=== ov7670_stream_gen_flat ===
Figure 1. Port wiring (ov7670_stream_gen_flat).
Scale bar: 20 µm.
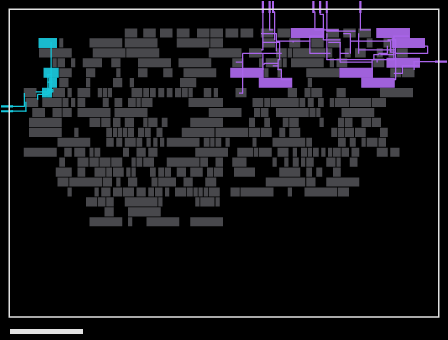

File: src/rtl/ov7670_stream_gen_if.sv
// OV7670-style camera stream bundle: control inputs to the generator and the
// byte stream / frame status it produces.
interface ov7670_stream_gen_if;
  logic       enable;
  logic [1:0] pattern_sel;
  logic       ov_vsync;
  logic       ov_href;
  logic [7:0] ov_data;
  logic       frame_done;
  logic [7:0] frame_count;

  // Generator side: takes control, drives the stream.
  modport master (
    input  enable,
    input  pattern_sel,
    output ov_vsync,
    output ov_href,
    output ov_data,
    output frame_done,
    output frame_count
  );

  // Consumer side: drives control, receives the stream.
  modport slave (
    output enable,
    output pattern_sel,
    input  ov_vsync,
    input  ov_href,
    input  ov_data,
    input  frame_done,
    input  frame_count
  );
endinterface

File: src/rtl/ov7670_stream_gen.sv
// Camera-style RGB565 test-pattern generator. Emits one byte per clock with
// OV7670-like vsync/href framing: VSYNC, back porch, active lines, front porch.
// Every output is a register loaded from the next-state values, so the
// framing and the pixel byte always line up with the state/column registers.
// H_ACTIVE is expected to be a multiple of 8 (eight equal colour bars).
module ov7670_stream_gen #(
  parameter int unsigned H_ACTIVE    = 320,
  parameter int unsigned V_ACTIVE    = 240,
  parameter int unsigned H_BLANK     = 144,
  parameter int unsigned VSYNC_LINES = 3,
  parameter int unsigned VBP_LINES   = 17,
  parameter int unsigned VFP_LINES   = 10
) (
  input logic                 clk_25_vga,
  input logic                 btn_RESET,
  ov7670_stream_gen_if.master bus
);

  localparam int unsigned LINE_LEN = 2 * H_ACTIVE + H_BLANK;
  localparam int unsigned COL_W    = $clog2(LINE_LEN);
  localparam int unsigned MAX_AB   = (V_ACTIVE > VSYNC_LINES) ? V_ACTIVE : VSYNC_LINES;
  localparam int unsigned MAX_CD   = (VBP_LINES > VFP_LINES) ? VBP_LINES : VFP_LINES;
  localparam int unsigned LINE_MAX = (MAX_AB > MAX_CD) ? MAX_AB : MAX_CD;
  localparam int unsigned LINE_W   = $clog2(LINE_MAX + 1);
  localparam int unsigned BAR_W    = H_ACTIVE / 8;

  localparam logic [2:0] StIdle   = 3'd0;
  localparam logic [2:0] StVsync  = 3'd1;
  localparam logic [2:0] StVbp    = 3'd2;
  localparam logic [2:0] StActive = 3'd3;
  localparam logic [2:0] StVfp    = 3'd4;

  logic [2:0]        r_state;
  logic [COL_W-1:0]  r_col;
  logic [LINE_W-1:0] r_line;
  logic [1:0]        r_pat;
  logic              r_vsync;
  logic              r_href;
  logic [7:0]        r_data;
  logic              r_frame_done;
  logic [7:0]        r_frame_count;

  logic [2:0]        w_state_d;
  logic [COL_W-1:0]  w_col_d;
  logic [LINE_W-1:0] w_line_d;
  logic [1:0]        w_pat_d;
  logic [7:0]        w_fc_d;
  logic              w_frame_end;
  logic              w_col_last;
  logic              w_line_last;
  logic [LINE_W-1:0] w_last_line;

  logic              w_href_d;
  logic [COL_W-1:0]  w_x;
  logic [4:0]        w_x5;
  logic [5:0]        w_y6;
  logic [2:0]        w_bar;
  logic [15:0]       w_pix;
  logic [7:0]        w_data_d;

  // Last line index of the current vertical region.
  always_comb begin
    w_last_line = '0;
    case (r_state)
      StVsync:  w_last_line = LINE_W'(VSYNC_LINES - 1);
      StVbp:    w_last_line = LINE_W'(VBP_LINES - 1);
      StActive: w_last_line = LINE_W'(V_ACTIVE - 1);
      StVfp:    w_last_line = LINE_W'(VFP_LINES - 1);
      default:  w_last_line = '0;
    endcase
  end

  assign w_col_last  = (r_col == COL_W'(LINE_LEN - 1));
  assign w_line_last = (r_line == w_last_line);

  // Frame sequencer: column/line counters and region transitions.
  always_comb begin
    w_state_d   = r_state;
    w_col_d     = r_col;
    w_line_d    = r_line;
    w_pat_d     = r_pat;
    w_fc_d      = r_frame_count;
    w_frame_end = 1'b0;
    case (r_state)
      StIdle: begin
        w_col_d  = '0;
        w_line_d = '0;
        if (bus.enable) begin
          w_state_d = StVsync;
          w_pat_d   = bus.pattern_sel;
        end
      end
      StVsync, StVbp, StActive, StVfp: begin
        w_col_d = w_col_last ? '0 : r_col + COL_W'(1);
        if (w_col_last) begin
          if (!w_line_last) begin
            w_line_d = r_line + LINE_W'(1);
          end else begin
            w_line_d = '0;
            case (r_state)
              StVsync:  w_state_d = StVbp;
              StVbp:    w_state_d = StActive;
              StActive: w_state_d = StVfp;
              default: begin
                // End of front porch closes the frame; enable only matters here,
                // so a mid-frame drop still finishes the frame.
                w_frame_end = 1'b1;
                w_fc_d      = r_frame_count + 8'd1;
                if (bus.enable) begin
                  w_state_d = StVsync;
                  w_pat_d   = bus.pattern_sel;
                end else begin
                  w_state_d = StIdle;
                end
              end
            endcase
          end
        end
      end
      default: begin
        w_state_d = StIdle;
        w_col_d   = '0;
        w_line_d  = '0;
      end
    endcase
  end

  assign w_href_d = (w_state_d == StActive) && (w_col_d < COL_W'(2 * H_ACTIVE));
  assign w_x      = w_col_d >> 1;
  assign w_x5     = 5'(w_x);
  assign w_y6     = 6'(w_line_d);

  // Bar index x/BAR_W, clamped so blanking columns never index past the last bar.
  always_comb begin
    w_bar = 3'(w_x / COL_W'(BAR_W));
    if (w_x >= COL_W'(8 * BAR_W)) begin
      w_bar = 3'd7;
    end
  end

  // Pattern pixel for the next column, using the frame's latched pattern.
  always_comb begin
    w_pix = 16'h0000;
    case (w_pat_d)
      2'd0: begin
        case (w_bar)
          3'd0:    w_pix = 16'hFFFF;
          3'd1:    w_pix = 16'hFFE0;
          3'd2:    w_pix = 16'h07FF;
          3'd3:    w_pix = 16'h07E0;
          3'd4:    w_pix = 16'hF81F;
          3'd5:    w_pix = 16'hF800;
          3'd6:    w_pix = 16'h001F;
          default: w_pix = 16'h0000;
        endcase
      end
      2'd1:    w_pix = 16'hF800;
      2'd2:    w_pix = {w_x5, w_y6, w_x5};
      default: w_pix = (w_x5[4] ^ w_y6[4] ^ w_fc_d[0]) ? 16'hFFFF : 16'h0000;
    endcase
  end

  // Even column carries the high byte, odd column the low byte; zero outside href.
  always_comb begin
    w_data_d = 8'h00;
    if (w_href_d) begin
      w_data_d = w_col_d[0] ? w_pix[7:0] : w_pix[15:8];
    end
  end

  // State and registered outputs; reset clears everything immediately.
  always_ff @(posedge clk_25_vga or negedge btn_RESET) begin
    if (!btn_RESET) begin
      r_state       <= StIdle;
      r_col         <= '0;
      r_line        <= '0;
      r_pat         <= 2'd0;
      r_vsync       <= 1'b0;
      r_href        <= 1'b0;
      r_data        <= 8'h00;
      r_frame_done  <= 1'b0;
      r_frame_count <= 8'h00;
    end else begin
      r_state       <= w_state_d;
      r_col         <= w_col_d;
      r_line        <= w_line_d;
      r_pat         <= w_pat_d;
      r_vsync       <= (w_state_d == StVsync);
      r_href        <= w_href_d;
      r_data        <= w_data_d;
      r_frame_done  <= w_frame_end;
      r_frame_count <= w_fc_d;
    end
  end

  assign bus.ov_vsync    = r_vsync;
  assign bus.ov_href     = r_href;
  assign bus.ov_data     = r_data;
  assign bus.frame_done  = r_frame_done;
  assign bus.frame_count = r_frame_count;

endmodule
File: src/flat_wrapper.sv
// flat-port wrapper written by rule: the top's interface ports become plain ports
module ov7670_stream_gen_flat 
#(
  parameter int unsigned H_ACTIVE    = 320,
  parameter int unsigned V_ACTIVE    = 240,
  parameter int unsigned H_BLANK     = 144,
  parameter int unsigned VSYNC_LINES = 3,
  parameter int unsigned VBP_LINES   = 17,
  parameter int unsigned VFP_LINES   = 10
)
  (clk_25_vga, btn_RESET, bus_enable, bus_pattern_sel, bus_ov_vsync, bus_ov_href, bus_ov_data, bus_frame_done, bus_frame_count);
  ov7670_stream_gen_if bus_i ();
  input logic clk_25_vga;
  input logic btn_RESET;
  input wire logic [$bits(bus_i.enable)-1:0] bus_enable;
  input wire logic [$bits(bus_i.pattern_sel)-1:0] bus_pattern_sel;
  output wire logic [$bits(bus_i.ov_vsync)-1:0] bus_ov_vsync;
  output wire logic [$bits(bus_i.ov_href)-1:0] bus_ov_href;
  output wire logic [$bits(bus_i.ov_data)-1:0] bus_ov_data;
  output wire logic [$bits(bus_i.frame_done)-1:0] bus_frame_done;
  output wire logic [$bits(bus_i.frame_count)-1:0] bus_frame_count;
  assign bus_i.enable = bus_enable;
  assign bus_i.pattern_sel = bus_pattern_sel;
  assign bus_ov_vsync = bus_i.ov_vsync;
  assign bus_ov_href = bus_i.ov_href;
  assign bus_ov_data = bus_i.ov_data;
  assign bus_frame_done = bus_i.frame_done;
  assign bus_frame_count = bus_i.frame_count;
  ov7670_stream_gen #(.H_ACTIVE(H_ACTIVE), .V_ACTIVE(V_ACTIVE), .H_BLANK(H_BLANK), .VSYNC_LINES(VSYNC_LINES), .VBP_LINES(VBP_LINES), .VFP_LINES(VFP_LINES)) u_core (.clk_25_vga(clk_25_vga), .btn_RESET(btn_RESET), .bus(bus_i));
endmodule
File: config.mk
export PLATFORM = sky130hd
export DESIGN_NAME = ov7670_stream_gen_flat
export DESIGN_NICKNAME = d
export VERILOG_FILES = /design/src/rtl/ov7670_stream_gen_if.sv /design/src/rtl/ov7670_stream_gen.sv /design/src/flat_wrapper.sv
export SDC_FILE = /design/constraint.sdc
export NUM_CORES = 1
export LEC_CHECK = 0
export CAP_MARGIN = 10
export CORE_ASPECT_RATIO = 0.7
export CORE_MARGIN = 3
export CORE_UTILIZATION = 30
export DETAILED_ROUTE_END_ITERATION = 16
export SYNTH_ARGS = -nofsm -noshare
export SYNTH_HDL_FRONTEND = slang
export SYNTH_SLANG_ARGS = --single-unit
File: constraint.sdc
create_clock -name clk_25_vga -period 3.6 [get_ports clk_25_vga]
set_clock_uncertainty 0.2 [all_clocks]
set_input_delay 0.36 -clock clk_25_vga [delete_from_list [all_inputs] [get_ports clk_25_vga]]
set_output_delay 0.36 -clock clk_25_vga [all_outputs]
set_load 0.005 [all_outputs]
=== fifo_wr_ptr_flat ===
File: src/rtl/fifo_wr_ptr_if.sv
// Write-side handshake and status bundle for the async FIFO write pointer controller.
// master = write client / read-pointer synchroniser side, slave = fifo_wr_ptr.
interface fifo_wr_ptr_if #(
  parameter int ADDR_W = 3
);
  logic              push_i;
  logic [ADDR_W:0]   rd_addr_synch_i;
  logic              wr_en_o;
  logic [ADDR_W-1:0] wr_idx_o;
  logic [ADDR_W:0]   wr_addr_o;
  logic [ADDR_W:0]   level_o;
  logic              full_o;
  logic              almost_full_o;
  logic              overflow_o;

  modport master (
    output push_i, rd_addr_synch_i,
    input  wr_en_o, wr_idx_o, wr_addr_o, level_o, full_o, almost_full_o, overflow_o
  );

  modport slave (
    input  push_i, rd_addr_synch_i,
    output wr_en_o, wr_idx_o, wr_addr_o, level_o, full_o, almost_full_o, overflow_o
  );
endinterface

File: src/rtl/fifo_wr_ptr.sv
// Async FIFO write-side pointer controller: binary write pointer with wrap bit,
// full gating, fill level, almost-full and sticky overflow. Synchronous active-low rst.
module fifo_wr_ptr #(
  parameter int ADDR_W = 3,
  parameter int AF_LVL = 6
) (
  input  logic         clk,
  input  logic         rst,
  fifo_wr_ptr_if.slave bus
);

  localparam int              DEPTH   = 1 << ADDR_W;
  localparam logic [ADDR_W:0] DEPTH_W = DEPTH[ADDR_W:0];
  localparam logic [ADDR_W:0] AF_W    = AF_LVL[ADDR_W:0];

  logic [ADDR_W:0] wr_addr_q;
  logic [ADDR_W:0] level_q;
  logic            full_q;
  logic            almost_full_q;
  logic            overflow_q;

  logic            accept;
  logic [ADDR_W:0] wr_addr_next;
  logic [ADDR_W:0] raw_level;
  logic [ADDR_W:0] level_next;

  // Strobe is suppressed during reset so a held push cannot write memory.
  assign accept = rst && bus.push_i && !full_q;

  always_comb begin
    wr_addr_next = wr_addr_q + {{ADDR_W{1'b0}}, accept};
    raw_level    = wr_addr_next - bus.rd_addr_synch_i;
    level_next   = raw_level;
    // A corrupt synchronised read pointer reads as full, blocking writes until it recovers.
    if (raw_level > DEPTH_W) begin
      level_next = DEPTH_W;
    end
  end

  always_ff @(posedge clk) begin
    if (!rst) begin
      wr_addr_q     <= '0;
      level_q       <= '0;
      full_q        <= 1'b0;
      almost_full_q <= 1'b0;
      overflow_q    <= 1'b0;
    end else begin
      wr_addr_q     <= wr_addr_next;
      level_q       <= level_next;
      full_q        <= (level_next == DEPTH_W);
      almost_full_q <= (level_next >= AF_W);
      if (bus.push_i && full_q) begin
        overflow_q <= 1'b1;
      end
    end
  end

  assign bus.wr_en_o       = accept;
  assign bus.wr_idx_o      = wr_addr_q[ADDR_W-1:0];
  assign bus.wr_addr_o     = wr_addr_q;
  assign bus.level_o       = level_q;
  assign bus.full_o        = full_q;
  assign bus.almost_full_o = almost_full_q;
  assign bus.overflow_o    = overflow_q;

endmodule

File: src/flat_wrapper.sv
// flat-port wrapper written by rule: the top's interface ports become plain ports
module fifo_wr_ptr_flat 
#(
  parameter int ADDR_W = 3,
  parameter int AF_LVL = 6
)
  (clk, rst, bus_push_i, bus_rd_addr_synch_i, bus_wr_en_o, bus_wr_idx_o, bus_wr_addr_o, bus_level_o, bus_full_o, bus_almost_full_o, bus_overflow_o);
  fifo_wr_ptr_if #(.ADDR_W(ADDR_W)) bus_i ();
  input  logic clk;
  input  logic rst;
  input wire logic [$bits(bus_i.push_i)-1:0] bus_push_i;
  input wire logic [$bits(bus_i.rd_addr_synch_i)-1:0] bus_rd_addr_synch_i;
  output wire logic [$bits(bus_i.wr_en_o)-1:0] bus_wr_en_o;
  output wire logic [$bits(bus_i.wr_idx_o)-1:0] bus_wr_idx_o;
  output wire logic [$bits(bus_i.wr_addr_o)-1:0] bus_wr_addr_o;
  output wire logic [$bits(bus_i.level_o)-1:0] bus_level_o;
  output wire logic [$bits(bus_i.full_o)-1:0] bus_full_o;
  output wire logic [$bits(bus_i.almost_full_o)-1:0] bus_almost_full_o;
  output wire logic [$bits(bus_i.overflow_o)-1:0] bus_overflow_o;
  assign bus_i.push_i = bus_push_i;
  assign bus_i.rd_addr_synch_i = bus_rd_addr_synch_i;
  assign bus_wr_en_o = bus_i.wr_en_o;
  assign bus_wr_idx_o = bus_i.wr_idx_o;
  assign bus_wr_addr_o = bus_i.wr_addr_o;
  assign bus_level_o = bus_i.level_o;
  assign bus_full_o = bus_i.full_o;
  assign bus_almost_full_o = bus_i.almost_full_o;
  assign bus_overflow_o = bus_i.overflow_o;
  fifo_wr_ptr #(.ADDR_W(ADDR_W), .AF_LVL(AF_LVL)) u_core (.clk(clk), .rst(rst), .bus(bus_i));
endmodule
File: config.mk
export PLATFORM = sky130hd
export DESIGN_NAME = fifo_wr_ptr_flat
export DESIGN_NICKNAME = d
export VERILOG_FILES = /design/src/rtl/fifo_wr_ptr_if.sv /design/src/rtl/fifo_wr_ptr.sv /design/src/flat_wrapper.sv
export SDC_FILE = /design/constraint.sdc
export NUM_CORES = 1
export LEC_CHECK = 0
export ABC_CLOCK_PERIOD_IN_PS = 2590
export CAP_MARGIN = 30
export CELL_PAD_IN_SITES_DETAIL_PLACEMENT = 1
export CELL_PAD_IN_SITES_GLOBAL_PLACEMENT = 2
export CORE_ASPECT_RATIO = 1.75
export CORE_MARGIN = 2
export CORE_UTILIZATION = 23
export DETAILED_ROUTE_END_ITERATION = 16
export MAX_ROUTING_LAYER = met4
export PLACE_DENSITY = 0.75
export SYNTH_ARGS = -nofsm -noshare
export SYNTH_HDL_FRONTEND = slang
export SYNTH_SLANG_ARGS = --single-unit
File: constraint.sdc
create_clock -name clk -period 2.59 [get_ports clk]
set_input_delay 0.259 -clock clk [delete_from_list [all_inputs] [get_ports clk]]
set_output_delay 0.259 -clock clk [all_outputs]
set_load 0.02 [all_outputs]
Figure 2. M1 wires (fifo_wr_ptr_flat).
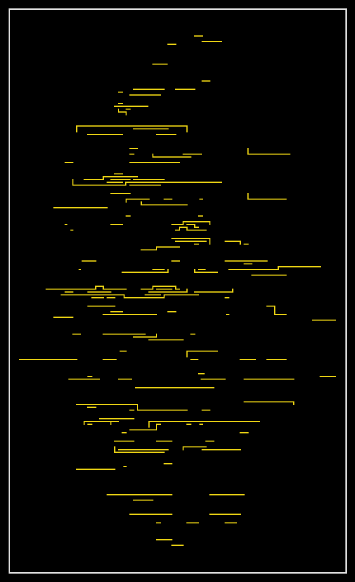
main direction = horizontal
wire length on this layer = 443 µm
longest straight run = 13.3 µm
share of all routed wire = 38%
nets with wire on the layer = 80

==> ci_impl_report.md, fifo_wr_ptr_flat <==
### Yosys + OpenROAD results

| Metric | Value |
|---|---|
| Vias in the first global route | around 460 |
| # clock sinks | 11 |
| Slew Viols, Final | 0 |
| Placed Area | a little under 800 µm² |
| Critical path's largest stage delay | about 0.50 ns |
| Core Util, Final | a little under two fifths |
| Main area contributors after synthesis | dfxtp_1 (41%), ha_1 (12%), a21oi_1 (4.7%) |
| Count of final setup violators | 0 |
| Outcome | complete, no violations |
| Asr flop ratio synth | 0% |
| Die width | between 40 and 50 µm |
| Cycle use final | 93.5% |
| Initial DRC Count | 13 |
| Stage-log warning count | 26 |
| Area fraction in xor and xnor cells | approximately 9.1% |
| Area of the core | 2240 µm² |
| Worst VDD drop | about 0.00023 V |
| Highest Signal Layer | met4 |
| Logic share of the area | 33.1% |
| Relative slew margins | a little over four fifths |
| Routed WL | approximately 1.2 mm |
| Main power group | registers |
| CP most frequent cell | ha_1 |
| Number of enable flip-flop cells | 0 |
| Worst setup SP type | primary input |
| Largest cell class | combinational gates |
| Worst path depth | 10 |
| Area fraction in compound gates | about 13% |
| DRC viols | 0 |
| Via count of the routed design | about 470 |
| M3 GR Usage | 0.974% |
| Hold crit path type | flip-flop to flip-flop |
| Setup Fix Bufs, Post-CTS | 0 |
| Worst Reg2Reg Path Length in Cells | 8 |
| Root buf cell | clkbuf_8 |
| Clock slew seen by the registers of the worst setup and hold paths | around 0.050 ns |
| Clock share of power | a little under two fifths |
| CTS Buf Count | 3 |
| Sequential cell area share | 26.2% |
| CP arrival | between 2 and 3 ns |
Figure 3. Track usage over the die (ov7670_stream_gen_flat).
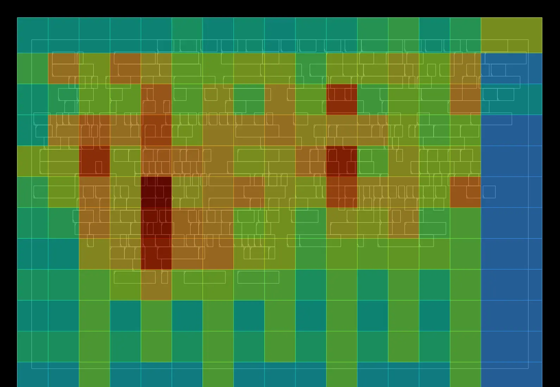
GR Util met2: 18.6%
drt wl/cell: 15.1 µm
Total GRT Usage: 14.5%
M3 GR Usage: 3.04%

Figure 4. PDN straps and rails (ov7670_stream_gen_flat).
Scale bar: 20 µm. Pins as bars on the die edge.
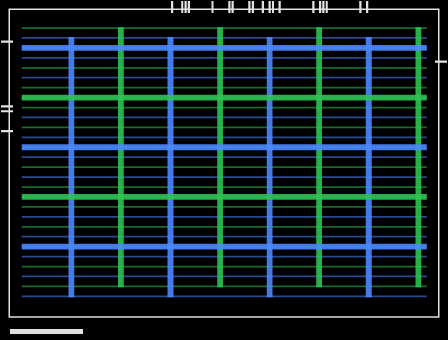
VDD -> green
VSS -> blue
met5 straps = 5
signal pins = 24

Notes on Figure 1 above:
bus_pattern_sel -> cyan  # bits 2, direction input, edge left, end cells 5, buffers 2, wire 46.0 µm
bus_frame_count -> purple  # bits 8, direction output, edge 7 top, 1 right, end cells 8, buffers 8, wire 310 µm

==> ci_impl_report.md, ov7670_stream_gen_flat <==
### Yosys + OpenROAD results

| Metric | Value |
|---|---|
| Outcome | complete, no violations |
| # clock sinks | 42 |
| Clk latency late pin | between 0.2 and 0.3 ns |
| Largest cell class | combinational gates |
| Crit path from | u_core.r_col[6] |
| I/O pin cnt | 24 |
| Worst VDD drop | 0.000293 V |
| Top cells by count | dfrtp_1 (42), nand2_1 (31), nor2_1 (21), nor3_1 (16) |
| Power Sequential | between 0.0006 and 0.0007 W |
| Area fraction in compound gates | a little under 20% |
| Worst Setup End Kind | flip-flop |
| Initial antenna violation count | 0 |
| Cell Type Count | roughly 65 |
| CTS Buffer Depth | 2 |
| Main power group | registers |

==> screenshots <==
Cells colored by class.
panel A
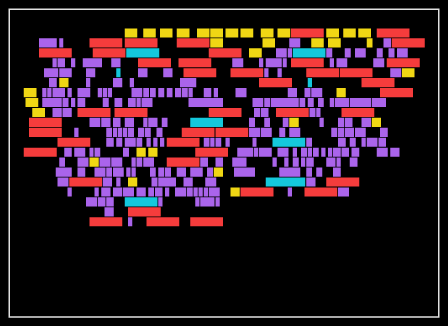
panel B
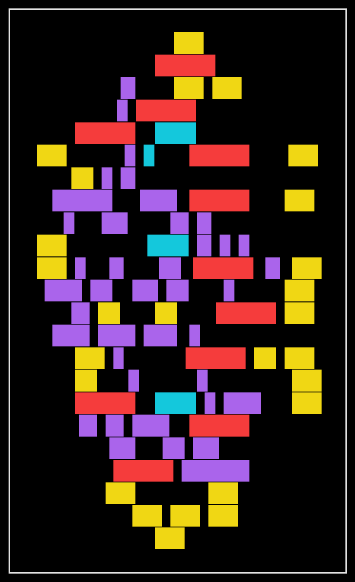
fifo_wr_ptr_flat is panel B.
ov7670_stream_gen_flat is panel A.
- most sequential cells: panel A
- most cells: panel A

Key to panel B:
remaining logic cells -> purple  # cells 40, share of their area 37%
clock drivers and dummy loads -> cyan  # cells 4, share of their area 5.6%
registers -> red  # cells 11, share of their area 27%
remaining buffers and delay cells -> yellow  # cells 26, share of their area 31%


=== sipo ===
Figure 5. Track usage over the die (sipo).
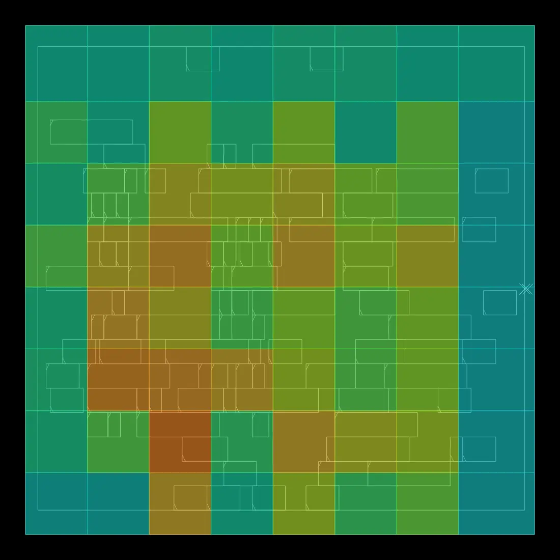

[src/rtl/serial_pkg.sv]
// Shared definitions for the serial shift blocks (sipo / piso).
package serial_pkg;

   // Legal values for the DIRECTION parameter of the serial blocks.
   localparam string DIR_MSB_FIRST = "msb_first";
   localparam string DIR_LSB_FIRST = "lsb_first";

   // Bit-counter width for a W-bit word. It is never narrower than one bit.
   function automatic int cnt_width(input int w);
      return ($clog2(w) > 1) ? $clog2(w) : 1;
   endfunction

endpackage : serial_pkg

[src/rtl/sipo.sv]
// Serial-in parallel-out deserializer.
// A qualified bit stream is assembled into DATA_WIDTH-bit words. Each word is
// placed in a one-deep output register that uses a valid/ready handshake. A
// completed word that finds the output slot full is dropped, and the drop is
// flagged with a one-cycle overflow pulse.
module sipo
   import serial_pkg::*;
#(
   parameter int    DATA_WIDTH = 8,
   parameter string DIRECTION  = DIR_MSB_FIRST
) (
   input  logic                  clk_i,
   input  logic                  a_rst_i,
   input  logic                  en_i,
   input  logic                  clr_i,
   input  logic                  data_valid_i,
   input  logic                  data_i,
   output logic [DATA_WIDTH-1:0] data_o,
   output logic                  data_valid_o,
   input  logic                  data_ready_i,
   output logic                  busy_o,
   output logic                  overflow_o
);

   localparam int              CNT_W    = cnt_width(DATA_WIDTH);
   localparam logic [CNT_W-1:0] CNT_LAST = CNT_W'(DATA_WIDTH - 1);

   logic [DATA_WIDTH-1:0] sh_q, sh_d;
   logic [CNT_W-1:0]      cnt_q, cnt_d;
   logic [DATA_WIDTH-1:0] data_q, data_d;
   logic                  vld_q, vld_d;
   logic                  ovf_q, ovf_d;
   logic [DATA_WIDTH-1:0] shifted;
   logic                  accept;
   logic                  last_bit;
   logic                  slot_free;

   if (DATA_WIDTH < 2) begin : g_bad_width
      $fatal(1, "sipo: DATA_WIDTH must be >= 2");
   end

   // The shift expression is chosen from the bit order, in the same way as piso.
   if (DIRECTION == DIR_MSB_FIRST) begin : g_msb
      assign shifted = {sh_q[DATA_WIDTH-2:0], data_i};
   end else if (DIRECTION == DIR_LSB_FIRST) begin : g_lsb
      assign shifted = {data_i, sh_q[DATA_WIDTH-1:1]};
   end else begin : g_bad_dir
      $fatal(1, "sipo: DIRECTION must be \"msb_first\" or \"lsb_first\"");
      assign shifted = '0;
   end

   assign accept    = en_i && data_valid_i && !clr_i;
   assign last_bit  = accept && (cnt_q == CNT_LAST);
   assign slot_free = !vld_q || data_ready_i;

   // Next state for the assembly path and the output slot.
   always_comb begin
      sh_d   = sh_q;
      cnt_d  = cnt_q;
      data_d = data_q;
      vld_d  = vld_q;
      ovf_d  = 1'b0;

      // A resync (clr_i) takes priority over any bit presented in the same cycle.
      if (clr_i) begin
         sh_d  = '0;
         cnt_d = '0;
      end else if (accept) begin
         sh_d  = shifted;
         cnt_d = last_bit ? '0 : cnt_q + 1'b1;
      end

      // The output slot empties when a word is taken, and can be refilled on the same edge.
      if (vld_q && data_ready_i) begin
         vld_d = 1'b0;
      end
      if (last_bit) begin
         if (slot_free) begin
            data_d = shifted;
            vld_d  = 1'b1;
         end else begin
            ovf_d  = 1'b1;
         end
      end
   end

   // State registers, cleared by the asynchronous reset.
   always_ff @(posedge clk_i or posedge a_rst_i) begin
      if (a_rst_i) begin
         sh_q   <= '0;
         cnt_q  <= '0;
         data_q <= '0;
         vld_q  <= 1'b0;
         ovf_q  <= 1'b0;
      end else begin
         sh_q   <= sh_d;
         cnt_q  <= cnt_d;
         data_q <= data_d;
         vld_q  <= vld_d;
         ovf_q  <= ovf_d;
      end
   end

   assign data_o       = data_q;
   assign data_valid_o = vld_q;
   assign busy_o       = (cnt_q != '0);
   assign overflow_o   = ovf_q;

endmodule : sipo

[config.mk]
export PLATFORM = sky130hd
export DESIGN_NAME = sipo
export DESIGN_NICKNAME = d
export VERILOG_FILES = /design/src/rtl/serial_pkg.sv /design/src/rtl/sipo.sv
export SDC_FILE = /design/constraint.sdc
export NUM_CORES = 1
export LEC_CHECK = 0
export CORE_UTILIZATION = 30
export CTS_BUF_LIST = sky130_fd_sc_hd__clkbuf_8
export CTS_CLUSTER_SIZE = 25
export DETAILED_ROUTE_END_ITERATION = 16
export MAX_ROUTING_LAYER = met4
export SYNTH_ARGS = -nofsm -noshare
export SYNTH_HDL_FRONTEND = slang
export SYNTH_SLANG_ARGS = --single-unit
[constraint.sdc]
create_clock -name clk_i -period 4 [get_ports clk_i]
set_input_delay 0.6 -clock clk_i [delete_from_list [all_inputs] [get_ports clk_i]]
set_output_delay 0.6 -clock clk_i [all_outputs]
set_load 0.05 [all_outputs]
=== mult_iter_unit ===
<file path="config.mk">
export PLATFORM = sky130hd
export DESIGN_NAME = mult_iter_unit
export DESIGN_NICKNAME = d
export VERILOG_FILES = /design/src/rtl/mult_iter_unit.sv
export SDC_FILE = /design/constraint.sdc
export NUM_CORES = 1
export LEC_CHECK = 0
export CORE_AREA = 2 2 124 126
export DETAILED_ROUTE_END_ITERATION = 16
export DIE_AREA = 0 0 126 128
export PLACE_DENSITY = 0.86
export REMOVE_ABC_BUFFERS = 1
export SLEW_MARGIN = 20
export SYNTH_ARGS = -nofsm -noshare
export SYNTH_HDL_FRONTEND = slang
export SYNTH_SLANG_ARGS = --single-unit
export TNS_END_PERCENT = 1
</file>
<file path="constraint.sdc">
create_clock -name clk -period 6.95 [get_ports clk]
set_input_delay 1.39 -clock clk [delete_from_list [all_inputs] [get_ports clk]]
set_output_delay 1.39 -clock clk [all_outputs]
set_load 0.02 [all_outputs]
</file>
<file path="src/rtl/mult_iter_unit.sv">
// Iterative shift-and-add multiplier for mult/multu; one add per cycle through a chained 8-bit CLA adder.
// Latency WIDTH cycles (WIDTH+2 for negative signed products); start ignored while busy. Signed support via MULT_SIGNED_EN.
module mult_iter_unit #(
    parameter int WIDTH = 32
) (
    input  logic             clk,
    input  logic             rst,
    input  logic             start,
    input  logic             is_signed,
    input  logic [WIDTH-1:0] a,
    input  logic [WIDTH-1:0] b,
    output logic             busy,
    output logic             done,
    output logic [WIDTH-1:0] hi,
    output logic [WIDTH-1:0] lo
);
    localparam int CW = $clog2(WIDTH + 1);
    localparam int NG = WIDTH / 8;

    typedef enum logic [2:0] {S_IDLE, S_RUN, S_NEG_LO, S_NEG_HI, S_DONE} state_t;

    state_t           state_q, state_d;
    logic [WIDTH-1:0] mcand_q, mcand_d;
    logic [WIDTH-1:0] acc_hi_q, acc_hi_d;
    logic [WIDTH-1:0] acc_lo_q, acc_lo_d;
    logic [CW-1:0]    count_q, count_d;
    logic [WIDTH-1:0] hi_q, hi_d;
    logic [WIDTH-1:0] lo_q, lo_d;
`ifdef MULT_SIGNED_EN
    logic             neg_q, neg_d;
    logic             cy_q, cy_d;
`else
    logic             unused_is_signed;
    assign unused_is_signed = is_signed;
`endif

    logic [WIDTH-1:0] add_a, add_b, add_s;
    logic             add_cin, add_co;

    // 8-bit group: every carry is formed from generate/propagate terms and the group carry-in directly.
    function automatic logic [8:0] cla8(input logic [7:0] x, input logic [7:0] y, input logic ci);
        logic [7:0] g, p;
        logic [8:0] c;
        logic       gg, pp;
        g    = x & y;
        p    = x ^ y;
        c    = '0;
        c[0] = ci;
        for (int i = 0; i < 8; i++) begin
            gg = 1'b0;
            pp = 1'b1;
            for (int j = 0; j <= i; j++) begin
                gg = g[j] | (p[j] & gg);
                pp = pp & p[j];
            end
            c[i+1] = gg | (pp & ci);
        end
        return {c[8], p ^ c[7:0]};
    endfunction

    always_comb begin
        add_a   = acc_hi_q;
        add_b   = acc_lo_q[0] ? mcand_q : '0;
        add_cin = 1'b0;
`ifdef MULT_SIGNED_EN
        if (state_q == S_NEG_LO) begin
            add_a   = ~acc_lo_q;
            add_b   = '0;
            add_cin = 1'b1;
        end else if (state_q == S_NEG_HI) begin
            add_a   = ~acc_hi_q;
            add_b   = '0;
            add_cin = cy_q;
        end
`endif
    end

    always_comb begin
        logic       gc;
        logic [8:0] r;
        add_s = '0;
        gc    = add_cin;
        r     = '0;
        for (int g = 0; g < NG; g++) begin
            r              = cla8(add_a[g*8 +: 8], add_b[g*8 +: 8], gc);
            add_s[g*8 +: 8] = r[7:0];
            gc             = r[8];
        end
        add_co = gc;
    end

    always_comb begin
        state_d  = state_q;
        mcand_d  = mcand_q;
        acc_hi_d = acc_hi_q;
        acc_lo_d = acc_lo_q;
        count_d  = count_q;
        hi_d     = hi_q;
        lo_d     = lo_q;
`ifdef MULT_SIGNED_EN
        neg_d    = neg_q;
        cy_d     = cy_q;
`endif
        case (state_q)
            S_IDLE, S_DONE: begin
                if (start) begin
`ifdef MULT_SIGNED_EN
                    mcand_d  = (is_signed && a[WIDTH-1]) ? -a : a;
                    acc_lo_d = (is_signed && b[WIDTH-1]) ? -b : b;
                    neg_d    = is_signed & (a[WIDTH-1] ^ b[WIDTH-1]);
`else
                    mcand_d  = a;
                    acc_lo_d = b;
`endif
                    acc_hi_d = '0;
                    count_d  = CW'(WIDTH);
                    state_d  = S_RUN;
                end else if (state_q == S_DONE) begin
                    state_d = S_IDLE;
                end
            end
            S_RUN: begin
                acc_hi_d = {add_co, add_s[WIDTH-1:1]};
                acc_lo_d = {add_s[0], acc_lo_q[WIDTH-1:1]};
                count_d  = count_q - CW'(1);
                if (count_q == CW'(1)) begin
`ifdef MULT_SIGNED_EN
                    if (neg_q) begin
                        state_d = S_NEG_LO;
                    end else begin
                        state_d = S_DONE;
                        hi_d    = acc_hi_d;
                        lo_d    = acc_lo_d;
                    end
`else
                    state_d = S_DONE;
                    hi_d    = acc_hi_d;
                    lo_d    = acc_lo_d;
`endif
                end
            end
`ifdef MULT_SIGNED_EN
            S_NEG_LO: begin
                acc_lo_d = add_s;
                cy_d     = add_co;
                state_d  = S_NEG_HI;
            end
            S_NEG_HI: begin
                acc_hi_d = add_s;
                hi_d     = add_s;
                lo_d     = acc_lo_q;
                state_d  = S_DONE;
            end
`endif
            default: state_d = S_IDLE;
        endcase
    end

    always_ff @(posedge clk or posedge rst) begin
        if (rst) begin
            state_q  <= S_IDLE;
            mcand_q  <= '0;
            acc_hi_q <= '0;
            acc_lo_q <= '0;
            count_q  <= '0;
            hi_q     <= '0;
            lo_q     <= '0;
`ifdef MULT_SIGNED_EN
            neg_q    <= 1'b0;
            cy_q     <= 1'b0;
`endif
        end else begin
            state_q  <= state_d;
            mcand_q  <= mcand_d;
            acc_hi_q <= acc_hi_d;
            acc_lo_q <= acc_lo_d;
            count_q  <= count_d;
            hi_q     <= hi_d;
            lo_q     <= lo_d;
`ifdef MULT_SIGNED_EN
            neg_q    <= neg_d;
            cy_q     <= cy_d;
`endif
        end
    end

    assign busy = (state_q == S_RUN) || (state_q == S_NEG_LO) || (state_q == S_NEG_HI);
    assign done = (state_q == S_DONE);
    assign hi   = hi_q;
    assign lo   = lo_q;
endmodule

</file>
=== branch_predictor_ctrl ===
$ cat config.mk
export PLATFORM = sky130hd
export DESIGN_NAME = branch_predictor_ctrl
export DESIGN_NICKNAME = d
export VERILOG_FILES = /design/src/rtl/arm_bp_pkg.sv /design/src/rtl/bp_btb.sv /design/src/rtl/branch_predictor_ctrl.sv
export SDC_FILE = /design/constraint.sdc
export NUM_CORES = 2
export LEC_CHECK = 0
export ABC_CLOCK_PERIOD_IN_PS = 13000
export CELL_PAD_IN_SITES_DETAIL_PLACEMENT = 1
export CELL_PAD_IN_SITES_GLOBAL_PLACEMENT = 1
export CORE_MARGIN = 2
export CORE_UTILIZATION = 54
export DETAILED_ROUTE_END_ITERATION = 8
export HOLD_SLACK_MARGIN = 0.15
export PLACE_DENSITY = 0.82
export RECOVER_POWER = 50
export SYNTH_ARGS = -nofsm -noshare
export SYNTH_HDL_FRONTEND = slang
export SYNTH_HIERARCHICAL = 1
export SYNTH_SLANG_ARGS = --single-unit
$ cat constraint.sdc
create_clock -name clk -period 13 [get_ports clk]
set_input_delay 3.9 -clock clk [delete_from_list [all_inputs] [get_ports clk]]
set_output_delay 3.9 -clock clk [all_outputs]
set_load 0.02 [all_outputs]
$ cat src/rtl/arm_bp_pkg.sv
// Shared types and helpers for the branch predictor: BTB entry layout, 2-bit
// counter encodings and the prediction record carried down the pipeline.
package arm_bp_pkg;

  localparam int ENTRIES = 16;
  localparam int IDXW    = $clog2(ENTRIES);
  localparam int TAGW    = 32 - IDXW - 2;

  localparam logic [1:0] SNT = 2'b00;
  localparam logic [1:0] WNT = 2'b01;
  localparam logic [1:0] WT  = 2'b10;
  localparam logic [1:0] ST  = 2'b11;

  typedef struct packed {
    logic            valid;
    logic [TAGW-1:0] tag;
    logic [31:0]     target;
    logic [1:0]      cnt;
  } btb_entry_t;

  typedef struct packed {
    logic        vld;
    logic        pred;
    logic [31:0] tgt;
    logic [31:0] pc;
  } pred_pipe_t;

  function automatic logic [IDXW-1:0] pc_idx(input logic [31:0] pc);
    return pc[IDXW+1:2];
  endfunction

  function automatic logic [TAGW-1:0] pc_tag(input logic [31:0] pc);
    return pc[31:IDXW+2];
  endfunction

  // Saturating 2-bit counter step: SNT and ST hold at the ends.
  function automatic logic [1:0] cnt_next(input logic [1:0] cnt, input logic taken);
    if (taken) return (cnt == ST)  ? ST  : cnt + 2'd1;
    else       return (cnt == SNT) ? SNT : cnt - 2'd1;
  endfunction

endpackage

$ cat src/rtl/bp_btb.sv
// Direct-mapped branch target buffer: two asynchronous read ports (fetch lookup
// and execute-stage update check) and one synchronous write port.
module bp_btb
  import arm_bp_pkg::*;
(
  input  logic            clk,
  input  logic            reset,
  input  logic [IDXW-1:0] rd_idx_f,
  output btb_entry_t      rd_entry_f,
  input  logic [IDXW-1:0] rd_idx_e,
  output btb_entry_t      rd_entry_e,
  input  logic            wr_en,
  input  logic [IDXW-1:0] wr_idx,
  input  btb_entry_t      wr_entry
);

  logic            valid_q  [ENTRIES];
  logic [1:0]      cnt_q    [ENTRIES];
  logic [TAGW-1:0] tag_q    [ENTRIES];
  logic [31:0]     target_q [ENTRIES];

  // NOTE: only valid and cnt are reset; tag/target are never consulted while
  // valid is clear, so they live in a reset-free array that maps onto plain RAM.
  always_ff @(posedge clk) begin
    if (reset) begin
      for (int i = 0; i < ENTRIES; i++) begin
        valid_q[i] <= 1'b0;
        cnt_q[i]   <= WNT;
      end
    end else if (wr_en) begin
      valid_q[wr_idx] <= wr_entry.valid;
      cnt_q[wr_idx]   <= wr_entry.cnt;
    end
  end

  always_ff @(posedge clk) begin
    if (wr_en && !reset) begin
      tag_q[wr_idx]    <= wr_entry.tag;
      target_q[wr_idx] <= wr_entry.target;
    end
  end

  always_comb begin
    rd_entry_f.valid  = valid_q[rd_idx_f];
    rd_entry_f.tag    = tag_q[rd_idx_f];
    rd_entry_f.target = target_q[rd_idx_f];
    rd_entry_f.cnt    = cnt_q[rd_idx_f];
    rd_entry_e.valid  = valid_q[rd_idx_e];
    rd_entry_e.tag    = tag_q[rd_idx_e];
    rd_entry_e.target = target_q[rd_idx_e];
    rd_entry_e.cnt    = cnt_q[rd_idx_e];
  end

endmodule

$ cat src/rtl/branch_predictor_ctrl.sv
// Fetch-steering controller: BTB lookup in Fetch, prediction carried F->D->E,
// resolution and BTB training in Execute, plus a saturating mispredict counter.
module branch_predictor_ctrl
  import arm_bp_pkg::*;
#(
  parameter int CNTW = 16
) (
  input  logic            clk,
  input  logic            reset,
  input  logic [31:0]     PCF,
  input  logic            StallF,
  input  logic            StallD,
  input  logic            FlushD,
  input  logic            FlushE,
  input  logic            BranchE,
  input  logic            TakenE,
  input  logic [31:0]     TargetE,
  output logic            PredTakenF,
  output logic [31:0]     PredTargetF,
  output logic            MispredictE,
  output logic [31:0]     RecoverPCE,
  output logic [CNTW-1:0] MispredCount
);

  localparam logic [CNTW-1:0] CNT_ONE = CNTW'(1);

  btb_entry_t rd_f, rd_e, wr_entry;
  logic       wr_en;
  logic       hit_f, hit_e, upd_en;
  pred_pipe_t pipe_d, pipe_e;
  logic       stall_f_unused;

  // Lookup is purely combinational, so a fetch stall has nothing to hold here.
  assign stall_f_unused = StallF;

  bp_btb u_btb (
    .clk        (clk),
    .reset      (reset),
    .rd_idx_f   (pc_idx(PCF)),
    .rd_entry_f (rd_f),
    .rd_idx_e   (pc_idx(pipe_e.pc)),
    .rd_entry_e (rd_e),
    .wr_en      (wr_en),
    .wr_idx     (pc_idx(pipe_e.pc)),
    .wr_entry   (wr_entry)
  );

  always_comb begin
    hit_f       = rd_f.valid && (rd_f.tag == pc_tag(PCF));
    PredTakenF  = hit_f && rd_f.cnt[1];
    PredTargetF = PredTakenF ? rd_f.target : PCF + 32'd4;
  end

  // A branch only counts when its slot in E still holds a live prediction.
  assign upd_en      = BranchE && pipe_e.vld;
  assign MispredictE = upd_en &&
                       ((TakenE != pipe_e.pred) || (TakenE && (TargetE != pipe_e.tgt)));
  assign RecoverPCE  = !upd_en ? 32'd0 : (TakenE ? TargetE : pipe_e.pc + 32'd4);

  // NOTE: every output of this block gets a default first so no path leaves a
  // signal unassigned and no latch is inferred.
  always_comb begin
    hit_e    = rd_e.valid && (rd_e.tag == pc_tag(pipe_e.pc));
    wr_en    = 1'b0;
    wr_entry = rd_e;
    if (upd_en && !reset) begin
      if (hit_e) begin
        wr_en        = 1'b1;
        wr_entry.cnt = cnt_next(rd_e.cnt, TakenE);
        if (TakenE) wr_entry.target = TargetE;
      end else if (TakenE) begin
        wr_en           = 1'b1;
        wr_entry.valid  = 1'b1;
        wr_entry.tag    = pc_tag(pipe_e.pc);
        wr_entry.target = TargetE;
        wr_entry.cnt    = WT;
      end
    end
  end

  // NOTE: sequential state uses non-blocking assignments so every register
  // samples the pre-edge values regardless of statement order.
  always_ff @(posedge clk) begin
    if (reset || FlushD || MispredictE) begin
      pipe_d <= '0;
    end else if (!StallD) begin
      pipe_d <= '{vld: 1'b1, pred: PredTakenF, tgt: PredTargetF, pc: PCF};
    end
  end

  always_ff @(posedge clk) begin
    if (reset || FlushE || MispredictE) pipe_e <= '0;
    else                                pipe_e <= pipe_d;
  end

  always_ff @(posedge clk) begin
    if (reset) begin
      MispredCount <= '0;
    end else if (MispredictE && (MispredCount != '1)) begin
      MispredCount <= MispredCount + CNT_ONE;
    end
  end

endmodule

=== sound_mailbox_fifo_flat ===
File: src/rtl/sound_mailbox_pkg.sv
// -----------------------------------------------------------------------------
// sound_mailbox_pkg
// Shared constants and helpers for the main-CPU <-> sound-CPU command mailbox.
//   STAT_*  : bit positions of the flags inside main_status
//   ptr_w() : FIFO pointer width for a given depth
// -----------------------------------------------------------------------------
package sound_mailbox_pkg;

    localparam int STAT_SIN_NE    = 7;
    localparam int STAT_SOUT_NE   = 6;
    localparam int STAT_SIN_FULL  = 5;
    localparam int STAT_SOUT_FULL = 4;
    localparam int STAT_SIN_OVF   = 3;
    localparam int STAT_SOUT_OVF  = 2;

    // Depth is a power of two >= 2, so the pointer wraps naturally.
    function automatic int ptr_w(input int depth);
        return (depth > 1) ? $clog2(depth) : 1;
    endfunction

endpackage

File: src/rtl/sound_mailbox_fifo_if.sv
// -----------------------------------------------------------------------------
// sound_mailbox_fifo_if
// Bus bundle between the CPU decode logic and the mailbox.
//   master : CPU side (drives main_*/snd_* strobes, write data, mbox_clear)
//   slave  : mailbox (drives read data, status, ready flags, levels, snd_irq_n)
// -----------------------------------------------------------------------------
interface sound_mailbox_fifo_if #(
    parameter int DATA_W     = 8,
    parameter int SIN_DEPTH  = 4,
    parameter int SOUT_DEPTH = 4
);
    logic                            main_wr;
    logic [DATA_W-1:0]               main_wdata;
    logic                            main_rd;
    logic [DATA_W-1:0]               main_rdata;
    logic [7:0]                      main_status;
    logic                            snd_wr;
    logic [DATA_W-1:0]               snd_wdata;
    logic                            snd_rd;
    logic [DATA_W-1:0]               snd_rdata;
    logic                            sin_ready;
    logic                            sout_ready;
    logic [$clog2(SIN_DEPTH):0]      sin_level;
    logic [$clog2(SOUT_DEPTH):0]     sout_level;
    logic                            mbox_clear;
    logic                            snd_irq_n;

    modport master (
        output main_wr, main_wdata, main_rd, snd_wr, snd_wdata, snd_rd, mbox_clear,
        input  main_rdata, main_status, snd_rdata, sin_ready, sout_ready,
               sin_level, sout_level, snd_irq_n
    );

    modport slave (
        input  main_wr, main_wdata, main_rd, snd_wr, snd_wdata, snd_rd, mbox_clear,
        output main_rdata, main_status, snd_rdata, sin_ready, sout_ready,
               sin_level, sout_level, snd_irq_n
    );
endinterface

File: src/rtl/sound_mbox_fifo.sv
// -----------------------------------------------------------------------------
// sound_mbox_fifo
// First-word-fall-through FIFO used for one direction of the mailbox.
//   clk_1_5, sound_reset_n : clock, async active-low reset
//   push/wdata             : write strobe and data (dropped when full, sets ovf)
//   pop                    : remove head (ignored when empty)
//   clear                  : synchronous flush of entries and ovf; last value kept
//   rdata                  : head when non-empty, else last popped value
//   level/full/ne/ovf      : occupancy and flags
// -----------------------------------------------------------------------------
module sound_mbox_fifo
    import sound_mailbox_pkg::*;
#(
    parameter int DATA_W = 8,
    parameter int DEPTH  = 4,
    localparam int PW    = ptr_w(DEPTH)
) (
    input  logic              clk_1_5,
    input  logic              sound_reset_n,
    input  logic              push,
    input  logic [DATA_W-1:0] wdata,
    input  logic              pop,
    input  logic              clear,
    output logic [DATA_W-1:0] rdata,
    output logic [PW:0]       level,
    output logic              full,
    output logic              ne,
    output logic              ovf
);
    localparam logic [PW:0] LVL_FULL = (PW+1)'(DEPTH);

    logic [DATA_W-1:0] mem [DEPTH];
    logic [DATA_W-1:0] last_q;
    logic [PW-1:0]     wr_ptr;
    logic [PW-1:0]     rd_ptr;
    logic [PW:0]       level_q;
    logic              ovf_q;
    logic              do_push;
    logic              do_pop;

    assign ne      = (level_q != '0);
    assign full    = (level_q == LVL_FULL);
    // A pop on a full FIFO frees the slot for the same-cycle push; a pop on an
    // empty FIFO is ignored, so the pushed word only becomes head next cycle.
    assign do_pop  = pop & ne;
    assign do_push = push & (~full | pop);

    always_ff @(posedge clk_1_5 or negedge sound_reset_n) begin
        if (!sound_reset_n) begin
            wr_ptr  <= '0;
            rd_ptr  <= '0;
            level_q <= '0;
            ovf_q   <= 1'b0;
            last_q  <= '0;
        end else if (clear) begin
            wr_ptr  <= '0;
            rd_ptr  <= '0;
            level_q <= '0;
            ovf_q   <= 1'b0;
        end else begin
            if (do_push) wr_ptr <= wr_ptr + 1'b1;
            if (do_pop) begin
                rd_ptr <= rd_ptr + 1'b1;
                last_q <= mem[rd_ptr];
            end
            if (push && !do_push) ovf_q <= 1'b1;
            case ({do_push, do_pop})
                2'b10:   level_q <= level_q + 1'b1;
                2'b01:   level_q <= level_q - 1'b1;
                default: level_q <= level_q;
            endcase
        end
    end

    // Storage carries no reset; the valid window is defined by the pointers.
    always_ff @(posedge clk_1_5) begin
        if (do_push && !clear) mem[wr_ptr] <= wdata;
    end

    assign rdata = ne ? mem[rd_ptr] : last_q;
    assign level = level_q;
    assign ovf   = ovf_q;

endmodule

File: src/rtl/sound_mailbox_fifo.sv
// -----------------------------------------------------------------------------
// sound_mailbox_fifo
// Main-CPU <-> sound-CPU command mailbox built from two FWFT FIFOs.
//   SIN  : main -> sound (main_wr pushes, snd_rd pops, snd_rdata reads head)
//   SOUT : sound -> main (snd_wr pushes, main_rd pops, main_rdata reads head)
// Ports: clk_1_5, sound_reset_n (async, active low), mbx (slave modport)
//   main_status = {sin_ne, sout_ne, sin_full, sout_full, sin_ovf, sout_ovf, 2'b00}
//   sin_ready/sout_ready feed PIA PA7/PA6.
// Optional: define SOUND_MAILBOX_IRQ_EN to drive snd_irq_n = registered
// ~sin_ready; otherwise snd_irq_n is tied high.
// -----------------------------------------------------------------------------
module sound_mailbox_fifo
    import sound_mailbox_pkg::*;
#(
    parameter int DATA_W     = 8,
    parameter int SIN_DEPTH  = 4,
    parameter int SOUT_DEPTH = 4
) (
    input  logic                  clk_1_5,
    input  logic                  sound_reset_n,
    sound_mailbox_fifo_if.slave   mbx
);
    logic sin_full, sin_ne, sin_ovf;
    logic sout_full, sout_ne, sout_ovf;
    logic [7:0] status;

    sound_mbox_fifo #(.DATA_W(DATA_W), .DEPTH(SIN_DEPTH)) u_sin (
        .clk_1_5       (clk_1_5),
        .sound_reset_n (sound_reset_n),
        .push          (mbx.main_wr),
        .wdata         (mbx.main_wdata),
        .pop           (mbx.snd_rd),
        .clear         (mbx.mbox_clear),
        .rdata         (mbx.snd_rdata),
        .level         (mbx.sin_level),
        .full          (sin_full),
        .ne            (sin_ne),
        .ovf           (sin_ovf)
    );

    sound_mbox_fifo #(.DATA_W(DATA_W), .DEPTH(SOUT_DEPTH)) u_sout (
        .clk_1_5       (clk_1_5),
        .sound_reset_n (sound_reset_n),
        .push          (mbx.snd_wr),
        .wdata         (mbx.snd_wdata),
        .pop           (mbx.main_rd),
        .clear         (mbx.mbox_clear),
        .rdata         (mbx.main_rdata),
        .level         (mbx.sout_level),
        .full          (sout_full),
        .ne            (sout_ne),
        .ovf           (sout_ovf)
    );

    always_comb begin
        status                 = 8'h00;
        status[STAT_SIN_NE]    = sin_ne;
        status[STAT_SOUT_NE]   = sout_ne;
        status[STAT_SIN_FULL]  = sin_full;
        status[STAT_SOUT_FULL] = sout_full;
        status[STAT_SIN_OVF]   = sin_ovf;
        status[STAT_SOUT_OVF]  = sout_ovf;
    end

    assign mbx.main_status = status;
    assign mbx.sin_ready   = sin_ne;
    assign mbx.sout_ready  = sout_ne;

`ifdef SOUND_MAILBOX_IRQ_EN
    logic irq_n_q;
    always_ff @(posedge clk_1_5 or negedge sound_reset_n) begin
        if (!sound_reset_n) irq_n_q <= 1'b1;
        else                irq_n_q <= ~sin_ne;
    end
    assign mbx.snd_irq_n = irq_n_q;
`else
    assign mbx.snd_irq_n = 1'b1;
`endif

endmodule

File: src/flat_wrapper.sv
// flat-port wrapper written by rule: the top's interface ports become plain ports
module sound_mailbox_fifo_flat import sound_mailbox_pkg::*;
#(
    parameter int DATA_W     = 8,
    parameter int SIN_DEPTH  = 4,
    parameter int SOUT_DEPTH = 4
)
  (clk_1_5, sound_reset_n, mbx_main_wr, mbx_main_wdata, mbx_main_rd, mbx_snd_wr, mbx_snd_wdata, mbx_snd_rd, mbx_mbox_clear, mbx_main_rdata, mbx_main_status, mbx_snd_rdata, mbx_sin_ready, mbx_sout_ready, mbx_sin_level, mbx_sout_level, mbx_snd_irq_n);
  sound_mailbox_fifo_if #(.DATA_W(DATA_W), .SIN_DEPTH(SIN_DEPTH), .SOUT_DEPTH(SOUT_DEPTH)) mbx_i ();
  input  logic clk_1_5;
  input  logic sound_reset_n;
  input wire logic [$bits(mbx_i.main_wr)-1:0] mbx_main_wr;
  input wire logic [$bits(mbx_i.main_wdata)-1:0] mbx_main_wdata;
  input wire logic [$bits(mbx_i.main_rd)-1:0] mbx_main_rd;
  input wire logic [$bits(mbx_i.snd_wr)-1:0] mbx_snd_wr;
  input wire logic [$bits(mbx_i.snd_wdata)-1:0] mbx_snd_wdata;
  input wire logic [$bits(mbx_i.snd_rd)-1:0] mbx_snd_rd;
  input wire logic [$bits(mbx_i.mbox_clear)-1:0] mbx_mbox_clear;
  output wire logic [$bits(mbx_i.main_rdata)-1:0] mbx_main_rdata;
  output wire logic [$bits(mbx_i.main_status)-1:0] mbx_main_status;
  output wire logic [$bits(mbx_i.snd_rdata)-1:0] mbx_snd_rdata;
  output wire logic [$bits(mbx_i.sin_ready)-1:0] mbx_sin_ready;
  output wire logic [$bits(mbx_i.sout_ready)-1:0] mbx_sout_ready;
  output wire logic [$bits(mbx_i.sin_level)-1:0] mbx_sin_level;
  output wire logic [$bits(mbx_i.sout_level)-1:0] mbx_sout_level;
  output wire logic [$bits(mbx_i.snd_irq_n)-1:0] mbx_snd_irq_n;
  assign mbx_i.main_wr = mbx_main_wr;
  assign mbx_i.main_wdata = mbx_main_wdata;
  assign mbx_i.main_rd = mbx_main_rd;
  assign mbx_i.snd_wr = mbx_snd_wr;
  assign mbx_i.snd_wdata = mbx_snd_wdata;
  assign mbx_i.snd_rd = mbx_snd_rd;
  assign mbx_i.mbox_clear = mbx_mbox_clear;
  assign mbx_main_rdata = mbx_i.main_rdata;
  assign mbx_main_status = mbx_i.main_status;
  assign mbx_snd_rdata = mbx_i.snd_rdata;
  assign mbx_sin_ready = mbx_i.sin_ready;
  assign mbx_sout_ready = mbx_i.sout_ready;
  assign mbx_sin_level = mbx_i.sin_level;
  assign mbx_sout_level = mbx_i.sout_level;
  assign mbx_snd_irq_n = mbx_i.snd_irq_n;
  sound_mailbox_fifo #(.DATA_W(DATA_W), .SIN_DEPTH(SIN_DEPTH), .SOUT_DEPTH(SOUT_DEPTH)) u_core (.clk_1_5(clk_1_5), .sound_reset_n(sound_reset_n), .mbx(mbx_i));
endmodule
File: config.mk
export PLATFORM = sky130hd
export DESIGN_NAME = sound_mailbox_fifo_flat
export DESIGN_NICKNAME = d
export VERILOG_FILES = /design/src/rtl/sound_mailbox_pkg.sv /design/src/rtl/sound_mailbox_fifo_if.sv /design/src/rtl/sound_mbox_fifo.sv /design/src/rtl/sound_mailbox_fifo.sv /design/src/flat_wrapper.sv
export SDC_FILE = /design/constraint.sdc
export NUM_CORES = 1
export LEC_CHECK = 0
export CORE_ASPECT_RATIO = 0.8
export CORE_MARGIN = 2
export CORE_UTILIZATION = 40
export DETAILED_ROUTE_END_ITERATION = 16
export SYNTH_ARGS = -nofsm -noshare
export SYNTH_HDL_FRONTEND = slang
export SYNTH_HIERARCHICAL = 1
export SYNTH_SLANG_ARGS = --single-unit
File: constraint.sdc
create_clock -name clk_1_5 -period 3.15 [get_ports clk_1_5]
set_clock_uncertainty 0.2 [all_clocks]
set_input_delay 0.63 -clock clk_1_5 [delete_from_list [all_inputs] [get_ports clk_1_5]]
set_output_delay 0.63 -clock clk_1_5 [all_outputs]
set_load 0.05 [all_outputs]
Figure 6. Cells colored by class (sipo).
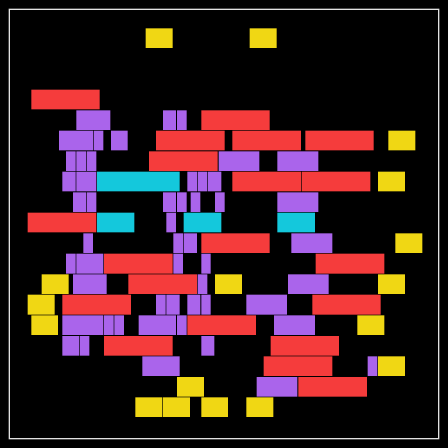
registers -> red  # cells 20, share of their area 45%
clock drivers and dummy loads -> cyan  # cells 4, share of their area 6.4%
remaining buffers and delay cells -> yellow  # cells 17, share of their area 15%
remaining logic cells -> purple  # cells 52, share of their area 33%

Figure 7. Placement density heat map (sipo).
Scale bar: 20 µm. The die is cut into 11 by 11 equal tiles; black is low, pale yellow is high, 0 to 100% covered.
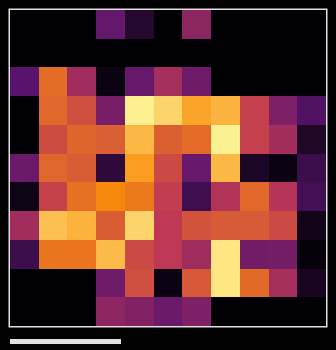
densest ninth of the die = center
fullest tile = 97%
tiles over 75% full = 12%

Notes on Figure 5 above:
met1 Use GR: 11.9%
drt wl/cell: 12.7 µm
gr busiest metal: met2

==> ci_impl_report.md, sipo <==
### Yosys + OpenROAD results

| Metric | Value |
|---|---|
| Area Growth Syn to Fin | 27.8% |
| Required @ worst endpoint | approximately 3.4 ns |
| GR Util met2 | 20.6% |
| DRC viols | 2 |
| Root buf cell | clkbuf_8 |
| Leak pwr | ~0.54 nW |
| RSZ-0062 raised after global routing | false |
| Number of standard cells reported by yosys | between 70 and 80 |
| CP arrival | 1.77 ns |
| Main logic family | simple AND/OR/NAND/NOR gates |
| Floorplan utilization | 32.1% |
| Routed met2 length | 846 µm |
| Die H | between 50 and 60 µm |
| Dpl hpwl | 1.18 mm |
| First-pass GRT wire length | roughly 2.6 mm |
| Failing checks | DRC |
| Filler Cells Inserted | 277 |
| Hold_sp | data_o[3] |
| Fin cells | around 120 |
| Core Rows | 19 |
| P_comb | 0.0000263 W |
| Synth Instances | between 70 and 80 |
| Sw Share | approximately a fifth |
| Count of final setup violators | 0 |
| Clock group total power | about 0.00020 W |
| Core Util, Final | slightly above 40% |
| Cycle use final | approximately three fifths |
| Outcome | finished, violations left |
Figure 8. Placement density heat map (branch_predictor_ctrl).
Scale bar: 100 µm. The die is cut into 32 by 32 equal tiles; black is low, pale yellow is high, 0 to 100% covered.
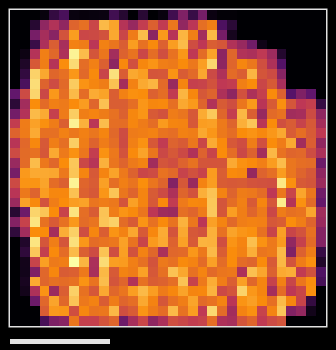
emptiest ninth of the die = upper right
nearly empty tiles = 8.7%
tiles over 75% full = 22%
fullest tile = 100%
mean over tiles = 58%

Figure 9. Track usage over the die (branch_predictor_ctrl).
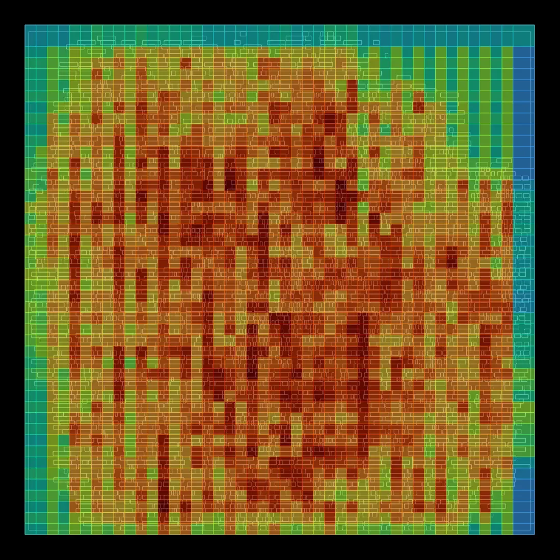
drt wl/cell: 38.3 µm
M3 GR Usage: 9.72%
GR Util met2: 55.6%

==> ci_impl_report.md, branch_predictor_ctrl <==
### Yosys + OpenROAD results

| Metric | Value |
|---|---|
| Outcome | finished, violations left |
| Failing checks | capacitance limit, slew limit |
| Required @ worst endpoint | roughly 9.1 ns |
| Routed Antenna Nets | 0 |
| Critical path class | primary input to primary output |
| First-pass GRT wire length | approximately 260 mm |
| Worst path top cell family by delay | buffers and inverters |
| Max cap viols | 17 |
| Final nets | about 3.3k |
| Met3 wire len | ~22 mm |
| Area Growth Syn to Fin | 12.9% |
| Area of the core | a little under 100,000 µm² |
| Clk cell area share | under 10% |
| Die area | 100,000 µm² |
| Root buf cell | clkbuf_16 |
| TritonCTS clock tree | done |
| Top reg by flops | u_btb/target_q |
| Slew Viols, Final | 533 |
| Floorplan utilization | roughly 55% |
| Biggest regs | u_btb/target_q (512), u_btb/tag_q (416) |
| P_comb | roughly 0.00048 W |
| RePlAce Congestion | between 0.8 and 0.9 |
| CP most frequent cell | clkbuf_1 |
| Highest Signal Layer | met5 |
| Peak Freq | between 80 and 90 MHz |
| Pin count of the biggest net entering global routing | roughly 160 |
| Hold_sp | pipe_d[23] |
| RSZ-0062 raised after global routing | false |
Figure 10. Cells colored by class (sound_mailbox_fifo_flat).
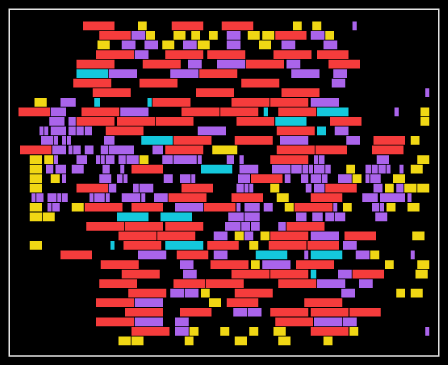
registers -> red  # cells 96, share of their area 52%
clock drivers and dummy loads -> cyan  # cells 16, share of their area 5.5%
remaining logic cells -> purple  # cells 167, share of their area 30%
remaining buffers and delay cells -> yellow  # cells 69, share of their area 12%

Figure 11. Placement density heat map (sound_mailbox_fifo_flat).
Scale bar: 20 µm. The die is cut into 12 by 10 equal tiles; black is low, pale yellow is high, 0 to 100% covered.
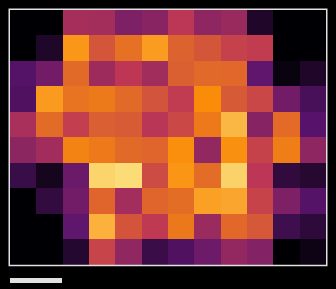
mean over tiles = 43%
tiles over 75% full = 11%
densest ninth of the die = center

==> ci_impl_report.md, sound_mailbox_fifo_flat <==
### Yosys + OpenROAD results

| Metric | Value |
|---|---|
| Slew Viols, Final | 0 |
| Crit path capture | mbx_main_status[4] |
| Area fraction in compound gates | 4.38% |
| Mux frac, synth | 17.7% |
| Root buf cell | clkbuf_16 |
| Non-clock buffer share | between 10% and 20% |
| Largest cell class | flip-flops and latches |
| Setup slack, reg-to-reg | just over 0.8 ns |
| Total GRT Usage | about 15% |
| Met1 Use GR | 22.5% |
| Stage-log warning count | 32 |
| Worst VDD drop | 0.000274 V |
| Ant diodes | 0 |
| Area Growth Syn to Fin | 20.8% |
| Number of non-clock inverters | 14 |
| Final nets | approximately 380 |
| Routed Antenna Nets | 0 |
| Synth Cell Area | roughly 4500 µm² |
| Outcome | complete, no violations |
| Sequential cell area share | just over 50% |
| Worst setup SP type | flip-flop |
| Worst Tran Pin Value | approximately 0.52 ns |
| Cell Type Count | between 40 and 50 |
| Hold EP | u_core/u_sin/last_q[3] |
| Relative slew margins | 65.5% |
| Post-route cell area | about 5400 µm² |
| Cell internal pwr | around 0.0027 W |
| Die width | between 100 and 150 µm |
| Multi-input gate area | about 1500 µm² |
| RSZ-0062 raised after global routing | false |
| Crit path from | u_core/u_sout/level[0] |
| Area of the core | roughly 11,000 µm² |
| Sequential cell area | ~2700 µm² |
| Number of standard cells reported by yosys | between 200 and 300 |
| Slowest CP cell | clkdlybuf4s50_1 |
| Setup Fix Bufs, Post-CTS | 0 |
Figure 12. Placement density heat map (mult_iter_unit).
Scale bar: 50 µm. The die is cut into 13 by 13 equal tiles; black is low, pale yellow is high, 0 to 100% covered.
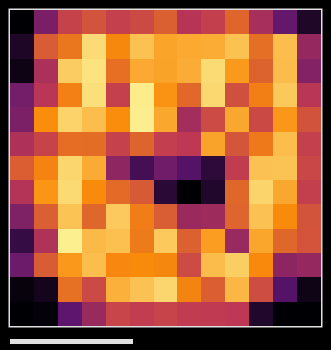
fullest tile = 97%
nearly empty tiles = 4.1%
mean over tiles = 59%
tiles over 75% full = 33%

Figure 13. Track usage over the die (mult_iter_unit).
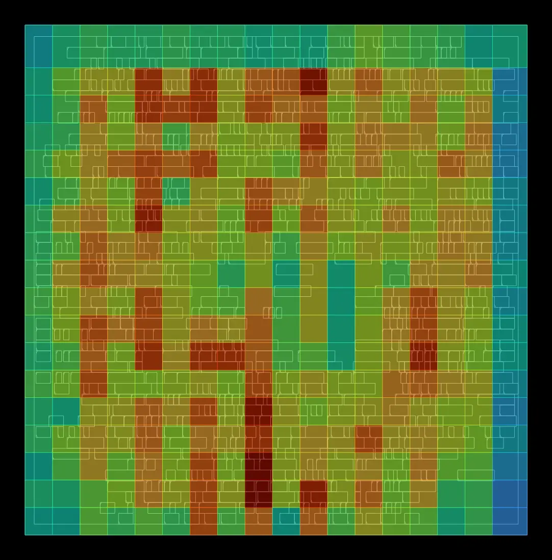
GR Util met2: 36.7%
Total GRT Usage: 22.6%
drt wl/cell: 15.8 µm

==> ci_impl_report.md, mult_iter_unit <==
### Yosys + OpenROAD results

| Metric | Value |
|---|---|
| Tmin final | 5.52 ns |
| GRT Residual Overflow | 0 |
| CP arrival | just under 6 ns |
| Top cells by count | nand2_1 (304), dfrtp_1 (168), clkbuf_1 (34), o21ai_0 (33), a22oi_1 (32) |
| Post-route setup slack | 1.43 ns |
| Met1 Use GR | between 30% and 40% |
| Worst path depth | 18 |
| Outcome | complete, no violations |
| Hold EP | mcand_q[17] |
| RR Startpoint | acc_lo_q[0] |
| CP most frequent cell | fa_1 |
| P per Cell Area | roughly 500 nW/µm² |
| Synthesis area per yosys | 7710 µm² |
| Core Rows | approximately 45 |
| Area fraction in xor and xnor cells | under 10% |
| Asr flop ratio synth | 100% |
| First-pass GRT wire length | 29.1 mm |
| Most common logic cells in the final layout | nand2_1 (303), dfrtp_1 (168), clkdlybuf4s50_1 (132) |
| Main logic family | simple AND/OR/NAND/NOR gates |
| Highest Signal Layer | met4 |
| Root buf cell | clkbuf_16 |
| Mux frac, synth | 2.74% |


## Gallery

Port wiring.
picture 1
Scale bar: 10 µm.
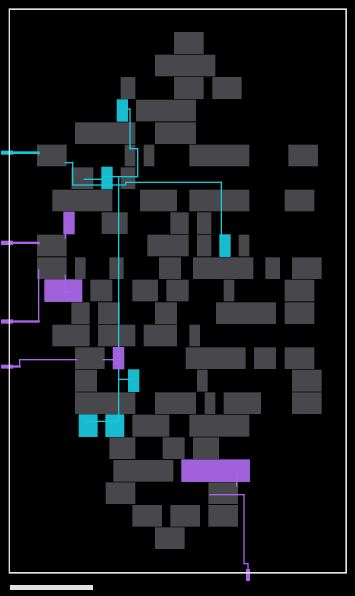
picture 2
Scale bar: 50 µm.
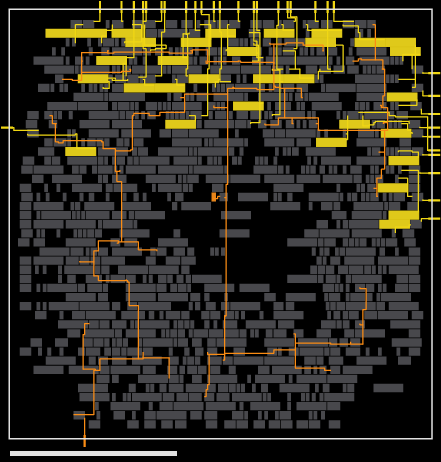
picture 3
Scale bar: 20 µm.
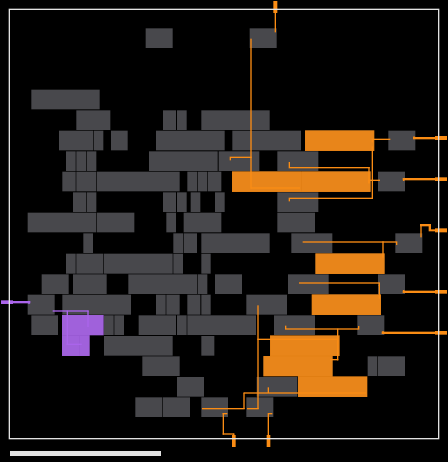
picture 4
Scale bar: 20 µm.
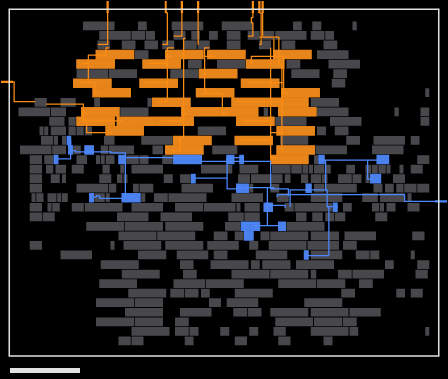
picture 5
Scale bar: 100 µm.
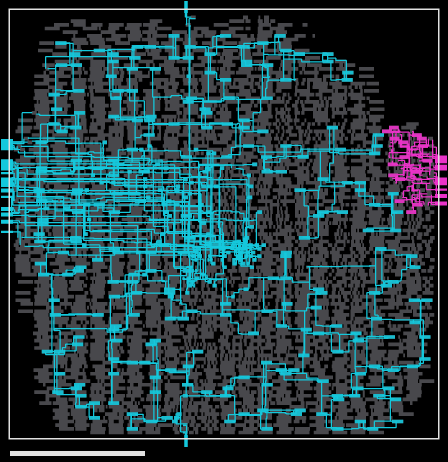
sipo: picture 3
sound_mailbox_fifo_flat: picture 4
mult_iter_unit: picture 2
branch_predictor_ctrl: picture 5
fifo_wr_ptr_flat: picture 1
The one with the fewest cells is picture 1.

Key to picture 4:
mbx_mbox_clear -> blue  # bits 1, direction input, edge right, end cells 25, buffers 3, wire 301 µm
mbx_main_wdata -> orange  # bits 8, direction input, edge 7 top, 1 left, end cells 32, buffers 8, wire 398 µm


==> notes/layouts.md <==
Pictures saved along the way, in no particular order.

PDN straps and rails.
shot_01.png
Scale bar: 50 µm. Pins as bars on the die edge.
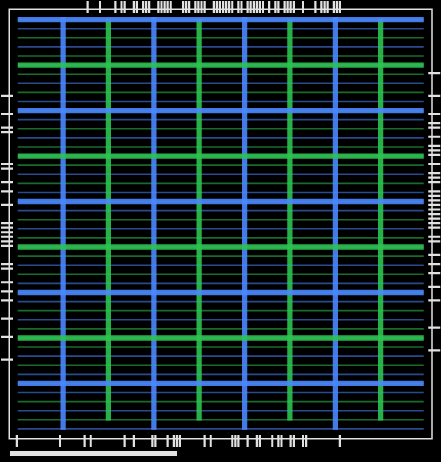
shot_02.png
Scale bar: 20 µm. Pins as bars on the die edge.
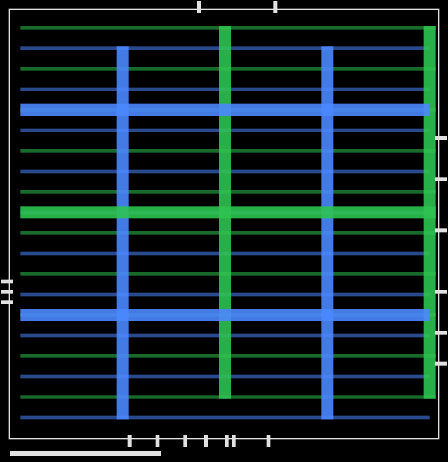
shot_03.png
Scale bar: 10 µm. Pins as bars on the die edge.
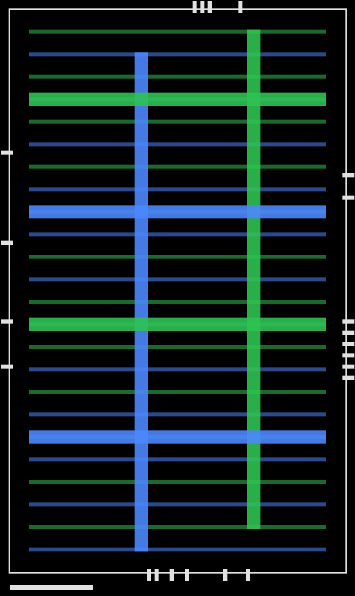
shot_04.png
Scale bar: 100 µm. Pins as bars on the die edge.
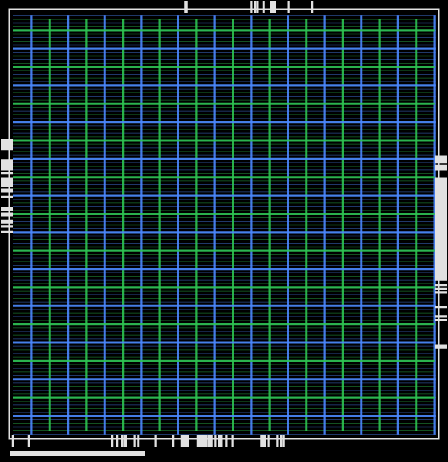
shot_05.png
Scale bar: 20 µm. Pins as bars on the die edge.
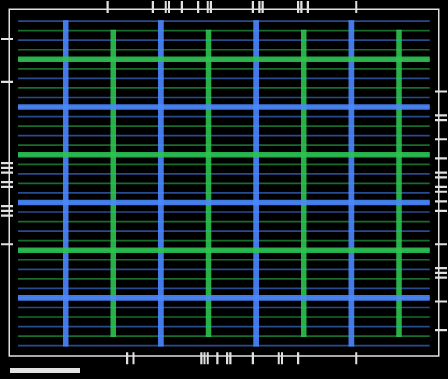
- shot_05.png = sound_mailbox_fifo_flat
- shot_01.png = mult_iter_unit
- shot_03.png = fifo_wr_ptr_flat
- shot_02.png = sipo
- shot_04.png = branch_predictor_ctrl

Key to shot_01.png:
VDD -> green
VSS -> blue
signal pins = 134
rows = 45

Power and IR drop assume default switching activity.
